==================== block 1
Block 1, M2 wires:
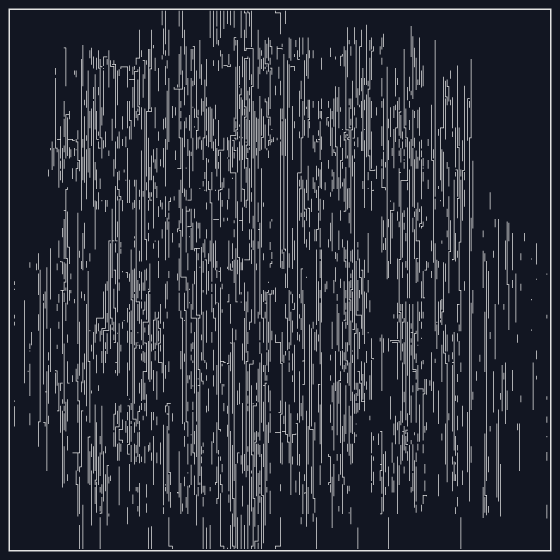

<file path="src/rtl/sqrt_pkg.sv">
// Shared types and defaults for the iterative integer square-root block.
package sqrt_pkg;

  localparam int unsigned SQRT_SIZE_DEFAULT = 32;

  typedef enum logic [1:0] {
    StIdle = 2'b00,
    StIter = 2'b01,
    StDone = 2'b10
  } sqrt_state_e;

endpackage

</file>
<file path="src/rtl/first_one_finder.sv">
// Returns the largest power of four that is <= i_number (zero when i_number is zero).
module first_one_finder #(
  parameter int unsigned SIZE = 32
) (
  input  logic [SIZE-1:0] i_number,
  output logic [SIZE-1:0] o_pow4,
  output logic            o_found
);

  // Scan bit pairs upward so the highest non-zero pair wins.
  always_comb begin
    o_pow4  = '0;
    o_found = 1'b0;
    for (int unsigned i = 0; i < SIZE / 2; i++) begin
      if (i_number[2*i +: 2] != 2'b00) begin
        o_pow4      = '0;
        o_pow4[2*i] = 1'b1;
        o_found     = 1'b1;
      end
    end
  end

endmodule

</file>
<file path="src/rtl/integer_sqrt_iter.sv">
// Iterative digit-by-digit integer square root: one result bit per clock in ITER.
module integer_sqrt_iter
  import sqrt_pkg::*;
#(
  parameter int unsigned SIZE = SQRT_SIZE_DEFAULT
) (
  input  logic              clk,
  input  logic              rst_n,
  input  logic              in_valid,
  output logic              in_ready,
  input  logic [SIZE-1:0]   number,
  output logic              out_valid,
  input  logic              out_ready,
  output logic [SIZE/2-1:0] root,
  output logic [SIZE/2:0]   remainder
);

  localparam int unsigned HALF = SIZE / 2;

  sqrt_state_e r_state;
  sqrt_state_e w_state_next;

  logic [SIZE-1:0] r_num;
  logic [SIZE-1:0] r_res;
  logic [SIZE-1:0] r_bit;
  logic [HALF-1:0] r_root;
  logic [HALF:0]   r_rem;

  logic [SIZE-1:0] w_pow4;
  logic            w_found;
  logic            w_accept;
  logic            w_last;
  logic [SIZE:0]   w_sum;
  logic            w_ge;
  logic [SIZE-1:0] w_num_next;
  logic [SIZE-1:0] w_res_next;
  logic [SIZE-1:0] w_bit_next;

  first_one_finder #(
    .SIZE (SIZE)
  ) u_first_one_finder (
    .i_number (number),
    .o_pow4   (w_pow4),
    .o_found  (w_found)
  );

  assign w_accept = in_valid & in_ready;
  assign w_last   = (r_bit == SIZE'(1));

  // Single step unit; the compare is one bit wider so res + bit never wraps.
  always_comb begin
    w_sum      = {1'b0, r_res} + {1'b0, r_bit};
    w_ge       = ({1'b0, r_num} >= w_sum);
    w_num_next = r_num;
    w_res_next = r_res >> 1;
    if (w_ge) begin
      w_num_next = r_num - w_sum[SIZE-1:0];
      w_res_next = (r_res >> 1) + r_bit;
    end
    w_bit_next = r_bit >> 2;
  end

  always_ff @(posedge clk or negedge rst_n) begin
    if (!rst_n) begin
      r_state <= StIdle;
    end else begin
      r_state <= w_state_next;
    end
  end

  always_comb begin
    w_state_next = r_state;
    unique case (r_state)
      StIdle: begin
        if (w_accept) begin
          w_state_next = w_found ? StIter : StDone;
        end
      end
      StIter: begin
        if (w_last) begin
          w_state_next = StDone;
        end
      end
      StDone: begin
        if (out_ready) begin
          w_state_next = StIdle;
        end
      end
      default: w_state_next = StIdle;
    endcase
  end

  always_comb begin
    in_ready  = (r_state == StIdle);
    out_valid = (r_state == StDone);
  end

  always_ff @(posedge clk or negedge rst_n) begin
    if (!rst_n) begin
      r_num  <= '0;
      r_res  <= '0;
      r_bit  <= '0;
      r_root <= '0;
      r_rem  <= '0;
    end else begin
      if (w_accept) begin
        r_num <= number;
        r_res <= '0;
        r_bit <= w_pow4;
        if (!w_found) begin
          r_root <= '0;
          r_rem  <= '0;
        end
      end else if (r_state == StIter) begin
        r_num <= w_num_next;
        r_res <= w_res_next;
        r_bit <= w_bit_next;
        if (w_last) begin
          r_root <= w_res_next[HALF-1:0];
          r_rem  <= w_num_next[HALF:0];
        end
      end
    end
  end

  assign root      = r_root;
  assign remainder = r_rem;

endmodule

</file>
<file path="config.mk">
export PLATFORM = sky130hd
export DESIGN_NAME = integer_sqrt_iter
export DESIGN_NICKNAME = d
export VERILOG_FILES = /design/src/rtl/sqrt_pkg.sv /design/src/rtl/first_one_finder.sv /design/src/rtl/integer_sqrt_iter.sv
export SDC_FILE = /design/constraint.sdc
export NUM_CORES = 1
export LEC_CHECK = 0
export CAP_MARGIN = 10
export CELL_PAD_IN_SITES_DETAIL_PLACEMENT = 0
export CELL_PAD_IN_SITES_GLOBAL_PLACEMENT = 1
export CORE_MARGIN = 3
export CORE_UTILIZATION = 45
export CTS_CLUSTER_DIAMETER = 120
export DETAILED_ROUTE_END_ITERATION = 7
export HOLD_SLACK_MARGIN = 0.02
export PLACE_DENSITY_LB_ADDON = 0.3
export RECOVER_POWER = 50
export SLEW_MARGIN = 20
export SYNTH_ARGS = -nofsm -noshare
export SYNTH_HDL_FRONTEND = slang
export SYNTH_SLANG_ARGS = --single-unit
</file>
<file path="constraint.sdc">
create_clock -name clk -period 6.7 [get_ports clk]
set_clock_uncertainty 0.1 [all_clocks]
set_input_delay 0.67 -clock clk [delete_from_list [all_inputs] [get_ports clk]]
set_output_delay 0.67 -clock clk [all_outputs]
set_load 0.03 [all_outputs]
</file>
==================== block 2
`src/rtl/pipelined_cla_adder.sv`:
```
`default_nettype none
// ============================================================================
// Module      : pipelined_cla_adder
// Description : Add/subtract unit of 4-bit CLA groups; inter-group carry is
//               registered between pipeline stages, valid/ready on both sides.
// Revision    : 1.0 - initial release
// ============================================================================
module pipelined_cla_adder #(
  parameter int WIDTH  = 16,
  parameter int STAGES = 2
) (
  input  logic             clk,
  input  logic             rst_n,
  input  logic             in_valid,
  output logic             in_ready,
  input  logic [WIDTH-1:0] x,
  input  logic [WIDTH-1:0] y,
  input  logic             cin,
  input  logic             sub,
  output logic             out_valid,
  input  logic             out_ready,
  output logic [WIDTH-1:0] sum,
  output logic             cout,
  output logic             ovf
);

  localparam int c_GPS = (WIDTH / 4) / STAGES;
  localparam int c_MSB = WIDTH - 1;

  // 4-bit full-lookahead group: returns {group carry-out, sum[3:0]}
  function automatic logic [4:0] cla4(input logic [3:0] a, input logic [3:0] b,
                                      input logic c0);
    logic [3:0] p, g, c;
    logic       gg, gp;
    p    = a ^ b;
    g    = a & b;
    c[0] = c0;
    c[1] = g[0] | (p[0] & c0);
    c[2] = g[1] | (p[1] & g[0]) | (p[1] & p[0] & c0);
    c[3] = g[2] | (p[2] & g[1]) | (p[2] & p[1] & g[0]) | (p[2] & p[1] & p[0] & c0);
    gg   = g[3] | (p[3] & g[2]) | (p[3] & p[2] & g[1]) | (p[3] & p[2] & p[1] & g[0]);
    gp   = &p;
    return {gg | (gp & c0), p ^ c};
  endfunction

  logic             w_adv;
  logic [WIDTH-1:0] w_effb;
  logic             w_cin0;

  logic [WIDTH-1:0] w_a_in [STAGES];
  logic [WIDTH-1:0] w_b_in [STAGES];
  logic [WIDTH-1:0] w_s_in [STAGES];
  logic [WIDTH-1:0] w_s_nx [STAGES];
  logic [STAGES-1:0] w_c_in, w_v_in, w_c_nx;

  logic [WIDTH-1:0] r_a [STAGES];
  logic [WIDTH-1:0] r_b [STAGES];
  logic [WIDTH-1:0] r_s [STAGES];
  logic [STAGES-1:0] r_c, r_v;

  assign w_effb   = sub ? ~y : y;
  assign w_cin0   = sub | cin;
  assign w_adv    = out_ready | ~r_v[STAGES-1];
  assign in_ready = w_adv;

  generate
    for (genvar k = 0; k < STAGES; k++) begin : g_stage
      localparam int c_LO = k * c_GPS * 4;

      if (k == 0) begin : g_first
        assign w_a_in[k] = x;
        assign w_b_in[k] = w_effb;
        assign w_s_in[k] = '0;
        assign w_c_in[k] = w_cin0;
        assign w_v_in[k] = in_valid;
      end else begin : g_rest
        assign w_a_in[k] = r_a[k-1];
        assign w_b_in[k] = r_b[k-1];
        assign w_s_in[k] = r_s[k-1];
        assign w_c_in[k] = r_c[k-1];
        assign w_v_in[k] = r_v[k-1];
      end

      logic [WIDTH-1:0] w_sum;
      logic             w_cy;

      // This stage's groups ripple the carry group to group within one cycle
      always_comb begin
        w_sum = w_s_in[k];
        w_cy  = w_c_in[k];
        for (int j = 0; j < c_GPS; j++) begin
          {w_cy, w_sum[c_LO+4*j +: 4]} = cla4(w_a_in[k][c_LO+4*j +: 4],
                                              w_b_in[k][c_LO+4*j +: 4], w_cy);
        end
      end

      assign w_s_nx[k] = w_sum;
      assign w_c_nx[k] = w_cy;
    end
  endgenerate

  // Whole pipe moves in lockstep; data only loads behind a valid token
  always_ff @(posedge clk or negedge rst_n) begin
    if (!rst_n) begin
      r_v <= '0;
      r_c <= '0;
      for (int k = 0; k < STAGES; k++) begin
        r_a[k] <= '0;
        r_b[k] <= '0;
        r_s[k] <= '0;
      end
    end else if (w_adv) begin
      r_v <= w_v_in;
      for (int k = 0; k < STAGES; k++) begin
        if (w_v_in[k]) begin
          r_a[k] <= w_a_in[k];
          r_b[k] <= w_b_in[k];
          r_s[k] <= w_s_nx[k];
          r_c[k] <= w_c_nx[k];
        end
      end
    end
  end

  assign out_valid = r_v[STAGES-1];
  assign sum       = r_s[STAGES-1];
  assign cout      = r_c[STAGES-1];
  assign ovf       = (r_a[STAGES-1][c_MSB] == r_b[STAGES-1][c_MSB]) &&
                     (r_s[STAGES-1][c_MSB] != r_a[STAGES-1][c_MSB]);

endmodule
`default_nettype wire

```
`config.mk`:
```
export PLATFORM = sky130hd
export DESIGN_NAME = pipelined_cla_adder
export DESIGN_NICKNAME = d
export VERILOG_FILES = /design/src/rtl/pipelined_cla_adder.sv
export SDC_FILE = /design/constraint.sdc
export NUM_CORES = 1
export LEC_CHECK = 0
export CORE_ASPECT_RATIO = 2
export CORE_UTILIZATION = 50
export DETAILED_ROUTE_END_ITERATION = 16
export PLACE_DENSITY_LB_ADDON = 0.25
export SLEW_MARGIN = 20
export SYNTH_ARGS = -nofsm -noshare
export SYNTH_HDL_FRONTEND = slang
export SYNTH_SLANG_ARGS = --single-unit
```
`constraint.sdc`:
```
create_clock -name clk -period 2.5 [get_ports clk]
set_input_delay 0.25 -clock clk [delete_from_list [all_inputs] [get_ports clk]]
set_output_delay 0.25 -clock clk [all_outputs]
set_load 0.05 [all_outputs]
```
Block 2, M2 wires:
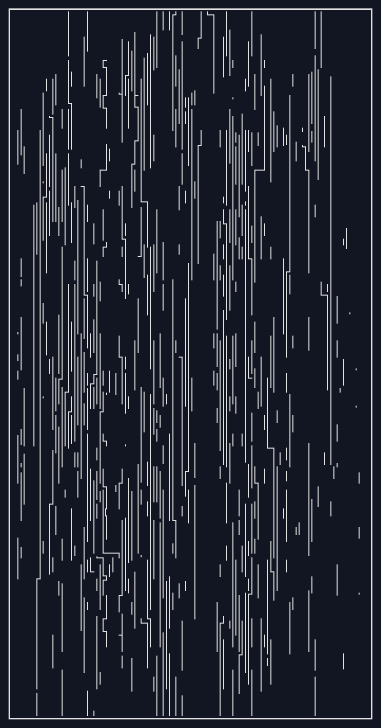
- longest straight run: 65.3 µm
- nets with wire on the layer: 325
- share of all routed wire: 58%

==> flow_summary_export.csv, block 2 <==
group,metric,value,unit
worst_setup_path,end_kind,"flip-flop",
finish,area_growth,33.1,%
placement,portBuffers,57,
finish,logic_gate_count,168,
clock_tree,cts_root_buffer,"clkbuf_8",
detailed_routing,via_count,1987,
placement,postPlaceCellArea,3270,µm²
clock_tree,ctsResizeCount,0,
global_route,use_met3,0.0442,
finish,largest_reg_flops,16,
worst_setup_path,path_class,"in -> reg",
die,fp.dieH,103,µm
synthesis,synth_top_flop_cell,"dfrtp_1",
finish,regArea,1150,µm²
synthesis,ys_cells,229,
run_status,status,"finished, final reports clean",
finish,comb_area,1330,µm²
finish,mostFrequentLayoutCell,"clkdlybuf4s50_1",
synthesis,largest_area_cell,"dfrtp_1",
[block 2: cell families after synthesis]
group,after synthesis,synth area share
buf+inv,15,0.0299
xor+xnor,22,0.0755
fa+ha+maj,20,0.110
flops,46,0.451
compound gates,53,0.141
simple gates,53,0.104
mux,20,0.0882
[block 2: power by group through the flow]
stage	sequential (mW)	clock (mW)	combinational, mW
after floorplan	1.60	0	0.637
after global placement	1.14	0	1.63
after detailed placement	1.15	0	1.65
after CTS	1.14	0.537	1.66
after global routing	1.17	0.570	1.78
final	1.14	0.523	1.65
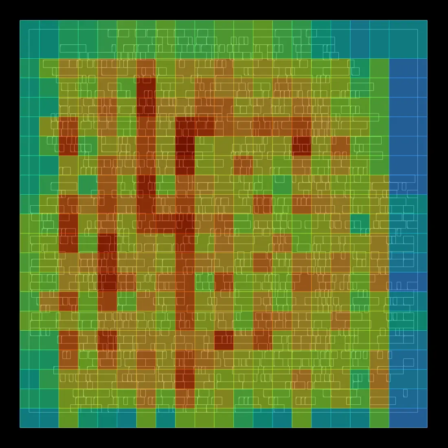
Block 1: routing congestion map
total track usage: 0.251
busiest grt layer: met1

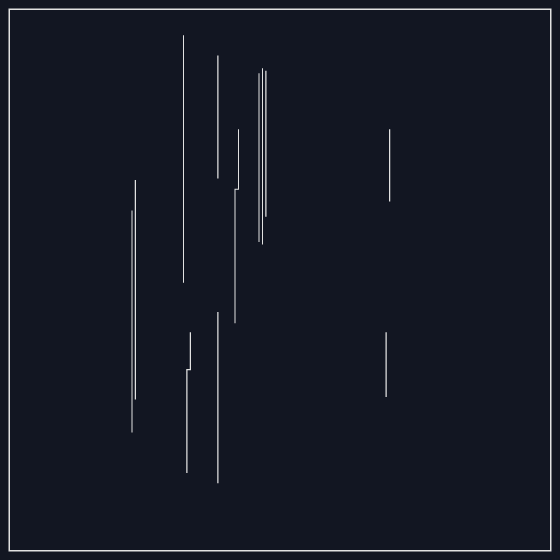
Block 1: M4 wires
- longest straight run: 66.0 µm
- nets with wire on the layer: 9
- wire length on this layer: 519 µm
- main direction: vertical
- share of all routed wire: 2.1%

Notes on 'M2 wires' of block 1 above:
- main direction: vertical
- share of all routed wire: 43%
- wire length on this layer: 10900 µm
- nets with wire on the layer: 933

==> flow_summary_export.csv, block 1 <==
group,metric,value,unit
run_status,status,"finished, violations left",
run_status,violations,"max-capacitance violations, max-slew violations",
timing,drv_slew,118,
die,tapCellCount,234,
detailed_routing,drtPass1Iterations,7,
detailed_routing,dr_wl_met3,1.16,mm
finish,diodes,0,
synthesis,largest_area_cell,"dfrtp_1",
detailed_routing,wl_met2,10.9,mm
worst_setup_path,max_stage_delay,0.48,ns
finish,mostFrequentLayoutCell,"nand2_1",
finish,lay_top_cells,"nand2_1, dfrtp_1, nor2_1",
synthesis,syn-num-nets,1148,
synthesis,most_common_cell,"nand2_1",
worst_setup_path,path_cells,"ha_1, a211oi_2, nor4_1, nor2_1, o221ai_1, a31oi_1, o21ai_0, and3_1, o21ai_0, xor2_1, ha_1, and3_1, nor3b_1, inv_1, a311oi_2, o211ai_4, nor2_2, nand2_2, or3_1, a31oi_1",
synthesis,netlist_logic_family_top,"AND-OR/OR-AND gates",
run,maxCapViolations,2,
die,dieArea,20900,µm²
detailed_routing,drc_errors,0,
finish,final_nets,1203,
clock_tree,cts_root_buffer,"clkbuf_16",
timing,setup-tns-final,0,ns
pwr,seq_power_share,0.212,
synthesis,synth_top_flop_cell,"dfrtp_1",
block 1: flip-flops by register name, summed over array words and instances, names as in the netlist:
signal,cells
r_num,32
r_res,32
remainder,17
r_bit,16
root,16
r_state,2
block 1: power by group through the flow:
stage | logic, mW | clock network [mW] | registers [mW]
final | 3.88 | 0.831 | 1.27
after global routing | 4.32 | 0.877 | 1.30
after CTS | 3.87 | 0.846 | 1.26
after detailed placement | 3.85 | 0 | 1.27
after global placement | 3.83 | 0 | 1.26
after floorplan | 2.87 | 0 | 1.27

## Gallery

Signal wires on met3.
picture 1
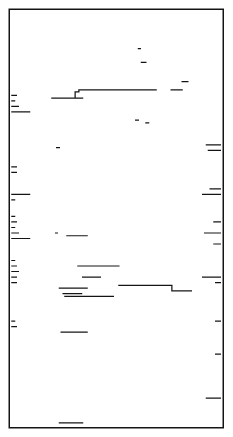
picture 2
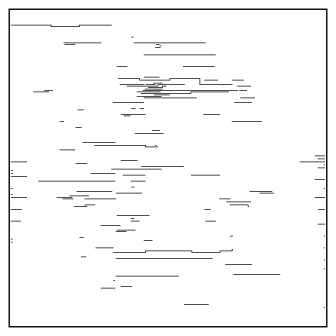
block 2: picture 1
block 1: picture 2


==================== block 3
Block 3, signal wires on met3:
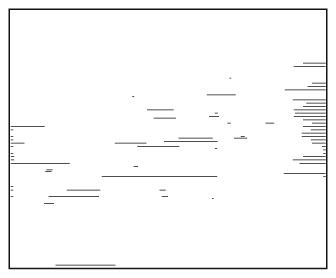

## config.mk

```make
export PLATFORM = sky130hd
export DESIGN_NAME = inst_seq_flat
export DESIGN_NICKNAME = d
export VERILOG_FILES = /design/src/rtl/proc_pkg.sv /design/src/rtl/inst_seq_if.sv /design/src/rtl/cond_eval.sv /design/src/rtl/inst_seq.sv /design/src/flat_wrapper.sv
export SDC_FILE = /design/constraint.sdc
export NUM_CORES = 1
export LEC_CHECK = 0
export CORE_ASPECT_RATIO = 0.8
export CORE_MARGIN = 5
export CORE_UTILIZATION = 29
export DETAILED_ROUTE_END_ITERATION = 12
export GPL_TIMING_DRIVEN = 0
export PLACE_DENSITY = 0.66
export RECOVER_POWER = 100
export SLEW_MARGIN = 10
export SYNTH_ARGS = -nofsm -noshare
export SYNTH_HDL_FRONTEND = slang
export SYNTH_HIERARCHICAL = 1
export SYNTH_SLANG_ARGS = --single-unit
```

## constraint.sdc

```tcl
create_clock -name clk -period 2.21 [get_ports clk]
set_input_delay 0.663 -clock clk [delete_from_list [all_inputs] [get_ports clk]]
set_output_delay 0.663 -clock clk [all_outputs]
set_load 0.05 [all_outputs]
```

## src/rtl/proc_pkg.sv

```systemverilog
// Shared definitions for the instruction sequencer: opcodes, branch condition
// codes, status-register bit positions and the sequencer FSM states.
package proc_pkg;

    localparam logic [3:0] OP_NOP = 4'd0;
    localparam logic [3:0] OP_LD  = 4'd1;
    localparam logic [3:0] OP_STR = 4'd2;
    localparam logic [3:0] OP_BRA = 4'd3;
    localparam logic [3:0] OP_XOR = 4'd4;
    localparam logic [3:0] OP_ADD = 4'd5;
    localparam logic [3:0] OP_ROT = 4'd6;
    localparam logic [3:0] OP_SHF = 4'd7;
    localparam logic [3:0] OP_HLT = 4'd8;
    localparam logic [3:0] OP_CMP = 4'd9;

    // Operand-type flag carried in ireg[27]; only the core interprets it.
    localparam logic REGTYPE = 1'b0;
    localparam logic IMMTYPE = 1'b1;

    localparam logic [2:0] CC_ALWAYS = 3'd0;
    localparam logic [2:0] CC_PARITY = 3'd1;
    localparam logic [2:0] CC_EVEN   = 3'd2;
    localparam logic [2:0] CC_CARRY  = 3'd3;
    localparam logic [2:0] CC_NEG    = 3'd4;
    localparam logic [2:0] CC_ZERO   = 3'd5;
    localparam logic [2:0] CC_NCARRY = 3'd6;
    localparam logic [2:0] CC_NNEG   = 3'd7;

    localparam int PSR_CARRY  = 0;
    localparam int PSR_PARITY = 1;
    localparam int PSR_EVEN   = 2;
    localparam int PSR_NEG    = 3;
    localparam int PSR_ZERO   = 4;

    typedef enum logic [2:0] {
        S_IDLE,
        S_FETCH,
        S_DECODE,
        S_ISSUE,
        S_EXEC,
        S_HALT
    } state_t;

    function automatic logic is_legal(input logic [3:0] op);
        return op <= OP_CMP;
    endfunction

endpackage

```

## src/rtl/inst_seq_if.sv

```systemverilog
// Bus between the sequencer, program memory and the execution core.
// The sequencer is the master; memory and core together form the slave.
interface inst_seq_if #(
    parameter int BUSW = 32,
    parameter int PSRW = 5,
    parameter int PCW  = 6
);

    logic [PCW-1:0]  imem_addr;
    logic [BUSW-1:0] imem_data;
    logic [BUSW-1:0] ireg;
    logic            issue;
    logic            core_done;
    logic [PSRW-1:0] psr;

    modport master (
        output imem_addr,
        output ireg,
        output issue,
        input  imem_data,
        input  core_done,
        input  psr
    );

    modport slave (
        input  imem_addr,
        input  ireg,
        input  issue,
        output imem_data,
        output core_done,
        output psr
    );

endinterface

```

## src/rtl/cond_eval.sv

```systemverilog
// Branch condition evaluator: maps a 3-bit condition code and the core status
// word to a taken/not-taken decision.
module cond_eval
    import proc_pkg::*;
#(
    parameter int PSRW = 5
) (
    input  logic [2:0]      cc,
    input  logic [PSRW-1:0] psr,
    output logic            taken
);

    always_comb begin
        taken = 1'b0;
        case (cc)
            CC_ALWAYS: taken = 1'b1;
            CC_PARITY: taken = psr[PSR_PARITY];
            CC_EVEN:   taken = psr[PSR_EVEN];
            CC_CARRY:  taken = psr[PSR_CARRY];
            CC_NEG:    taken = psr[PSR_NEG];
            CC_ZERO:   taken = psr[PSR_ZERO];
            CC_NCARRY: taken = ~psr[PSR_CARRY];
            CC_NNEG:   taken = ~psr[PSR_NEG];
            default:   taken = 1'b0;
        endcase
    end

endmodule

```

## src/rtl/inst_seq.sv

```systemverilog
// Instruction sequencer: owns the PC, fetches from synchronous program memory,
// resolves NOP/BRA/HLT locally and hands every other opcode to the core.
module inst_seq
    import proc_pkg::*;
#(
    parameter int BUSW = 32,
    parameter int PSRW = 5,
    parameter int PCW  = 6,
    parameter int TMO  = 255,
    parameter int CNTW = 16
) (
    input  logic            clk,
    input  logic            rst,
    input  logic            start,
    inst_seq_if.master      bus,
    output logic [PCW-1:0]  pc,
    output logic            busy,
    output logic            halted,
    output logic            err,
    output logic [CNTW-1:0] retired
);

    localparam int WDW = $clog2(TMO + 1);

    state_t          state;
    logic [WDW-1:0]  wd_cnt;
    logic [3:0]      op;
    logic            taken;
    logic [PCW-1:0]  pc_inc;
    logic [PCW-1:0]  br_next;
    logic [CNTW-1:0] retired_inc;

    assign op          = bus.imem_data[BUSW-1 -: 4];
    assign pc_inc      = pc + PCW'(1);
    assign br_next     = taken ? bus.imem_data[PCW-1:0] : pc_inc;
    assign retired_inc = (retired == '1) ? retired : retired + CNTW'(1);

    cond_eval #(
        .PSRW (PSRW)
    ) u_cond (
        .cc    (bus.imem_data[26:24]),
        .psr   (bus.psr),
        .taken (taken)
    );

    // imem_addr is reloaded together with pc so the read of the next word is
    // already in flight during FETCH and its data lands in DECODE.
    always_ff @(posedge clk) begin
        if (rst) begin
            state         <= S_IDLE;
            pc            <= '0;
            bus.imem_addr <= '0;
            bus.ireg      <= '0;
            bus.issue     <= 1'b0;
            busy          <= 1'b0;
            halted        <= 1'b0;
            err           <= 1'b0;
            retired       <= '0;
            wd_cnt        <= '0;
        end else begin
            bus.issue <= 1'b0;
            case (state)
                S_IDLE, S_HALT: begin
                    if (start) begin
                        state         <= S_FETCH;
                        pc            <= '0;
                        bus.imem_addr <= '0;
                        err           <= 1'b0;
                        busy          <= 1'b1;
                        halted        <= 1'b0;
                    end
                end
                S_FETCH: begin
                    state <= S_DECODE;
                end
                S_DECODE: begin
                    bus.ireg <= bus.imem_data;
                    if (!is_legal(op)) begin
                        err    <= 1'b1;
                        state  <= S_HALT;
                        busy   <= 1'b0;
                        halted <= 1'b1;
                    end else begin
                        case (op)
                            OP_NOP: begin
                                pc            <= pc_inc;
                                bus.imem_addr <= pc_inc;
                                retired       <= retired_inc;
                                state         <= S_FETCH;
                            end
                            OP_BRA: begin
                                pc            <= br_next;
                                bus.imem_addr <= br_next;
                                retired       <= retired_inc;
                                state         <= S_FETCH;
                            end
                            OP_HLT: begin
                                retired <= retired_inc;
                                state   <= S_HALT;
                                busy    <= 1'b0;
                                halted  <= 1'b1;
                            end
                            default: begin
                                state     <= S_ISSUE;
                                bus.issue <= 1'b1;
                            end
                        endcase
                    end
                end
                S_ISSUE: begin
                    state  <= S_EXEC;
                    wd_cnt <= WDW'(1);
                end
                S_EXEC: begin
                    // A completion in the final allowed cycle still counts.
                    if (bus.core_done) begin
                        pc            <= pc_inc;
                        bus.imem_addr <= pc_inc;
                        retired       <= retired_inc;
                        state         <= S_FETCH;
                    end else if (wd_cnt == WDW'(TMO)) begin
                        err    <= 1'b1;
                        state  <= S_HALT;
                        busy   <= 1'b0;
                        halted <= 1'b1;
                    end else begin
                        wd_cnt <= wd_cnt + WDW'(1);
                    end
                end
                default: begin
                    state <= S_IDLE;
                end
            endcase
        end
    end

endmodule

```

## src/flat_wrapper.sv

```systemverilog
// flat-port wrapper written by rule: the top's interface ports become plain ports
module inst_seq_flat import proc_pkg::*;
#(
    parameter int BUSW = 32,
    parameter int PSRW = 5,
    parameter int PCW  = 6,
    parameter int TMO  = 255,
    parameter int CNTW = 16
)
  (clk, rst, start, pc, busy, halted, err, retired, bus_imem_addr, bus_ireg, bus_issue, bus_imem_data, bus_core_done, bus_psr);
  inst_seq_if #(.BUSW(BUSW), .PSRW(PSRW), .PCW(PCW)) bus_i ();
  input  logic clk;
  input  logic rst;
  input  logic start;
  output logic [PCW-1:0] pc;
  output logic busy;
  output logic halted;
  output logic err;
  output logic [CNTW-1:0] retired;
  output wire logic [$bits(bus_i.imem_addr)-1:0] bus_imem_addr;
  output wire logic [$bits(bus_i.ireg)-1:0] bus_ireg;
  output wire logic [$bits(bus_i.issue)-1:0] bus_issue;
  input wire logic [$bits(bus_i.imem_data)-1:0] bus_imem_data;
  input wire logic [$bits(bus_i.core_done)-1:0] bus_core_done;
  input wire logic [$bits(bus_i.psr)-1:0] bus_psr;
  assign bus_imem_addr = bus_i.imem_addr;
  assign bus_ireg = bus_i.ireg;
  assign bus_issue = bus_i.issue;
  assign bus_i.imem_data = bus_imem_data;
  assign bus_i.core_done = bus_core_done;
  assign bus_i.psr = bus_psr;
  inst_seq #(.BUSW(BUSW), .PSRW(PSRW), .PCW(PCW), .TMO(TMO), .CNTW(CNTW)) u_core (.clk(clk), .rst(rst), .start(start), .bus(bus_i), .pc(pc), .busy(busy), .halted(halted), .err(err), .retired(retired));
endmodule
```

==================== block 4
### config.mk
export PLATFORM = sky130hd
export DESIGN_NAME = fc_score_unit_flat
export DESIGN_NICKNAME = d
export VERILOG_FILES = /design/src/rtl/fc_score_unit_if.sv /design/src/rtl/fc_score_unit.sv /design/src/flat_wrapper.sv
export SDC_FILE = /design/constraint.sdc
export NUM_CORES = 2
export LEC_CHECK = 0
export CAP_MARGIN = 20
export CORE_MARGIN = 4
export CORE_UTILIZATION = 50
export CTS_CLUSTER_DIAMETER = 200
export DETAILED_ROUTE_END_ITERATION = 8
export PLACE_DENSITY = 0.7
export SLEW_MARGIN = 20
export SYNTH_ARGS = -nofsm -noshare
export SYNTH_HDL_FRONTEND = slang
export SYNTH_SLANG_ARGS = --single-unit
### constraint.sdc
create_clock -name clk -period 16.2 [get_ports clk]
set_input_delay 2.43 -clock clk [delete_from_list [all_inputs] [get_ports clk]]
set_output_delay 2.43 -clock clk [all_outputs]
set_load 0.01 [all_outputs]
### src/rtl/fc_score_unit_if.sv
// -----------------------------------------------------------------------------
// fc_score_unit_if
//
// Purpose: groups the data-path buses of fc_score_unit into one bundle:
//   - feature stream  : feat_valid / feat_data / feat_ready
//   - weight memory   : w_rd / w_addr / w_data (synchronous, 1-cycle latency)
//   - score stream    : out_en / out_data (toward the argmax decoder)
//
// Handshake rules:
//   A feature beat transfers on every rising clk edge where feat_valid and
//   feat_ready are both 1. The producer holds feat_data stable while
//   feat_valid is high and not yet accepted. feat_ready depends only on the
//   unit's state, never on feat_valid. w_data must present the word at
//   w_addr one cycle after w_rd was high. out_en is a single-cycle pulse with
//   no back-pressure; out_data is valid while out_en=1 and holds afterwards.
//
// Modports:
//   slave  : the scoring unit itself
//   master : the environment (feature source, weight memory, score sink)
// -----------------------------------------------------------------------------
interface fc_score_unit_if #(
  parameter int DATA_W = 32,
  parameter int ADDR_W = 8
);
  logic              feat_valid;
  logic [DATA_W-1:0] feat_data;
  logic              feat_ready;
  logic              w_rd;
  logic [ADDR_W-1:0] w_addr;
  logic [DATA_W-1:0] w_data;
  logic              out_en;
  logic [DATA_W-1:0] out_data;

  modport slave (
    input  feat_valid, feat_data, w_data,
    output feat_ready, w_rd, w_addr, out_en, out_data
  );

  modport master (
    output feat_valid, feat_data, w_data,
    input  feat_ready, w_rd, w_addr, out_en, out_data
  );
endinterface

### src/rtl/fc_score_unit.sv
// -----------------------------------------------------------------------------
// fc_score_unit
//
// Purpose: fully-connected output layer. Buffers one N_IN-element signed
// fixed-point feature vector, then for each of N_CLASS classes accumulates
// sum_i w(c,i)*x(i) + (b(c) <<< FRAC) in a wide accumulator, shifts the
// result right by FRAC (floor) and saturates it to DATA_W bits. Scores leave
// one per out_en pulse.
//
// Ports:
//   clk        rising-edge clock
//   rst        synchronous active-low reset
//   start      begin a frame (honoured only while idle)
//   bus        fc_score_unit_if.slave: feature stream, weight memory port,
//              score output
//   busy       high from accepted start through the done cycle
//   done       one-cycle pulse after the last class score
//   dbg_state  current FSM state (IDLE=0, LOAD=1, MAC=2, OUT=3, DONE=4)
//
// Weight memory map: weight(c,i) at c*N_IN+i, bias(c) at N_CLASS*N_IN+c.
// -----------------------------------------------------------------------------
module fc_score_unit #(
  parameter int DATA_W  = 32,
  parameter int N_IN    = 16,
  parameter int N_CLASS = 10,
  parameter int FRAC    = 16,
  parameter int ADDR_W  = 8
) (
  input  logic                  clk,
  input  logic                  rst,
  input  logic                  start,
  fc_score_unit_if.slave        bus,
  output logic                  busy,
  output logic                  done,
  output logic [2:0]            dbg_state
);

  localparam int IW     = (N_IN > 1) ? $clog2(N_IN) : 1;
  localparam int TW     = $clog2(N_IN + 2);
  localparam int CW     = (N_CLASS > 1) ? $clog2(N_CLASS) : 1;
  localparam int PROD_W = 2 * DATA_W;
  // Room for N_IN full-width products plus the shifted bias, plus sign.
  localparam int ACC_W  = 2 * DATA_W + $clog2(N_IN + 1) + 1;

  typedef enum logic [2:0] {
    S_IDLE = 3'd0,
    S_LOAD = 3'd1,
    S_MAC  = 3'd2,
    S_OUT  = 3'd3,
    S_DONE = 3'd4
  } state_t;

  state_t state;
  state_t state_next;

  logic [IW-1:0]           k;        // next feature slot to fill
  logic [TW-1:0]           t;        // local MAC cycle within a class
  logic [CW-1:0]           c;        // current class
  logic signed [ACC_W-1:0] acc;
  logic [DATA_W-1:0]       score_q;
  logic [DATA_W-1:0]       feat_buf [N_IN];

  logic accept;
  logic last_beat;
  logic mac_last;
  logic last_class;

  assign accept     = (state == S_LOAD) && bus.feat_valid;
  assign last_beat  = (k == IW'(N_IN - 1));
  assign mac_last   = (t == TW'(N_IN + 1));
  assign last_class = (c == CW'(N_CLASS - 1));

  // ---------------------------------------------------------------------------
  // FSM: state register and next-state logic
  // ---------------------------------------------------------------------------
  always_ff @(posedge clk) begin
    if (!rst) begin
      state <= S_IDLE;
    end else begin
      state <= state_next;
    end
  end

  always_comb begin
    state_next = state;
    case (state)
      S_IDLE:  if (start) state_next = S_LOAD;
      S_LOAD:  if (accept && last_beat) state_next = S_MAC;
      S_MAC:   if (mac_last) state_next = S_OUT;
      S_OUT:   state_next = last_class ? S_DONE : S_MAC;
      S_DONE:  state_next = S_IDLE;
      default: state_next = S_IDLE;
    endcase
  end

  // ---------------------------------------------------------------------------
  // Outputs decoded from registered state only
  // ---------------------------------------------------------------------------
  always_comb begin
    bus.feat_ready = (state == S_LOAD);
    bus.out_en     = (state == S_OUT);
    bus.out_data   = score_q;
    busy           = (state != S_IDLE);
    done           = (state == S_DONE);
    dbg_state      = state;
    bus.w_rd       = 1'b0;
    bus.w_addr     = '0;
    if (state == S_MAC) begin
      if (t < TW'(N_IN)) begin
        bus.w_rd   = 1'b1;
        bus.w_addr = ADDR_W'(int'(c) * N_IN + int'(t));
      end else if (t == TW'(N_IN)) begin
        bus.w_rd   = 1'b1;
        bus.w_addr = ADDR_W'(N_CLASS * N_IN + int'(c));
      end
    end
  end

  // ---------------------------------------------------------------------------
  // Arithmetic. w_data read at t-1 arrives at t, so the weight for feature
  // t-1 is consumed at t=1..N_IN and the bias at t=N_IN+1.
  // ---------------------------------------------------------------------------
  logic [IW-1:0]            buf_idx;
  logic signed [PROD_W-1:0] w_ext;
  logic signed [PROD_W-1:0] x_ext;
  logic signed [PROD_W-1:0] prod;
  logic signed [ACC_W-1:0]  term;
  logic signed [ACC_W-1:0]  acc_sum;
  logic signed [ACC_W-1:0]  shifted;
  logic                     fits;
  logic [DATA_W-1:0]        score;

  assign buf_idx = IW'(t - TW'(1));
  assign w_ext   = PROD_W'($signed(bus.w_data));
  assign x_ext   = PROD_W'($signed(feat_buf[buf_idx]));
  assign prod    = w_ext * x_ext;

  always_comb begin
    if (mac_last) begin
      term = ACC_W'($signed(bus.w_data)) <<< FRAC;
    end else begin
      term = ACC_W'(prod);
    end
  end

  assign acc_sum = acc + term;
  assign shifted = acc_sum >>> FRAC;

  // The score fits when every bit above the DATA_W sign bit repeats it.
  assign fits = (&shifted[ACC_W-1:DATA_W-1]) || (~|shifted[ACC_W-1:DATA_W-1]);

  always_comb begin
    if (fits) begin
      score = shifted[DATA_W-1:0];
    end else if (shifted[ACC_W-1]) begin
      score = {1'b1, {(DATA_W-1){1'b0}}};
    end else begin
      score = {1'b0, {(DATA_W-1){1'b1}}};
    end
  end

  // ---------------------------------------------------------------------------
  // Counters, accumulator and score register. The score is captured on the
  // last MAC edge (including the bias) so it is already valid during the OUT
  // cycle that pulses out_en.
  // ---------------------------------------------------------------------------
  always_ff @(posedge clk) begin
    if (!rst) begin
      k       <= '0;
      t       <= '0;
      c       <= '0;
      acc     <= '0;
      score_q <= '0;
    end else begin
      case (state)
        S_IDLE: begin
          k <= '0;
          t <= '0;
          c <= '0;
        end
        S_LOAD: begin
          if (accept) begin
            k <= last_beat ? '0 : k + 1'b1;
          end
        end
        S_MAC: begin
          if (t == '0) begin
            acc <= '0;
          end else begin
            acc <= acc_sum;
          end
          if (mac_last) begin
            t       <= '0;
            score_q <= score;
          end else begin
            t <= t + 1'b1;
          end
        end
        S_OUT: begin
          if (!last_class) begin
            c <= c + 1'b1;
          end
        end
        default: begin
        end
      endcase
    end
  end

  // Feature buffer: contents are don't-care after reset, so no reset term.
  always_ff @(posedge clk) begin
    if (rst && accept) begin
      feat_buf[k] <= bus.feat_data;
    end
  end

endmodule

### src/flat_wrapper.sv
// flat-port wrapper written by rule: the top's interface ports become plain ports
module fc_score_unit_flat 
#(
  parameter int DATA_W  = 32,
  parameter int N_IN    = 16,
  parameter int N_CLASS = 10,
  parameter int FRAC    = 16,
  parameter int ADDR_W  = 8
)
  (clk, rst, start, busy, done, dbg_state, bus_feat_valid, bus_feat_data, bus_w_data, bus_feat_ready, bus_w_rd, bus_w_addr, bus_out_en, bus_out_data);
  fc_score_unit_if #(.DATA_W(DATA_W), .ADDR_W(ADDR_W)) bus_i ();
  input  logic clk;
  input  logic rst;
  input  logic start;
  output logic busy;
  output logic done;
  output logic [2:0] dbg_state;
  input wire logic [$bits(bus_i.feat_valid)-1:0] bus_feat_valid;
  input wire logic [$bits(bus_i.feat_data)-1:0] bus_feat_data;
  input wire logic [$bits(bus_i.w_data)-1:0] bus_w_data;
  output wire logic [$bits(bus_i.feat_ready)-1:0] bus_feat_ready;
  output wire logic [$bits(bus_i.w_rd)-1:0] bus_w_rd;
  output wire logic [$bits(bus_i.w_addr)-1:0] bus_w_addr;
  output wire logic [$bits(bus_i.out_en)-1:0] bus_out_en;
  output wire logic [$bits(bus_i.out_data)-1:0] bus_out_data;
  assign bus_i.feat_valid = bus_feat_valid;
  assign bus_i.feat_data = bus_feat_data;
  assign bus_i.w_data = bus_w_data;
  assign bus_feat_ready = bus_i.feat_ready;
  assign bus_w_rd = bus_i.w_rd;
  assign bus_w_addr = bus_i.w_addr;
  assign bus_out_en = bus_i.out_en;
  assign bus_out_data = bus_i.out_data;
  fc_score_unit #(.DATA_W(DATA_W), .N_IN(N_IN), .N_CLASS(N_CLASS), .FRAC(FRAC), .ADDR_W(ADDR_W)) u_core (.clk(clk), .rst(rst), .start(start), .bus(bus_i), .busy(busy), .done(done), .dbg_state(dbg_state));
endmodule
==================== block 5
===== config.mk =====
export PLATFORM = sky130hd
export DESIGN_NAME = btn_conditioner
export DESIGN_NICKNAME = d
export VERILOG_FILES = /design/src/rtl/btn_conditioner.sv
export SDC_FILE = /design/constraint.sdc
export NUM_CORES = 1
export LEC_CHECK = 0
export CORE_MARGIN = 2
export CORE_UTILIZATION = 42
export DETAILED_ROUTE_END_ITERATION = 8
export PLACE_DENSITY = 0.56
export SLEW_MARGIN = 20
export SYNTH_ARGS = -nofsm -noshare
export SYNTH_HDL_FRONTEND = slang
export SYNTH_SLANG_ARGS = --single-unit

===== constraint.sdc =====
create_clock -name clk_20 -period 3.85 [get_ports clk_20]
set_input_delay 0.9625 -clock clk_20 [delete_from_list [all_inputs] [get_ports clk_20]]
set_output_delay 0.9625 -clock clk_20 [all_outputs]
set_load 0.05 [all_outputs]

===== src/rtl/btn_conditioner.sv =====
// Multi-channel pushbutton conditioner: synchroniser, debounce, edge pulses and
// an optional auto-repeat press per channel. All outputs are registered.
//
// Auto-repeat FSM (one per channel):
//   state  | meaning
//   IDLE   | no repeat pending; armed only by a rise while repeat_en is high
//   DELAY  | button held, counting REPEAT_DELAY cycles to the first repeat press
//   REPEAT | button held, emitting a press every REPEAT_PERIOD cycles
module btn_conditioner #(
  parameter int N_CH            = 4,
  parameter int SYNC_STAGES     = 2,
  parameter int DEBOUNCE_CYCLES = 20000,
  parameter int REPEAT_DELAY    = 10000000,
  parameter int REPEAT_PERIOD   = 2000000
) (
  input  logic            clk_20,
  input  logic            rst,
  input  logic [N_CH-1:0] btn,
  input  logic [N_CH-1:0] repeat_en,
  output logic [N_CH-1:0] level,
  output logic [N_CH-1:0] rise,
  output logic [N_CH-1:0] fall,
  output logic [N_CH-1:0] press
);

  localparam int DW   = $clog2(DEBOUNCE_CYCLES + 1);
  localparam int HMAX = (REPEAT_DELAY > REPEAT_PERIOD) ? REPEAT_DELAY : REPEAT_PERIOD;
  localparam int HW   = $clog2(HMAX + 1);

  localparam logic [DW-1:0] DC_LAST = DW'(DEBOUNCE_CYCLES - 1);
  localparam logic [HW-1:0] RD_LAST = HW'(REPEAT_DELAY - 1);
  localparam logic [HW-1:0] RP_LAST = HW'(REPEAT_PERIOD - 1);

  typedef enum logic [1:0] {
    IDLE   = 2'd0,
    DELAY  = 2'd1,
    REPEAT = 2'd2
  } rep_state_e;

  logic [SYNC_STAGES-1:0] sync_q [N_CH];
  logic [DW-1:0]          dcnt_q [N_CH];
  logic [DW-1:0]          dcnt_d [N_CH];
  logic [HW-1:0]          hcnt_q [N_CH];
  logic [HW-1:0]          hcnt_d [N_CH];
  rep_state_e             state_q [N_CH];
  rep_state_e             state_d [N_CH];

  logic [N_CH-1:0] s;
  logic [N_CH-1:0] level_d;
  logic [N_CH-1:0] flip_up;
  logic [N_CH-1:0] flip_dn;
  logic [N_CH-1:0] rep_pulse;

  // Debounce: flip only after DEBOUNCE_CYCLES consecutive disagreeing samples.
  always_comb begin
    for (int i = 0; i < N_CH; i++) begin
      s[i]       = sync_q[i][SYNC_STAGES-1];
      level_d[i] = level[i];
      dcnt_d[i]  = '0;
      flip_up[i] = 1'b0;
      flip_dn[i] = 1'b0;
      if (s[i] != level[i]) begin
        if (dcnt_q[i] == DC_LAST) begin
          level_d[i] = ~level[i];
          flip_up[i] = ~level[i];
          flip_dn[i] = level[i];
        end else begin
          dcnt_d[i] = dcnt_q[i] + DW'(1);
        end
      end
    end
  end

  always_comb begin
    for (int i = 0; i < N_CH; i++) begin
      state_d[i]   = state_q[i];
      hcnt_d[i]    = hcnt_q[i];
      rep_pulse[i] = 1'b0;
      case (state_q[i])
        IDLE: begin
          hcnt_d[i] = '0;
          if (flip_up[i] && repeat_en[i]) state_d[i] = DELAY;
        end
        DELAY: begin
          if (flip_dn[i] || !repeat_en[i]) begin
            state_d[i] = IDLE;
            hcnt_d[i]  = '0;
          end else if (hcnt_q[i] == RD_LAST) begin
            rep_pulse[i] = 1'b1;
            hcnt_d[i]    = '0;
            state_d[i]   = REPEAT;
          end else begin
            hcnt_d[i] = hcnt_q[i] + HW'(1);
          end
        end
        REPEAT: begin
          if (flip_dn[i] || !repeat_en[i]) begin
            state_d[i] = IDLE;
            hcnt_d[i]  = '0;
          end else if (hcnt_q[i] == RP_LAST) begin
            rep_pulse[i] = 1'b1;
            hcnt_d[i]    = '0;
          end else begin
            hcnt_d[i] = hcnt_q[i] + HW'(1);
          end
        end
        default: begin
          state_d[i] = IDLE;
          hcnt_d[i]  = '0;
        end
      endcase
    end
  end

  always_ff @(posedge clk_20) begin
    if (rst) begin
      for (int i = 0; i < N_CH; i++) begin
        state_q[i] <= IDLE;
        hcnt_q[i]  <= '0;
      end
    end else begin
      for (int i = 0; i < N_CH; i++) begin
        state_q[i] <= state_d[i];
        hcnt_q[i]  <= hcnt_d[i];
      end
    end
  end

  always_ff @(posedge clk_20) begin
    if (rst) begin
      for (int i = 0; i < N_CH; i++) begin
        sync_q[i] <= '0;
        dcnt_q[i] <= '0;
      end
      level <= '0;
      rise  <= '0;
      fall  <= '0;
      press <= '0;
    end else begin
      for (int i = 0; i < N_CH; i++) begin
        sync_q[i] <= {sync_q[i][SYNC_STAGES-2:0], btn[i]};
        dcnt_q[i] <= dcnt_d[i];
      end
      level <= level_d;
      rise  <= flip_up;
      fall  <= flip_dn;
      press <= flip_up | rep_pulse;
    end
  end

endmodule


==================== block 6
### config.mk
export PLATFORM = sky130hd
export DESIGN_NAME = mult_sequencer
export DESIGN_NICKNAME = d
export VERILOG_FILES = /design/src/rtl/mult_pkg.sv /design/src/rtl/mult_sequencer_edge_detect.sv /design/src/rtl/mult_sequencer.sv
export SDC_FILE = /design/constraint.sdc
export NUM_CORES = 1
export LEC_CHECK = 0
export CORE_AREA = 4 4 72 74
export CTS_CLUSTER_SIZE = 28
export DETAILED_ROUTE_END_ITERATION = 6
export DIE_AREA = 0 0 76 78
export PLACE_DENSITY = 0.74
export RECOVER_POWER = 100
export SYNTH_ARGS = -nofsm -noshare
export SYNTH_HDL_FRONTEND = slang
export SYNTH_SLANG_ARGS = --single-unit
### constraint.sdc
create_clock -name clk -period 2 [get_ports clk]
set_clock_uncertainty 0.2 [all_clocks]
set_input_delay 0.5 -clock clk [delete_from_list [all_inputs] [get_ports clk]]
set_output_delay 0.5 -clock clk [all_outputs]
set_load 0.01 [all_outputs]
### src/rtl/mult_pkg.sv
// Shared types and constants for the multiplier sequencer slice.
//   seq_state_t : 3-bit sequencer state, value doubles as the phase LED code
//   is_busy()   : true while a multiplication/conversion is in flight
package mult_pkg;

    localparam int unsigned DIP_WIDTH      = 4;
    localparam int unsigned OP_WIDTH       = 2 * DIP_WIDTH;
    localparam int unsigned RESULT_WIDTH   = 2 * OP_WIDTH;
    localparam int unsigned TIMEOUT_CYCLES = 64;

    typedef enum logic [2:0] {
        S_A_LO      = 3'd0,
        S_A_HI      = 3'd1,
        S_B_LO      = 3'd2,
        S_B_HI      = 3'd3,
        S_START     = 3'd4,
        S_WAIT_MULT = 3'd5,
        S_CONVERT   = 3'd6,
        S_SHOW      = 3'd7
    } seq_state_t;

    function automatic logic is_busy(input seq_state_t s);
        return (s == S_START) || (s == S_WAIT_MULT) || (s == S_CONVERT);
    endfunction

endpackage

### src/rtl/mult_sequencer_edge_detect.sv
// Registered rising-edge detector for a synchronous, debounced level.
//   clk, reset : clock and synchronous active-high reset
//   sig        : input level
//   pulse      : one-cycle pulse, one cycle after sig rises
module edge_detect (
    input  logic clk,
    input  logic reset,
    input  logic sig,
    output logic pulse
);

    logic sig_q;

    always_ff @(posedge clk) begin
        if (reset) begin
            sig_q <= 1'b0;
            pulse <= 1'b0;
        end else begin
            sig_q <= sig;
            pulse <= sig & ~sig_q;
        end
    end

endmodule

### src/rtl/mult_sequencer.sv
// Multiplier front-end controller: collects two operands nibble by nibble
// from the dipswitch, launches the multiplier, latches the product, strobes
// it towards sign_magnitude and waits for binary_BCD before re-arming.
//   dipswitch/load_btn           : operand entry (one nibble per press)
//   operand_a/b, mult_start      : multiplier request
//   mult_done, mult_result       : multiplier response
//   result, result_valid         : latched product to sign_magnitude
//   BCD_ready                    : conversion done from binary_BCD
//   busy, error, phase           : status / LEDs
module mult_sequencer #(
    parameter int unsigned OP_WIDTH       = mult_pkg::OP_WIDTH,
    parameter int unsigned TIMEOUT_CYCLES = mult_pkg::TIMEOUT_CYCLES
) (
    input  logic                            clk,
    input  logic                            reset,
    input  logic [mult_pkg::DIP_WIDTH-1:0]  dipswitch,
    input  logic                            load_btn,
    input  logic                            mult_done,
    input  logic [2*OP_WIDTH-1:0]           mult_result,
    input  logic                            BCD_ready,
    output logic [OP_WIDTH-1:0]             operand_a,
    output logic [OP_WIDTH-1:0]             operand_b,
    output logic                            mult_start,
    output logic [2*OP_WIDTH-1:0]           result,
    output logic                            result_valid,
    output logic                            busy,
    output logic                            error,
    output logic [2:0]                      phase
);

    import mult_pkg::*;

    localparam int unsigned RES_W = 2 * OP_WIDTH;
    localparam int unsigned CNT_W = (TIMEOUT_CYCLES > 2) ? $clog2(TIMEOUT_CYCLES) : 1;

    seq_state_t          state_q, state_d;
    logic                load_ev;
    logic [CNT_W-1:0]    cnt_q, cnt_d;
    logic                timeout_hit;
    logic [OP_WIDTH-1:0] operand_a_d, operand_b_d;
    logic [RES_W-1:0]    result_d;
    logic                error_d, mult_start_d, result_valid_d, busy_d;

    // Load button edge: a held button yields a single event.
    edge_detect u_load_edge (
        .clk   (clk),
        .reset (reset),
        .sig   (load_btn),
        .pulse (load_ev)
    );

    assign timeout_hit = (cnt_q == CNT_W'(TIMEOUT_CYCLES - 1));
    assign phase       = state_q;

    // State register.
    always_ff @(posedge clk) begin
        if (reset) begin
            state_q <= S_A_LO;
        end else begin
            state_q <= state_d;
        end
    end

    // Next-state logic; mult_done takes priority over a coincident timeout.
    always_comb begin
        state_d = state_q;
        case (state_q)
            S_A_LO:      if (load_ev) state_d = S_A_HI;
            S_A_HI:      if (load_ev) state_d = S_B_LO;
            S_B_LO:      if (load_ev) state_d = S_B_HI;
            S_B_HI:      if (load_ev) state_d = S_START;
            S_START:     state_d = S_WAIT_MULT;
            S_WAIT_MULT: begin
                if (mult_done)        state_d = S_CONVERT;
                else if (timeout_hit) state_d = S_A_LO;
            end
            S_CONVERT:   if (BCD_ready || timeout_hit) state_d = S_SHOW;
            S_SHOW:      if (load_ev) state_d = S_A_LO;
            default:     state_d = S_A_LO;
        endcase
    end

    // Output / datapath next values; all of them are registered below.
    always_comb begin
        operand_a_d = operand_a;
        operand_b_d = operand_b;
        result_d    = result;
        error_d     = error;
        cnt_d       = cnt_q;
        case (state_q)
            S_A_LO: if (load_ev) operand_a_d[DIP_WIDTH-1:0]        = dipswitch;
            S_A_HI: if (load_ev) operand_a_d[OP_WIDTH-1:DIP_WIDTH] = dipswitch;
            S_B_LO: if (load_ev) operand_b_d[DIP_WIDTH-1:0]        = dipswitch;
            S_B_HI: if (load_ev) operand_b_d[OP_WIDTH-1:DIP_WIDTH] = dipswitch;
            S_START: cnt_d = '0;
            S_WAIT_MULT: begin
                if (mult_done) begin
                    result_d = mult_result;
                    cnt_d    = '0;
                end else if (timeout_hit) begin
                    error_d = 1'b1;
                    cnt_d   = '0;
                end else begin
                    cnt_d = cnt_q + CNT_W'(1);
                end
            end
            S_CONVERT: begin
                if (!BCD_ready && timeout_hit) error_d = 1'b1;
                cnt_d = cnt_q + CNT_W'(1);
            end
            S_SHOW: begin
                if (load_ev) begin
                    operand_a_d = '0;
                    operand_b_d = '0;
                    error_d     = 1'b0;
                end
            end
            default: ;
        endcase
        mult_start_d   = (state_d == S_START);
        result_valid_d = (state_q == S_WAIT_MULT) && (state_d == S_CONVERT);
        busy_d         = is_busy(state_d);
    end

    // Output and datapath registers.
    always_ff @(posedge clk) begin
        if (reset) begin
            operand_a    <= '0;
            operand_b    <= '0;
            result       <= '0;
            error        <= 1'b0;
            cnt_q        <= '0;
            mult_start   <= 1'b0;
            result_valid <= 1'b0;
            busy         <= 1'b0;
        end else begin
            operand_a    <= operand_a_d;
            operand_b    <= operand_b_d;
            result       <= result_d;
            error        <= error_d;
            cnt_q        <= cnt_d;
            mult_start   <= mult_start_d;
            result_valid <= result_valid_d;
            busy         <= busy_d;
        end
    end

endmodule


## Gallery

M2 wires.
Plate I
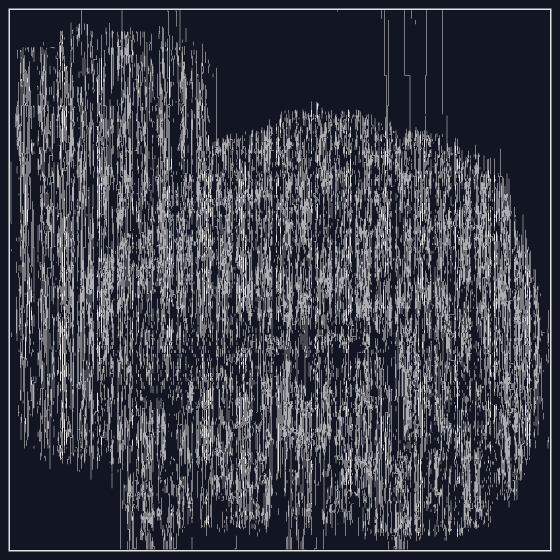
Plate II
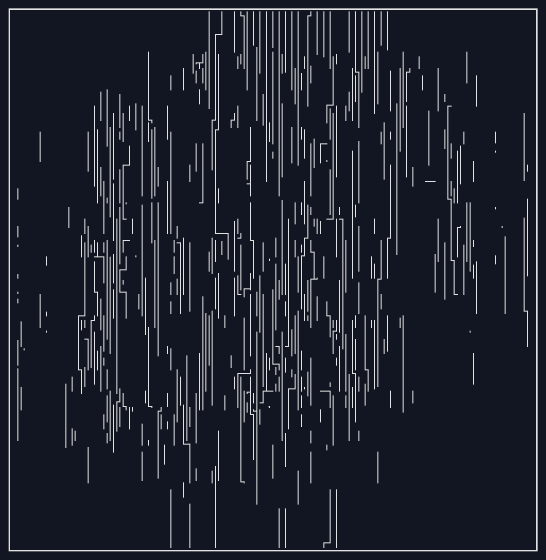
Plate III
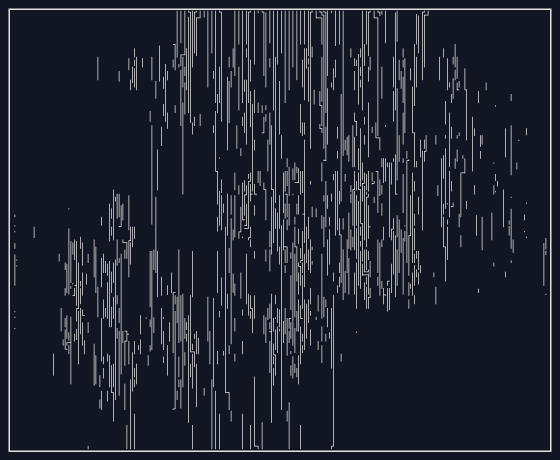
Plate IV
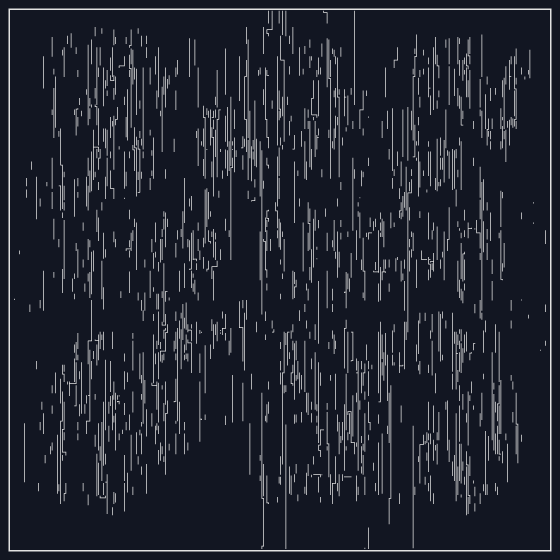
| picture | from |
|---|---|
| Plate II | block 6 |
| Plate III | block 3 |
| Plate IV | block 5 |
| Plate I | block 4 |

Key to Plate I:
- main direction: vertical
- share of all routed wire: 51%
- nets with wire on the layer: 6395
- wire length on this layer: 83.4 mm

Block 5, signal wires on met3:
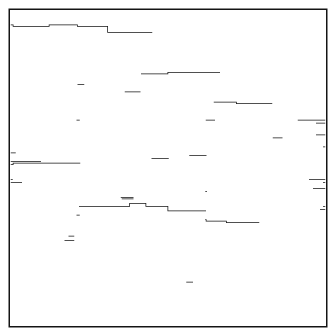
- main direction: horizontal
- nets with wire on the layer: 24
- wire length on this layer: 366 µm
- share of all routed wire: 2.5%

==> flow_summary_export.csv, block 5 <==
group,metric,value,unit
run_status,status,"finished, final reports clean",
timing,setup-tns-final,0,ns
worst_setup_path,cp_common_cell,"or4b_1",
detailed_routing,drt_wl_total,14.7,mm
synthesis,ys_types,56,
global_route,antenna_found_initial,0,
global_route,grt.total_usage,0.150,
global_route,grt_max_degree,25,
finish,largest_reg_flops,96,
timing,tightest_slew,0.865,ns
synthesis,synth_top_flop_cell,"dfxtp_1",
synthesis,simple_gate_area_frac,0.300,
worst_setup_path,r2r_cells,6,
detailed_routing,dr_wl_met3,366,µm
## block 5: area by class of cell
class	count	area, µm²	area share
Multi-Input combinational cell	700	4320	0.460
Sequential cell	188	3760	0.401
Clock buffer	18	429	0.0457
Tap cell	265	332	0.0353
Timing Repair Buffer	28	273	0.0291
Clock inverter	14	169	0.0180
Inverter	27	101	0.0108
## block 5: cells in the mapped netlist, types with 16 or more instances
cell type  instances
dfxtp_1          188
nor2_1           176
xor2_1            89
nand2_1           74
nand3_1           66
xnor2_1           46
and3_1            33
inv_1             27
nand4_1           27
nor3_1            22
ha_1              20
and4_1            16
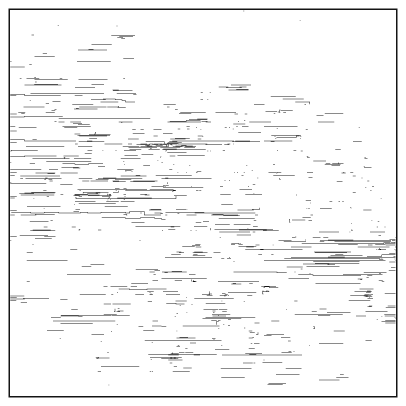
Block 4: signal wires on met3
- share of all routed wire: 5.6%
- main direction: horizontal
- nets with wire on the layer: 437

==> flow_summary_export.csv, block 4 <==
group,metric,value,unit
run_status,status,"finished, final reports clean",
finish,comb_area_frac,0.608,
synthesis,ys_area,65200,µm²
detailed_routing,dr.max_layer_used,"met5",
finish,seq_cells,630,
global_route,grt_pass1_wl,262,mm
clock_tree,path_clk_slew,0.07,ns
die,fp.dieH,369,µm
die,pin_count,116,
synthesis,ys_cells,5864,
global_route,top_usage_layer,"met2",
detailed_routing,drt_iter0_drc,3178,
clock_tree,ctsResizeCount,0,
synthesis,syn-num-nets,7285,
detailed_routing,wl_met2,83.4,mm
finish,logic_gate_count,3936,
block 4: per-stage QoR:
step	utilization	instance area (µm²)	instances	hold slack [ns]
final	0.543	70300	7619	0.482
after global routing	0.543	70300	7619	0.535
after CTS	0.543	70300	7616	0.487
after detailed placement	0.527	68300	7502	0.477
after global placement	0.527	68300	7501	0.468
after floorplan	-	65200	5864	0.448
block 4: registers in the layout, indices dropped and copies added (netlist names):
signal / flops
u_core.c: 4
u_core.bus.out_data: 32
u_core.acc: 70
u_core.feat_buf: 512
u_core.t: 5
u_core.k: 4
u_core.dbg_state: 3
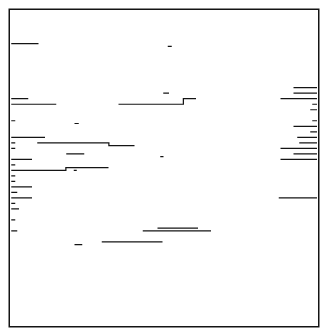
Block 6: signal wires on met3
- main direction: horizontal
- longest straight run: 17.5 µm
- wire length on this layer: 242 µm
- share of all routed wire: 5.0%

==> flow_summary_export.csv, block 6 <==
group,metric,value,unit
run_status,status,"finished, final reports clean",
synthesis,netlist_logic_family_top,"simple AND/OR/NAND/NOR gates",
clock_tree,cts_tree,"done",
clock_tree,cts_setup_buffers,0,
run,warnings,26,
worst_setup_path,cp_max_fo,6,
global_route,top_usage_layer,"met2",
finish,largest_reg_flops,16,
timing,drv_slew,0,
synthesis,simple_gate_area_frac,0.293,
detailed_routing,drt_iter0_drc,100,
detailed_routing,met1_length,2.23,mm
finish,final_nets,338,
synthesis,ys_seq_share,0.470,
-- block 6: worst min-delay path by stage --
stage | start | endpoint | slack [ns] | depth (start not counted)
6_report | u_load_edge.sig_q | u_load_edge.pulse | 0.19 | 1
5_1_grt | u_load_edge.sig_q | u_load_edge.pulse | 0.20 | 1
4_1_cts | u_load_edge.sig_q | u_load_edge.pulse | 0.19 | 1
3_5_place_dp | u_load_edge.sig_q | u_load_edge.pulse | 0.18 | 1
3_3_place_gp | u_load_edge.sig_q | u_load_edge.pulse | 0.18 | 1
2_1_floorplan | u_load_edge.sig_q | u_load_edge.pulse | 0.17 | 1
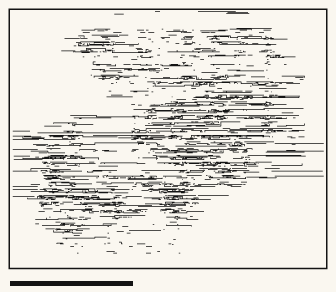
Block 3: signal wires on met1
Bar = 50 µm.
- nets with wire on the layer: 519
- longest straight run: 30.8 µm

About 'signal wires on met3' of block 3:
- nets with wire on the layer: 58
- longest straight run: 46.7 µm
- wire length on this layer: 510 µm
- share of all routed wire: 5.1%
- main direction: horizontal

==> flow_summary_export.csv, block 3 <==
group,metric,value,unit
worst_setup_path,end_kind,"flip-flop",
finish,comb_area_frac,0.374,
finish,largest_reg_flops,32,
finish,sh_seq_area,0.280,
global_route,top_usage_layer,"met2",
timing,tightest_slew,0.633,ns
run_status,status,"finished, final reports clean",
synthesis,ys_seq_share,0.423,
detailed_routing,met1_length,4.66,mm
global_route,use_met1,0.193,
worst_setup_path,timing.critical_path.buf_inv,2,
die,dieArea,13500,µm²
detailed_routing,drtPass1Iterations,4,
synthesis,top_cells_by_area,"dfxtp_1, nand2_1, a21oi_1, nor2_1, xnor2_1",
global_route,grt.total_usage,0.146,
worst_setup_path,crit_family,"multiplexers",
worst_setup_path,cp_max_fo,5,
finish,drive_gt1_frac,0.130,
global_route,grt.overflow.total,0,
worst_setup_path,path_cells,"clkbuf_4, mux2_4, mux4_2, nand2b_4, nor2_4, buf_6, mux2i_1, a211oi_1, nor3_1",
detailed_routing,dr_wl_met3,510,µm
worst_setup_path,max_stage_delay,0.51,ns
detailed_routing,wire_per_inst,14.9,µm
worst_setup_path,regToRegEndpoint,"u_core/retired[5]",
placement,place_ws,-0.811,ns
-- block 3: worst min-delay path by stage --
stage / slack (ns) / endpoint
finish: 0.45 / u_core/bus.ireg[19]
global route: 0.46 / u_core/bus.ireg[12]
CTS: 0.45 / u_core/bus.ireg[27]
detailed placement: 0.45 / u_core/bus.ireg[19]
global placement: 0.44 / u_core/bus.ireg[19]
floorplan: 0.48 / u_core/wd_cnt[7]

==================== block 7
$ cat src/rtl/spi_arb_pkg.sv
// Shared types and default parameter values for the SPI bus arbiter.
package spi_arb_pkg;

  typedef enum logic [1:0] {
    ST_IDLE    = 2'd0,
    ST_GRANT   = 2'd1,
    ST_RELEASE = 2'd2
  } arb_state_e;

  localparam int DEF_NUM_MASTERS = 2;
  localparam int DEF_NUM_CS      = 8;
  localparam int DEF_RR_MODE     = 0;
  localparam int DEF_TURNAROUND  = 1;
  localparam int DEF_MAX_HOLD    = 0;
  localparam int DEF_CPOL        = 0;

endpackage

$ cat src/rtl/spi_bus_arbiter_if.sv
// Engine-side request/grant signals and the shared SPI bus seen by the arbiter.
interface spi_bus_arbiter_if #(
  parameter int NUM_MASTERS = 2,
  parameter int NUM_CS      = 8
);
  import spi_arb_pkg::*;

  // Handshake: m_req[i] is a level held for the whole transaction; m_gnt[i]
  // rises one cycle after an eligible request is seen in IDLE and falls one
  // edge after the owner drops m_req (or on a forced release).
  logic [NUM_MASTERS-1:0]        m_req;
  logic [NUM_MASTERS-1:0]        m_sclk;
  logic [NUM_MASTERS-1:0]        m_mosi;
  logic [NUM_MASTERS*NUM_CS-1:0] m_cs_n;
  logic [NUM_MASTERS-1:0]        m_gnt;
  logic                          bus_sclk;
  logic                          bus_mosi;
  logic [NUM_CS-1:0]             bus_cs_n;
  logic                          busy;
  logic                          timeout;
  arb_state_e                    dbg_state;

  modport slave (
    input  m_req, m_sclk, m_mosi, m_cs_n,
    output m_gnt, bus_sclk, bus_mosi, bus_cs_n, busy, timeout, dbg_state
  );

  modport master (
    output m_req, m_sclk, m_mosi, m_cs_n,
    input  m_gnt, bus_sclk, bus_mosi, bus_cs_n, busy, timeout, dbg_state
  );

endinterface

$ cat src/rtl/spi_arb_rr_picker.sv
// Combinational winner select: first eligible master searching upward from
// the start index (0 in fixed-priority mode), wrapping modulo NUM_MASTERS.
module spi_arb_rr_picker #(
  parameter int NUM_MASTERS = 2,
  parameter int RR_MODE     = 0,
  localparam int IDX_W      = $clog2(NUM_MASTERS)
) (
  input  logic [NUM_MASTERS-1:0] eligible,
  input  logic [IDX_W-1:0]       start,
  output logic                   valid,
  output logic [IDX_W-1:0]       winner
);

  always_comb begin : pick
    int idx;
    logic [IDX_W-1:0] cand;
    valid  = |eligible;
    winner = '0;
    idx    = 0;
    cand   = '0;
    // Descending scan so the smallest offset from start overrides the rest.
    for (int k = NUM_MASTERS - 1; k >= 0; k--) begin
      idx = ((RR_MODE != 0) ? int'(start) : 0) + k;
      if (idx >= NUM_MASTERS) idx = idx - NUM_MASTERS;
      cand = IDX_W'(idx);
      if (eligible[cand]) winner = cand;
    end
  end

endmodule

$ cat src/rtl/spi_bus_arbiter.sv
// Grants one of several SPI engines the shared bus, with turnaround gaps,
// optional round-robin and an optional maximum hold time with lockout.
module spi_bus_arbiter
  import spi_arb_pkg::*;
#(
  parameter int NUM_MASTERS = DEF_NUM_MASTERS,
  parameter int NUM_CS      = DEF_NUM_CS,
  parameter int RR_MODE     = DEF_RR_MODE,
  parameter int TURNAROUND  = DEF_TURNAROUND,
  parameter int MAX_HOLD    = DEF_MAX_HOLD,
  parameter int CPOL        = DEF_CPOL
) (
  input logic               clk,
  input logic               reset,
  spi_bus_arbiter_if.slave  bus
);

  localparam int IDX_W  = $clog2(NUM_MASTERS);
  localparam int HOLD_W = (MAX_HOLD > 1) ? $clog2(MAX_HOLD + 1) : 1;

  arb_state_e             state, state_nxt;
  logic [IDX_W-1:0]       owner, owner_nxt, rr_ptr, rr_ptr_nxt, winner;
  logic [NUM_MASTERS-1:0] gnt, gnt_nxt, lockout, lockout_nxt, eligible;
  logic [HOLD_W-1:0]      hold_cnt, hold_nxt;
  logic [3:0]             ta_cnt, ta_nxt;
  logic                   timeout_q, timeout_nxt;
  logic                   win_valid, owner_req, hold_expired;

  assign eligible     = bus.m_req & ~lockout;
  assign owner_req    = bus.m_req[owner];
  assign hold_expired = (MAX_HOLD != 0) && (hold_cnt == HOLD_W'(MAX_HOLD - 1));

  spi_arb_rr_picker #(
    .NUM_MASTERS (NUM_MASTERS),
    .RR_MODE     (RR_MODE)
  ) u_picker (
    .eligible (eligible),
    .start    (rr_ptr),
    .valid    (win_valid),
    .winner   (winner)
  );

  always_ff @(posedge clk or posedge reset) begin
    if (reset) begin
      state     <= ST_IDLE;
      owner     <= '0;
      rr_ptr    <= '0;
      gnt       <= '0;
      lockout   <= '0;
      hold_cnt  <= '0;
      ta_cnt    <= '0;
      timeout_q <= 1'b0;
    end else begin
      state     <= state_nxt;
      owner     <= owner_nxt;
      rr_ptr    <= rr_ptr_nxt;
      gnt       <= gnt_nxt;
      lockout   <= lockout_nxt;
      hold_cnt  <= hold_nxt;
      ta_cnt    <= ta_nxt;
      timeout_q <= timeout_nxt;
    end
  end

  always_comb begin
    state_nxt   = state;
    owner_nxt   = owner;
    rr_ptr_nxt  = rr_ptr;
    gnt_nxt     = gnt;
    hold_nxt    = hold_cnt;
    ta_nxt      = ta_cnt;
    timeout_nxt = 1'b0;
    // A locked-out master becomes eligible again once it lets go of m_req.
    lockout_nxt = lockout & bus.m_req;
    case (state)
      ST_IDLE: begin
        if (win_valid) begin
          state_nxt       = ST_GRANT;
          owner_nxt       = winner;
          gnt_nxt         = '0;
          gnt_nxt[winner] = 1'b1;
          hold_nxt        = '0;
          rr_ptr_nxt      = (winner == IDX_W'(NUM_MASTERS - 1)) ? '0 : winner + 1'b1;
        end
      end
      ST_GRANT: begin
        if (!owner_req) begin
          state_nxt = ST_RELEASE;
          gnt_nxt   = '0;
          ta_nxt    = '0;
        end else if (hold_expired) begin
          state_nxt          = ST_RELEASE;
          gnt_nxt            = '0;
          ta_nxt             = '0;
          lockout_nxt[owner] = 1'b1;
          timeout_nxt        = 1'b1;
        end else if (MAX_HOLD != 0) begin
          hold_nxt = hold_cnt + 1'b1;
        end
      end
      ST_RELEASE: begin
        if (ta_cnt == 4'(TURNAROUND - 1)) state_nxt = ST_IDLE;
        else                              ta_nxt    = ta_cnt + 1'b1;
      end
      default: state_nxt = ST_IDLE;
    endcase
  end

  // Bus mux keys off the registered state, so reset parks the bus immediately.
  always_comb begin
    bus.bus_cs_n = '1;
    bus.bus_sclk = 1'(CPOL);
    bus.bus_mosi = 1'b0;
    if (state == ST_GRANT) begin
      for (int i = 0; i < NUM_MASTERS; i++) begin
        if (owner == IDX_W'(i)) begin
          bus.bus_cs_n = bus.m_cs_n[i*NUM_CS +: NUM_CS];
          bus.bus_sclk = bus.m_sclk[i];
          bus.bus_mosi = bus.m_mosi[i];
        end
      end
    end
  end

  assign bus.m_gnt     = gnt;
  assign bus.busy      = (state != ST_IDLE);
  assign bus.timeout   = timeout_q;
  assign bus.dbg_state = state;

endmodule

$ cat src/flat_wrapper.sv
// flat-port wrapper written by rule: the top's interface ports become plain ports
module spi_bus_arbiter_flat import spi_arb_pkg::*;
#(
  parameter int NUM_MASTERS = DEF_NUM_MASTERS,
  parameter int NUM_CS      = DEF_NUM_CS,
  parameter int RR_MODE     = DEF_RR_MODE,
  parameter int TURNAROUND  = DEF_TURNAROUND,
  parameter int MAX_HOLD    = DEF_MAX_HOLD,
  parameter int CPOL        = DEF_CPOL
)
  (clk, reset, bus_m_req, bus_m_sclk, bus_m_mosi, bus_m_cs_n, bus_m_gnt, bus_bus_sclk, bus_bus_mosi, bus_bus_cs_n, bus_busy, bus_timeout, bus_dbg_state);
  spi_bus_arbiter_if #(.NUM_MASTERS(NUM_MASTERS), .NUM_CS(NUM_CS)) bus_i ();
  input logic clk;
  input logic reset;
  input wire logic [$bits(bus_i.m_req)-1:0] bus_m_req;
  input wire logic [$bits(bus_i.m_sclk)-1:0] bus_m_sclk;
  input wire logic [$bits(bus_i.m_mosi)-1:0] bus_m_mosi;
  input wire logic [$bits(bus_i.m_cs_n)-1:0] bus_m_cs_n;
  output wire logic [$bits(bus_i.m_gnt)-1:0] bus_m_gnt;
  output wire logic [$bits(bus_i.bus_sclk)-1:0] bus_bus_sclk;
  output wire logic [$bits(bus_i.bus_mosi)-1:0] bus_bus_mosi;
  output wire logic [$bits(bus_i.bus_cs_n)-1:0] bus_bus_cs_n;
  output wire logic [$bits(bus_i.busy)-1:0] bus_busy;
  output wire logic [$bits(bus_i.timeout)-1:0] bus_timeout;
  output wire logic [$bits(bus_i.dbg_state)-1:0] bus_dbg_state;
  assign bus_i.m_req = bus_m_req;
  assign bus_i.m_sclk = bus_m_sclk;
  assign bus_i.m_mosi = bus_m_mosi;
  assign bus_i.m_cs_n = bus_m_cs_n;
  assign bus_m_gnt = bus_i.m_gnt;
  assign bus_bus_sclk = bus_i.bus_sclk;
  assign bus_bus_mosi = bus_i.bus_mosi;
  assign bus_bus_cs_n = bus_i.bus_cs_n;
  assign bus_busy = bus_i.busy;
  assign bus_timeout = bus_i.timeout;
  assign bus_dbg_state = bus_i.dbg_state;
  spi_bus_arbiter #(.NUM_MASTERS(NUM_MASTERS), .NUM_CS(NUM_CS), .RR_MODE(RR_MODE), .TURNAROUND(TURNAROUND), .MAX_HOLD(MAX_HOLD), .CPOL(CPOL)) u_core (.clk(clk), .reset(reset), .bus(bus_i));
endmodule
$ cat config.mk
export PLATFORM = sky130hd
export DESIGN_NAME = spi_bus_arbiter_flat
export DESIGN_NICKNAME = d
export VERILOG_FILES = /design/src/rtl/spi_arb_pkg.sv /design/src/rtl/spi_bus_arbiter_if.sv /design/src/rtl/spi_arb_rr_picker.sv /design/src/rtl/spi_bus_arbiter.sv /design/src/flat_wrapper.sv
export SDC_FILE = /design/constraint.sdc
export NUM_CORES = 1
export LEC_CHECK = 0
export CAP_MARGIN = 20
export CORE_MARGIN = 4
export CORE_UTILIZATION = 38
export DETAILED_ROUTE_END_ITERATION = 10
export PLACE_DENSITY = 0.91
export SETUP_SLACK_MARGIN = 0.05
export SLEW_MARGIN = 20
export SYNTH_ARGS = -nofsm -noshare
export SYNTH_HDL_FRONTEND = slang
export SYNTH_SLANG_ARGS = --single-unit
$ cat constraint.sdc
create_clock -name clk -period 1.7 [get_ports clk]
set_input_delay 0.255 -clock clk [delete_from_list [all_inputs] [get_ports clk]]
set_output_delay 0.255 -clock clk [all_outputs]
set_load 0.01 [all_outputs]
==================== block 8
`config.mk`:
```
export PLATFORM = sky130hd
export DESIGN_NAME = memory_arbiter
export DESIGN_NICKNAME = d
export VERILOG_FILES = /design/src/rtl/memory_arbiter.sv
export SDC_FILE = /design/constraint.sdc
export NUM_CORES = 1
export LEC_CHECK = 0
export ABC_CLOCK_PERIOD_IN_PS = 2900
export CORE_AREA = 2 2 169 171
export CTS_CLUSTER_DIAMETER = 40
export DETAILED_ROUTE_END_ITERATION = 12
export DIE_AREA = 0 0 171 173
export SYNTH_ARGS = -nofsm -noshare
export SYNTH_HDL_FRONTEND = slang
export SYNTH_SLANG_ARGS = --single-unit
export TNS_END_PERCENT = 100
```
`constraint.sdc`:
```
create_clock -name CLK -period 2.9 [get_ports CLK]
set_input_delay 0.435 -clock CLK [delete_from_list [all_inputs] [get_ports CLK]]
set_output_delay 0.435 -clock CLK [all_outputs]
set_load 0.1 [all_outputs]
```
`src/rtl/memory_arbiter.sv`:
```
// Round-robin arbiter sharing one main-memory bus between the instruction and
// data ports of CPUS cores, one transaction at a time, with a timeout watchdog.
module memory_arbiter #(
    parameter int CPUS    = 2,
    parameter int TIMEOUT = 255
) (
    input  logic                  CLK,
    input  logic                  nRST,
    input  logic [CPUS-1:0]       iREN,
    input  logic [CPUS-1:0][31:0] iaddr,
    input  logic [CPUS-1:0]       dREN,
    input  logic [CPUS-1:0]       dWEN,
    input  logic [CPUS-1:0][31:0] daddr,
    input  logic [CPUS-1:0][31:0] dstore,
    output logic [CPUS-1:0]       iwait,
    output logic [CPUS-1:0]       dwait,
    output logic [CPUS-1:0][31:0] iload,
    output logic [CPUS-1:0][31:0] dload,
    output logic                  ramREN,
    output logic                  ramWEN,
    output logic [31:0]           ramaddr,
    output logic [31:0]           ramstore,
    input  logic [31:0]           ramload,
    input  logic                  ramready,
    output logic                  bus_err
);

    localparam int              CW         = (CPUS > 1) ? $clog2(CPUS) : 1;
    localparam logic [7:0]      TIMEOUT_C  = 8'(TIMEOUT);
    localparam logic [31:0]     ABORT_WORD = 32'hBAD1_BAD1;
    localparam logic [CW-1:0]   LAST_RST   = CW'(CPUS - 1);

    typedef enum logic [1:0] {
        ST_IDLE   = 2'd0,
        ST_ACCESS = 2'd1,
        ST_DONE   = 2'd2
    } state_t;

    typedef enum logic [1:0] {
        TY_I  = 2'd0,
        TY_DR = 2'd1,
        TY_DW = 2'd2
    } acc_t;

    state_t        state_q,   state_d;
    logic [CW-1:0] winner_q,  winner_d;
    acc_t          type_q,    type_d;
    logic [31:0]   addr_q,    addr_d;
    logic [31:0]   store_q,   store_d;
    logic [31:0]   load_q,    load_d;
    logic [CW-1:0] last_q,    last_d;
    logic [7:0]    cnt_q,     cnt_d;
    logic          bus_err_q, bus_err_d;

    logic [CPUS-1:0] req_any_s;
    logic            grant_found_s;
    logic [CW-1:0]   grant_core_s;
    logic [CW-1:0]   scan_idx_s;
    int              scan_sum_s;
    acc_t            grant_type_s;
    logic [31:0]     grant_addr_s;

    assign req_any_s = iREN | dREN | dWEN;

    // Round-robin scan starting one past the previous winner
    always_comb begin
        grant_found_s = 1'b0;
        grant_core_s  = '0;
        scan_idx_s    = '0;
        scan_sum_s    = 0;
        for (int i = 1; i <= CPUS; i++) begin
            scan_sum_s    = int'(last_q) + i;
            scan_sum_s    = (scan_sum_s >= CPUS) ? (scan_sum_s - CPUS) : scan_sum_s;
            scan_idx_s    = CW'(scan_sum_s);
            grant_core_s  = (!grant_found_s && req_any_s[scan_idx_s]) ? scan_idx_s : grant_core_s;
            grant_found_s = grant_found_s | req_any_s[scan_idx_s];
        end
    end

    // Fixed priority inside the winning core: write, data read, fetch
    always_comb begin
        grant_type_s = TY_I;
        grant_addr_s = iaddr[grant_core_s];
        if (dWEN[grant_core_s]) begin
            grant_type_s = TY_DW;
            grant_addr_s = daddr[grant_core_s];
        end else if (dREN[grant_core_s]) begin
            grant_type_s = TY_DR;
            grant_addr_s = daddr[grant_core_s];
        end else begin
            grant_type_s = TY_I;
            grant_addr_s = iaddr[grant_core_s];
        end
    end

    // Transaction FSM: next state, latches, watchdog
    always_comb begin
        state_d   = state_q;
        winner_d  = winner_q;
        type_d    = type_q;
        addr_d    = addr_q;
        store_d   = store_q;
        load_d    = load_q;
        last_d    = last_q;
        cnt_d     = cnt_q;
        bus_err_d = 1'b0;
        case (state_q)
            ST_IDLE: begin
                if (grant_found_s) begin
                    state_d  = ST_ACCESS;
                    winner_d = grant_core_s;
                    type_d   = grant_type_s;
                    addr_d   = grant_addr_s;
                    store_d  = dstore[grant_core_s];
                    cnt_d    = 8'd0;
                end else begin
                    state_d = ST_IDLE;
                end
            end
            ST_ACCESS: begin
                if (ramready) begin
                    state_d = ST_DONE;
                    load_d  = (type_q == TY_DW) ? load_q : ramload;
                end else if (cnt_q == TIMEOUT_C) begin
                    // Dead RAM: complete with a recognisable poison word
                    state_d   = ST_DONE;
                    load_d    = ABORT_WORD;
                    bus_err_d = 1'b1;
                end else begin
                    cnt_d = cnt_q + 8'd1;
                end
            end
            ST_DONE: begin
                last_d  = winner_q;
                state_d = ST_IDLE;
            end
            default: begin
                state_d = ST_IDLE;
            end
        endcase
    end

    // State and latch registers
    always_ff @(posedge CLK or negedge nRST) begin
        if (!nRST) begin
            state_q   <= ST_IDLE;
            winner_q  <= '0;
            type_q    <= TY_I;
            addr_q    <= 32'h0000_0000;
            store_q   <= 32'h0000_0000;
            load_q    <= 32'h0000_0000;
            last_q    <= LAST_RST;
            cnt_q     <= 8'd0;
            bus_err_q <= 1'b0;
        end else begin
            state_q   <= state_d;
            winner_q  <= winner_d;
            type_q    <= type_d;
            addr_q    <= addr_d;
            store_q   <= store_d;
            load_q    <= load_d;
            last_q    <= last_d;
            cnt_q     <= cnt_d;
            bus_err_q <= bus_err_d;
        end
    end

    assign ramREN   = (state_q == ST_ACCESS) && (type_q != TY_DW);
    assign ramWEN   = (state_q == ST_ACCESS) && (type_q == TY_DW);
    assign ramaddr  = addr_q;
    assign ramstore = store_q;
    assign bus_err  = bus_err_q;

    // Per-core wait lines drop only for the winner during DONE
    always_comb begin
        iwait = '0;
        dwait = '0;
        iload = '0;
        dload = '0;
        for (int c = 0; c < CPUS; c++) begin
            iwait[c] = iREN[c] & ~((state_q == ST_DONE) && (winner_q == CW'(c)) && (type_q == TY_I));
            dwait[c] = (dREN[c] | dWEN[c]) &
                       ~((state_q == ST_DONE) && (winner_q == CW'(c)) && (type_q != TY_I));
            iload[c] = load_q;
            dload[c] = load_q;
        end
    end

endmodule

```
==================== block 9
### config.mk
export PLATFORM = sky130hd
export DESIGN_NAME = aclock_display
export DESIGN_NICKNAME = d
export VERILOG_FILES = /design/src/rtl/aclock_display.sv
export SDC_FILE = /design/constraint.sdc
export NUM_CORES = 1
export LEC_CHECK = 0
export ABC_AREA = 1
export CORE_UTILIZATION = 50
export DETAILED_ROUTE_END_ITERATION = 16
export PLACE_DENSITY = 0.75
export RECOVER_POWER = 25
export SYNTH_ARGS = -nofsm -noshare
export SYNTH_HDL_FRONTEND = slang
export SYNTH_SLANG_ARGS = --single-unit
export TNS_END_PERCENT = 50
### constraint.sdc
create_clock -name clk -period 3.9 [get_ports clk]
set_clock_uncertainty 0.2 [all_clocks]
set_input_delay 0.39 -clock clk [delete_from_list [all_inputs] [get_ports clk]]
set_output_delay 0.39 -clock clk [all_outputs]
set_load 0.1 [all_outputs]
### src/rtl/aclock_display.sv
// aclock_display: six-digit multiplexed common-anode seven-segment driver for Aclock HH.MM.SS.
// Defining ACLK_DISPLAY_BLINK_EN adds whole-display blinking while Alarm is asserted.
module aclock_display #(
    parameter int SCAN_DIV     = 1000,
    parameter int BLINK_FRAMES = 64
) (
    input  logic       clk,
    input  logic       reset,
    input  logic [1:0] H_in1,
    input  logic [3:0] H_in0,
    input  logic [3:0] M_in1,
    input  logic [3:0] M_in0,
    input  logic [3:0] S_in1,
    input  logic [3:0] S_in0,
    input  logic       Alarm,
    output logic [6:0] seg,
    output logic       dp,
    output logic [5:0] an,
    output logic       frame_tick
);
    localparam int PW = $clog2(SCAN_DIV);
    localparam int BW = (BLINK_FRAMES > 1) ? $clog2(BLINK_FRAMES) : 1;

    logic [PW-1:0]   pcnt_q, pcnt_d;
    logic [2:0]      idx_q, idx_d;
    logic [5:0][3:0] snap_q, snap_d;
    logic            run_q, ft_q;
    logic [6:0]      seg_q, seg_d;
    logic [5:0]      an_q, an_d;
    logic            dp_q, dp_d;
    logic            phase_q;
    logic            wrap, capture, blank;
    logic [3:0]      digit;

    function automatic logic [6:0] dec7(input logic [3:0] v);
        case (v)
            4'd0:    dec7 = 7'h40;
            4'd1:    dec7 = 7'h79;
            4'd2:    dec7 = 7'h24;
            4'd3:    dec7 = 7'h30;
            4'd4:    dec7 = 7'h19;
            4'd5:    dec7 = 7'h12;
            4'd6:    dec7 = 7'h02;
            4'd7:    dec7 = 7'h78;
            4'd8:    dec7 = 7'h00;
            4'd9:    dec7 = 7'h10;
            default: dec7 = 7'h3F;
        endcase
    endfunction

    // run_q holds the display dark for the first cycle so digit 0 first shows the fresh snapshot
    always_comb begin
        wrap    = pcnt_q == PW'(SCAN_DIV - 1);
        capture = idx_q == 3'd0 && pcnt_q == '0;
        pcnt_d  = wrap ? '0 : pcnt_q + 1'b1;
        idx_d   = !wrap ? idx_q : (idx_q == 3'd5) ? 3'd0 : idx_q + 3'd1;
        snap_d  = capture ? {{2'b00, H_in1}, H_in0, M_in1, M_in0, S_in1, S_in0} : snap_q;
        digit   = snap_q[idx_q];
        blank   = !run_q || !phase_q;
        seg_d   = (blank || (idx_q == 3'd5 && digit == 4'd0)) ? 7'h7F : dec7(digit);
        an_d    = blank ? 6'h3F : ~(6'd1 << idx_q);
        dp_d    = blank || !(idx_q == 3'd2 || idx_q == 3'd4);
    end

    always_ff @(posedge clk or negedge reset) begin
        if (!reset) begin
            pcnt_q <= '0;
            idx_q  <= '0;
            snap_q <= '0;
            run_q  <= 1'b0;
            ft_q   <= 1'b0;
            seg_q  <= 7'h7F;
            an_q   <= 6'h3F;
            dp_q   <= 1'b1;
        end else begin
            pcnt_q <= pcnt_d;
            idx_q  <= idx_d;
            snap_q <= snap_d;
            run_q  <= 1'b1;
            ft_q   <= capture;
            seg_q  <= seg_d;
            an_q   <= an_d;
            dp_q   <= dp_d;
        end
    end

`ifdef ACLK_DISPLAY_BLINK_EN
    logic [BW-1:0] bcnt_q, bcnt_d;
    logic          phase_d, last;

    always_comb begin
        last    = bcnt_q == BW'(BLINK_FRAMES - 1);
        bcnt_d  = !Alarm ? '0 : !capture ? bcnt_q : last ? '0 : bcnt_q + 1'b1;
        phase_d = !Alarm ? 1'b1 : (capture && last) ? !phase_q : phase_q;
    end

    always_ff @(posedge clk or negedge reset) begin
        if (!reset) begin
            bcnt_q  <= '0;
            phase_q <= 1'b1;
        end else begin
            bcnt_q  <= bcnt_d;
            phase_q <= phase_d;
        end
    end
`else
    logic unused_alarm;
    assign unused_alarm = Alarm;
    assign phase_q      = 1'b1;
`endif

    assign seg        = seg_q;
    assign an         = an_q;
    assign dp         = dp_q;
    assign frame_tick = ft_q;
endmodule

==================== block 10
==> config.mk <==
export PLATFORM = sky130hd
export DESIGN_NAME = mem_arbiter
export DESIGN_NICKNAME = d
export VERILOG_FILES = /design/src/rtl/mem_arb_pkg.sv /design/src/rtl/arb_select2.sv /design/src/rtl/mem_arbiter.sv
export SDC_FILE = /design/constraint.sdc
export NUM_CORES = 1
export LEC_CHECK = 0
export CORE_AREA = 2 2 112 114
export DETAILED_ROUTE_END_ITERATION = 12
export DIE_AREA = 0 0 114 116
export HOLD_SLACK_MARGIN = 0.08
export SETUP_SLACK_MARGIN = 0.15
export SLEW_MARGIN = 15
export SYNTH_ARGS = -nofsm -noshare
export SYNTH_HDL_FRONTEND = slang
export SYNTH_HIERARCHICAL = 1
export SYNTH_SLANG_ARGS = --single-unit
==> constraint.sdc <==
create_clock -name clock -period 1.9 [get_ports clock]
set_clock_uncertainty 0.05 [all_clocks]
set_input_delay 0.19 -clock clock [delete_from_list [all_inputs] [get_ports clock]]
set_output_delay 0.19 -clock clock [all_outputs]
set_load 0.01 [all_outputs]
==> src/rtl/mem_arb_pkg.sv <==
// Shared FSM state encoding and default widths for the two-port RAM arbiter.
package mem_arb_pkg;

  localparam int ADDR_W = 15;
  localparam int DATA_W = 16;

  typedef enum logic [1:0] {
    IDLE    = 2'b00,
    ISSUE   = 2'b01,
    RD_WAIT = 2'b10,
    ACK     = 2'b11
  } state_t;

endpackage

==> src/rtl/arb_select2.sv <==
// Combinational winner select for two requesters.
// ARB_ROUND_ROBIN_EN selects round-robin on contention; otherwise port 0 has fixed priority.
module arb_select2 (
  input  logic req0,
  input  logic req1,
  input  logic last,
  output logic gnt,
  output logic valid
);

  assign valid = req0 | req1;

`ifdef ARB_ROUND_ROBIN_EN
  // On contention the port not granted last wins; a lone requester always wins.
  assign gnt = (req0 & req1) ? ~last : req1;
`else
  logic unused_last;
  assign unused_last = last;
  assign gnt         = req1 & ~req0;
`endif

endmodule

==> src/rtl/mem_arbiter.sv <==
// Two-port arbiter/sequencer for the 32Kx16 RAM with one-cycle read latency.
// ARB_ROUND_ROBIN_EN enables the last-grant register and round-robin contention.
//
// state   | meaning
// IDLE    | sample req0/req1, latch winner's we/addr/wdata
// ISSUE   | RAM sees registered addr/we this cycle only
// RD_WAIT | ram_rdata valid, captured into owner's rdata
// ACK     | one-cycle ack to owner
module mem_arbiter #(
  parameter int ADDR_W = mem_arb_pkg::ADDR_W,
  parameter int DATA_W = mem_arb_pkg::DATA_W
) (
  input  logic              clock,
  input  logic              reset_n,
  input  logic              req0,
  input  logic              req1,
  input  logic              we0,
  input  logic              we1,
  input  logic [ADDR_W-1:0] addr0,
  input  logic [ADDR_W-1:0] addr1,
  input  logic [DATA_W-1:0] wdata0,
  input  logic [DATA_W-1:0] wdata1,
  output logic              ack0,
  output logic              ack1,
  output logic [DATA_W-1:0] rdata0,
  output logic [DATA_W-1:0] rdata1,
  output logic [ADDR_W-1:0] ram_addr,
  output logic [DATA_W-1:0] ram_wdata,
  output logic              ram_we,
  input  logic [DATA_W-1:0] ram_rdata,
  output logic              busy,
  output logic              owner
);

  import mem_arb_pkg::*;

  state_t              state_q, state_d;
  logic                owner_q, owner_d;
  logic                ram_we_q, ram_we_d;
  logic [ADDR_W-1:0]   ram_addr_q, ram_addr_d;
  logic [DATA_W-1:0]   ram_wdata_q, ram_wdata_d;
  logic [DATA_W-1:0]   rdata0_q, rdata0_d;
  logic [DATA_W-1:0]   rdata1_q, rdata1_d;
  logic                sel_gnt;
  logic                sel_valid;
  logic                sel_last;

`ifdef ARB_ROUND_ROBIN_EN
  logic last_q, last_d;
  assign sel_last = last_q;
`else
  assign sel_last = 1'b1;
`endif

  arb_select2 u_sel (
    .req0  (req0),
    .req1  (req1),
    .last  (sel_last),
    .gnt   (sel_gnt),
    .valid (sel_valid)
  );

  always_comb begin
    state_d     = state_q;
    owner_d     = owner_q;
    ram_we_d    = ram_we_q;
    ram_addr_d  = ram_addr_q;
    ram_wdata_d = ram_wdata_q;
    rdata0_d    = rdata0_q;
    rdata1_d    = rdata1_q;
`ifdef ARB_ROUND_ROBIN_EN
    last_d      = last_q;
`endif
    case (state_q)
      IDLE: begin
        if (sel_valid) begin
          owner_d     = sel_gnt;
          ram_we_d    = sel_gnt ? we1    : we0;
          ram_addr_d  = sel_gnt ? addr1  : addr0;
          ram_wdata_d = sel_gnt ? wdata1 : wdata0;
`ifdef ARB_ROUND_ROBIN_EN
          last_d      = sel_gnt;
`endif
          state_d     = ISSUE;
        end
      end
      ISSUE: begin
        // ram_we_q still holds the transaction direction during ISSUE.
        ram_we_d = 1'b0;
        state_d  = ram_we_q ? ACK : RD_WAIT;
      end
      RD_WAIT: begin
        if (owner_q) rdata1_d = ram_rdata;
        else         rdata0_d = ram_rdata;
        state_d = ACK;
      end
      ACK:     state_d = IDLE;
      default: state_d = IDLE;
    endcase
  end

  always_ff @(posedge clock or negedge reset_n) begin
    if (!reset_n) begin
      state_q     <= IDLE;
      owner_q     <= 1'b0;
      ram_we_q    <= 1'b0;
      ram_addr_q  <= '0;
      ram_wdata_q <= '0;
      rdata0_q    <= '0;
      rdata1_q    <= '0;
    end else begin
      state_q     <= state_d;
      owner_q     <= owner_d;
      ram_we_q    <= ram_we_d;
      ram_addr_q  <= ram_addr_d;
      ram_wdata_q <= ram_wdata_d;
      rdata0_q    <= rdata0_d;
      rdata1_q    <= rdata1_d;
    end
  end

`ifdef ARB_ROUND_ROBIN_EN
  // Reset to 1 so port 0 wins the first contention.
  always_ff @(posedge clock or negedge reset_n) begin
    if (!reset_n) last_q <= 1'b1;
    else          last_q <= last_d;
  end
`endif

  assign ack0      = (state_q == ACK) && !owner_q;
  assign ack1      = (state_q == ACK) &&  owner_q;
  assign busy      = (state_q != IDLE);
  assign owner     = owner_q;
  assign ram_we    = ram_we_q;
  assign ram_addr  = ram_addr_q;
  assign ram_wdata = ram_wdata_q;
  assign rdata0    = rdata0_q;
  assign rdata1    = rdata1_q;

endmodule

Block 7, routing congestion map:
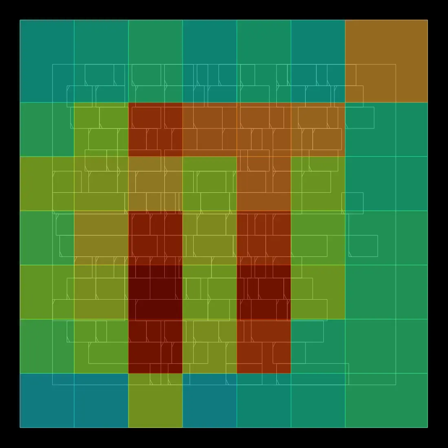
utilization after layout: 0.686
met1 Use GR: 0.224
M3 GR Usage: 0.0172
total track usage: 0.193

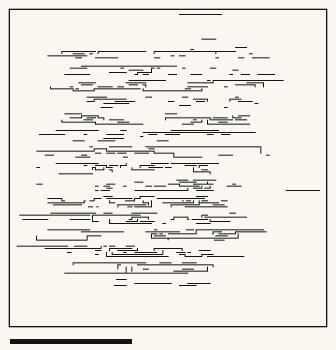
Block 7: signal wires on met1
Bar = 20 µm.
- longest straight run: 20.2 µm
- nets with wire on the layer: 141
- wire length on this layer: 896 µm
- main direction: horizontal

==> flow_summary_export.csv, block 7 <==
group,metric,value,unit
worst_setup_path,setup.worst_path.start,"u_core.owner",
timing,finalCriticalPeriod,1.64,ns
finish,regArea,278,µm²
synthesis,yosys-top-cells-count,"dfrtp_1, inv_1, mux2i_1",
detailed_routing,drt_wl_total,2.36,mm
placement,portBuffers,38,
finish,seq_cells,11,
worst_setup_path,cp.arrival,1.38,ns
clock_tree,path_clk_slew,0.07,ns
detailed_routing,met1_length,896,µm
detailed_routing,dr.max_layer_used,"met4",
global_route,grt_max_degree,12,
synthesis,synth_flops,11,
clock_tree,cts_root_buffer,"clkbuf_4",
detailed_routing,drtPass1Iterations,4,
worst_setup_path,timing.critical_path.buf_inv,2,
die,tapCellCount,25,
finish,diodes,0,
synthesis,yosys_warnings,0,
worst_setup_path,crit_path_top_delay_cell,"dfrtp_2",
worst_setup_path,end_kind,"output pin",
finish,lay_top_cells,"clkdlybuf4s50_1, inv_1, mux2i_1",
run_status,status,"finished, final reports clean",
block 7: per-stage QoR:
stage / setup TNS, ns / hold slack [ns]
global route: 0 / 0.311
floorplan: 0 / 0.107
detailed placement: -1.00 / 0.488
CTS: 0 / 0.302
finish: 0 / 0.279
global placement: -0.464 / 0.472
block 7: timing repair:
item | in CTS | in global routing
gates cloned | 0 | 0
resized | 18 | 13
buffers inserted | 5 | 0
setup endpoints to repair | 11 | 12
block 7: registers in the layout, summed over array words and instances, names as in the netlist:
signal / flops
u_core.lockout: 2
u_core.bus.m_gnt: 2
u_core.ta_cnt: 4
u_core.bus.dbg_state: 2
u_core.owner: 1
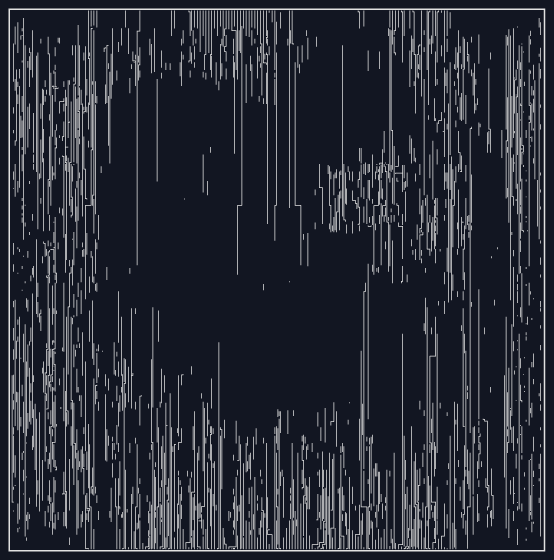
Block 8: M2 wires
- wire length on this layer: 12300 µm
- longest straight run: 97.4 µm
- share of all routed wire: 53%

==> flow_summary_export.csv, block 8 <==
group,metric,value,unit
worst_setup_path,max_stage_delay,0.50,ns
worst_setup_path,path_class,"reg -> out",
die,fp.dieW,171,µm
placement,place.gp.congestion,0.766,
clock_tree,path_clk_slew,0.08,ns
worst_setup_path,r2r_slack,0.88,ns
finish,drive_gt1_frac,0.252,
synthesis,ys_area,6280,µm²
synthesis,synth_top_flop_cell,"dfrtp_1",
worst_hold_path,hold_path.class,"reg -> reg",
global_route,grt_pass1_vias,5670,
detailed_routing,vias_per_cell,4.34,
clock_tree,cts_root_buffer,"clkbuf_16",
die,pin_count,432,
worst_setup_path,regToRegEndpoint,"cnt_q[3]",
synthesis,syn-num-nets,852,
worst_setup_path,setup.worst_path.start,"state_q[1]",
finish,comb_area_frac,0.248,
timing,clock_skew,0.0139,ns
run_status,status,"finished, final reports clean",
finish,diodes,1,
worst_setup_path,crit_family,"simple AND/OR/NAND/NOR gates",
synthesis,xor_share,0,
timing,setup-tns-final,0,ns
finish,n_clock_buffer,11,
global_route,use_met1,0.169,
==> block 8: cells in the final DEF (no fill, tap or decap), types with 3 or more instances in the layout <==
cell type / n
nand2_1: 74
mux2i_1: 99
buf_4: 204
nor2_1: 9
o31ai_1: 4
o21ai_0: 4
inv_1: 18
a21oi_1: 5
nor3_1: 6
inv_6: 3
o21ai_1: 48
clkbuf_16: 9
o221ai_1: 32
buf_12: 8
clkdlybuf4s50_1: 231
o22a_1: 18
dfrtp_1: 110
nand3_1: 16
or4_1: 4
nand2b_1: 3
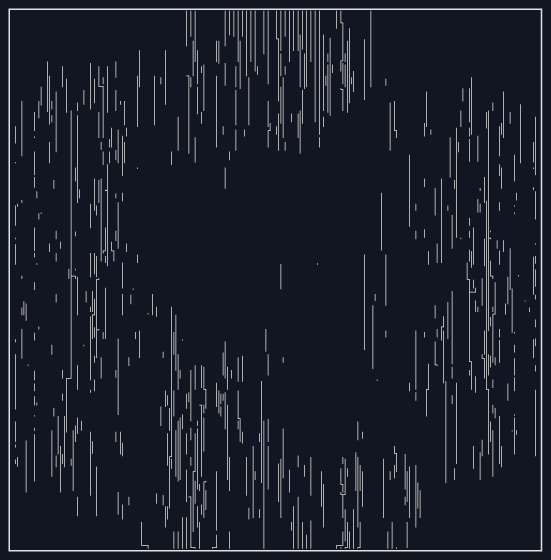
Block 10: M2 wires
- main direction: vertical
- longest straight run: 57.5 µm
- nets with wire on the layer: 402
- wire length on this layer: 3080 µm
- share of all routed wire: 42%

==> flow_summary_export.csv, block 10 <==
group,metric,value,unit
detailed_routing,wl_met2,3.08,mm
global_route,use_met2,0.159,
placement,place_inst,525,
die,rows,40,
clock_tree,cts_setup_buffers,2,
finish,sh_seq_area,0.336,
worst_setup_path,end_kind,"output pin",
finish,nFillCells,1148,
worst_setup_path,cp-start-kind,"flip-flop",
finish,final_nets,482,
run,warnings,32,
run_status,status,"finished, final reports clean",
finish,comb_area,1200,µm²
worst_setup_path,r2r_slack,0.26,ns
finish,clk_share,0.0567,
run,maxCapViolations,0,
timing,layout_setup_ws,0.173,ns
placement,portBuffers,151,
worst_setup_path,path_class,"reg -> out",
clock_tree,cts_root_buffer,"clkbuf_16",
finish,area_growth,68.7,%
worst_setup_path,r2r_cells,5,
detailed_routing,drt_iter0_drc,71,
global_route,use_met1,0.141,
placement,place_ws,0.168,ns
-- block 10: flip-flops by register name, indices dropped and copies added, names as in the netlist --
| signal | count |
|---|---|
| owner | 1 |
| ram_addr | 15 |
| ram_wdata | 16 |
| ram_we | 1 |
| rdata0 | 16 |
| rdata1 | 16 |
| state_q | 2 |
-- block 10: critical path, cell delays in order, from the launching register on --
cell	delay, ns
dfrtp_1	0.41
buf_4	0.14
ha_1	0.18
and2_1	0.16
dlygate4sd2_1	0.27
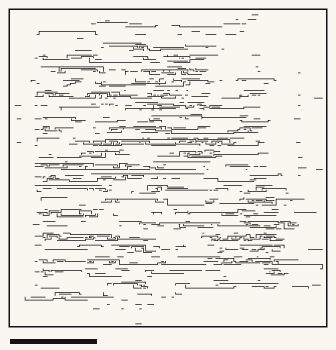
Block 9: signal wires on met1
Bar = 20 µm.
- wire length on this layer: 2060 µm
- longest straight run: 25.8 µm
- main direction: horizontal

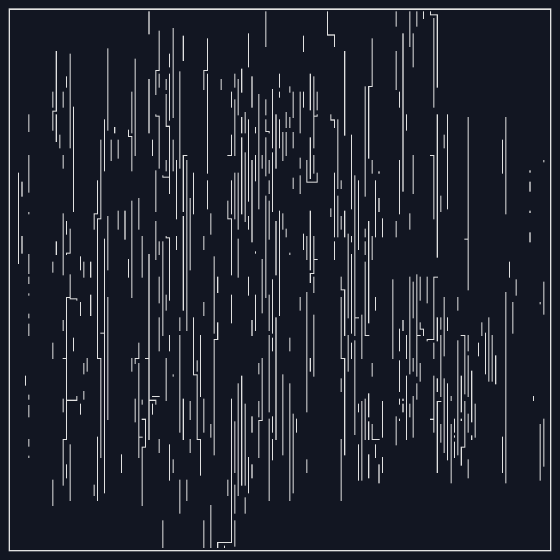
Block 9: M2 wires
- nets with wire on the layer: 280
- longest straight run: 34.0 µm
- wire length on this layer: 2140 µm

==> flow_summary_export.csv, block 9 <==
group,metric,value,unit
run_status,status,"finished, final reports clean",
synthesis,largest_area_cell,"dfrtp_1",
worst_hold_path,hold_path.class,"reg -> reg",
detailed_routing,vias_per_cell,4.77,
synthesis,top_cells_by_area,"dfrtp_1, nand2_1, dfstp_2, nand3_1, ha_1",
detailed_routing,dr.max_layer_used,"met4",
finish,diodes,0,
timing,rsz0062_at_grt,"false",
timing,finalCriticalPeriod,2.59,ns
finish,comb_area_frac,0.342,
die,coreArea,4750,µm²
clock_tree,cts_setup_buffers,0,
timing,setup_viol,0,
synthesis,syn-num-nets,341,
timing,layout_setup_ws,1.31,ns
finish,n_clock_buffer,7,
worst_setup_path,cp.arrival,2.61,ns
synthesis,most_common_cell,"nand2_1",
finish,logic_gate_count,221,
finish,mostFrequentLayoutCell,"nand2_1",
block 9: critical path: stages, from the launching register on:
cell and delay [ns]:
dfrtp_1 0.59, inv_1 0.31, nand2_2 0.19, nor2_4 0.07, nand2_1 0.07, nand2_1 0.05, a21oi_1 0.34, inv_1 0.15
ha_1 0.23, inv_1 0.05, nand3_1 0.09, nand3_1 0.10, nand3_1 0.07
block 9: metal layers:
metal	global-route usage	vias up
met5	0	-
met4	0.105	0
met3	0.0333	7
met2	0.340	45
met1	0.234	898
li1	-	1030


==> gallery <==
Signal wires on met3.
image #1
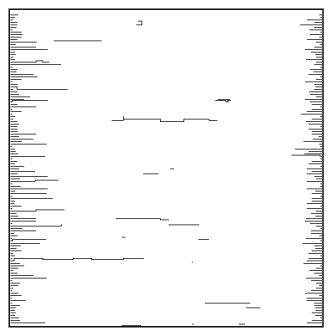
image #2
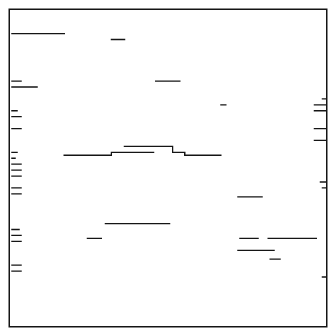
image #3
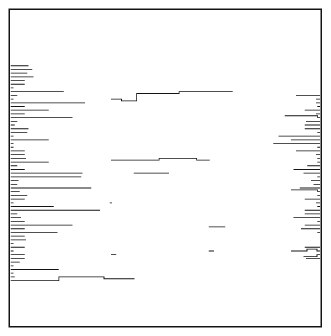
image #4
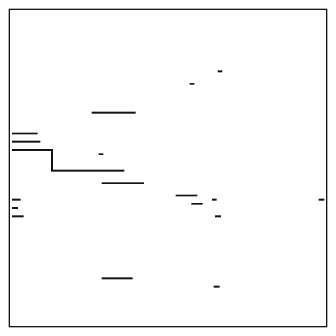
Block 9 is image #2.
Block 7 is image #4.
Block 10 is image #3.
Block 8 is image #1.


## Gallery

Nets reached from selected ports.
panel A
Bar = 20 µm.
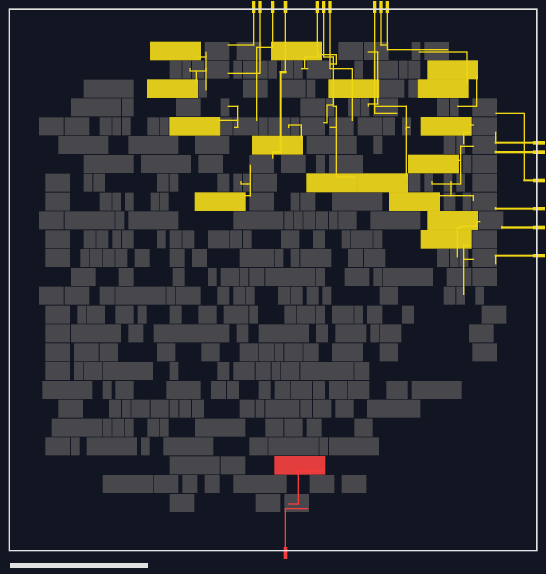
panel B
Bar = 20 µm.
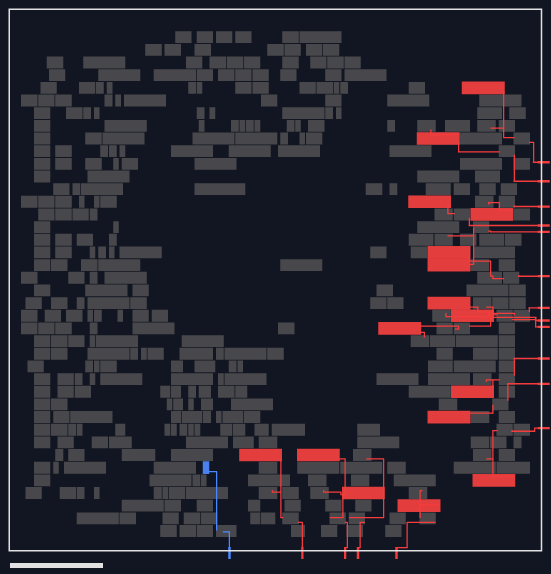
panel C
Bar = 20 µm.
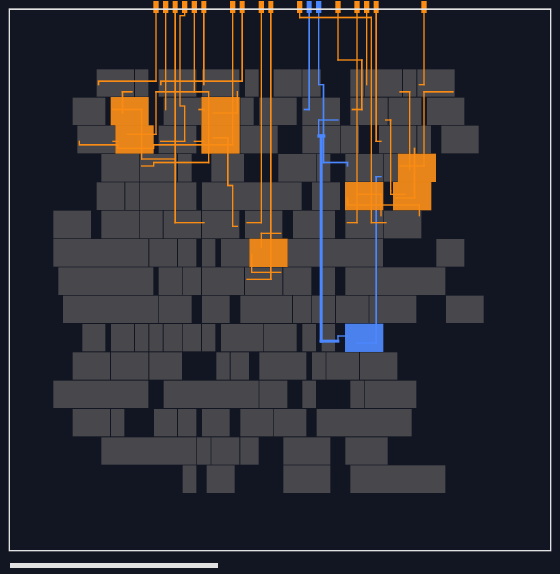
panel D
Bar = 20 µm.
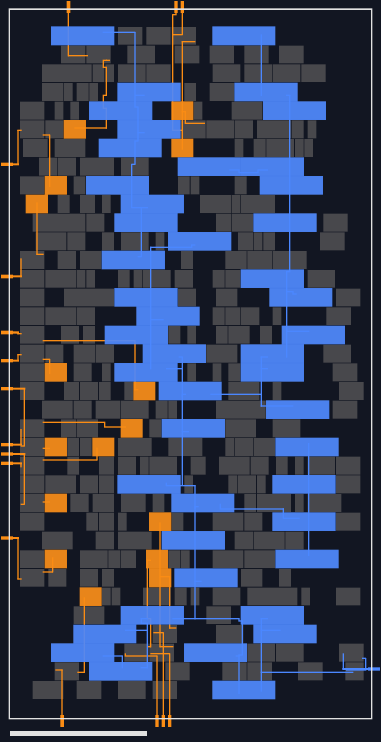
panel E
Bar = 50 µm.
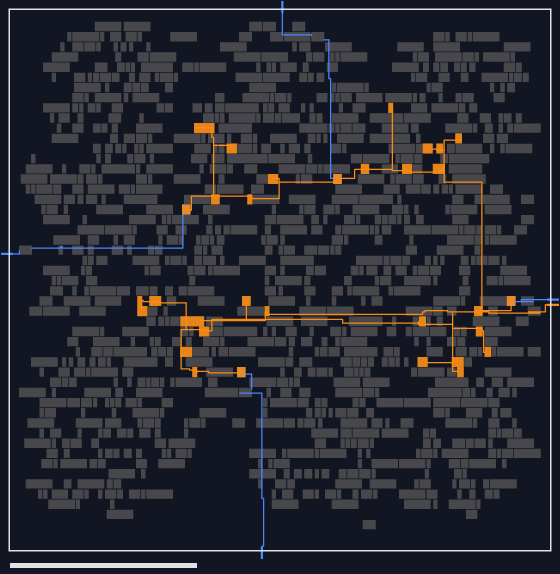
panel F
Bar = 20 µm.
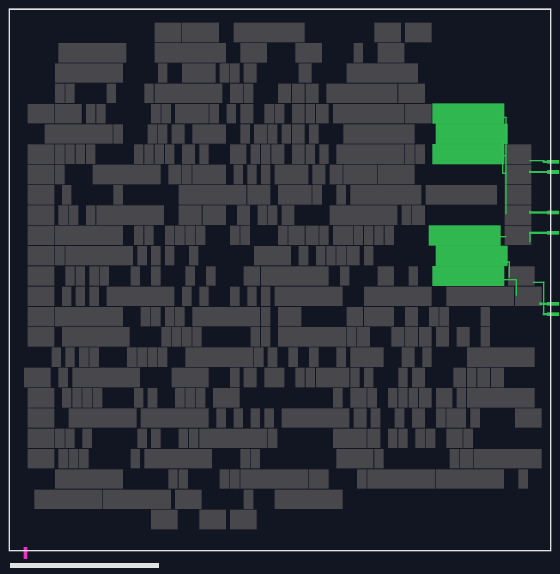
| picture | from |
|---|---|
| panel F | block 9 |
| panel D | block 2 |
| panel E | block 5 |
| panel A | block 6 |
| panel B | block 10 |
| panel C | block 7 |

Key to panel C:
- bus_m_mosi: blue (bits 2; direction input; end cells 1; wire 71.9 µm)
- bus_m_cs_n: orange (bits 16; direction input; end cells 8; wire 370 µm)

No activity file was given, so power comes from the tool's default toggle rates.
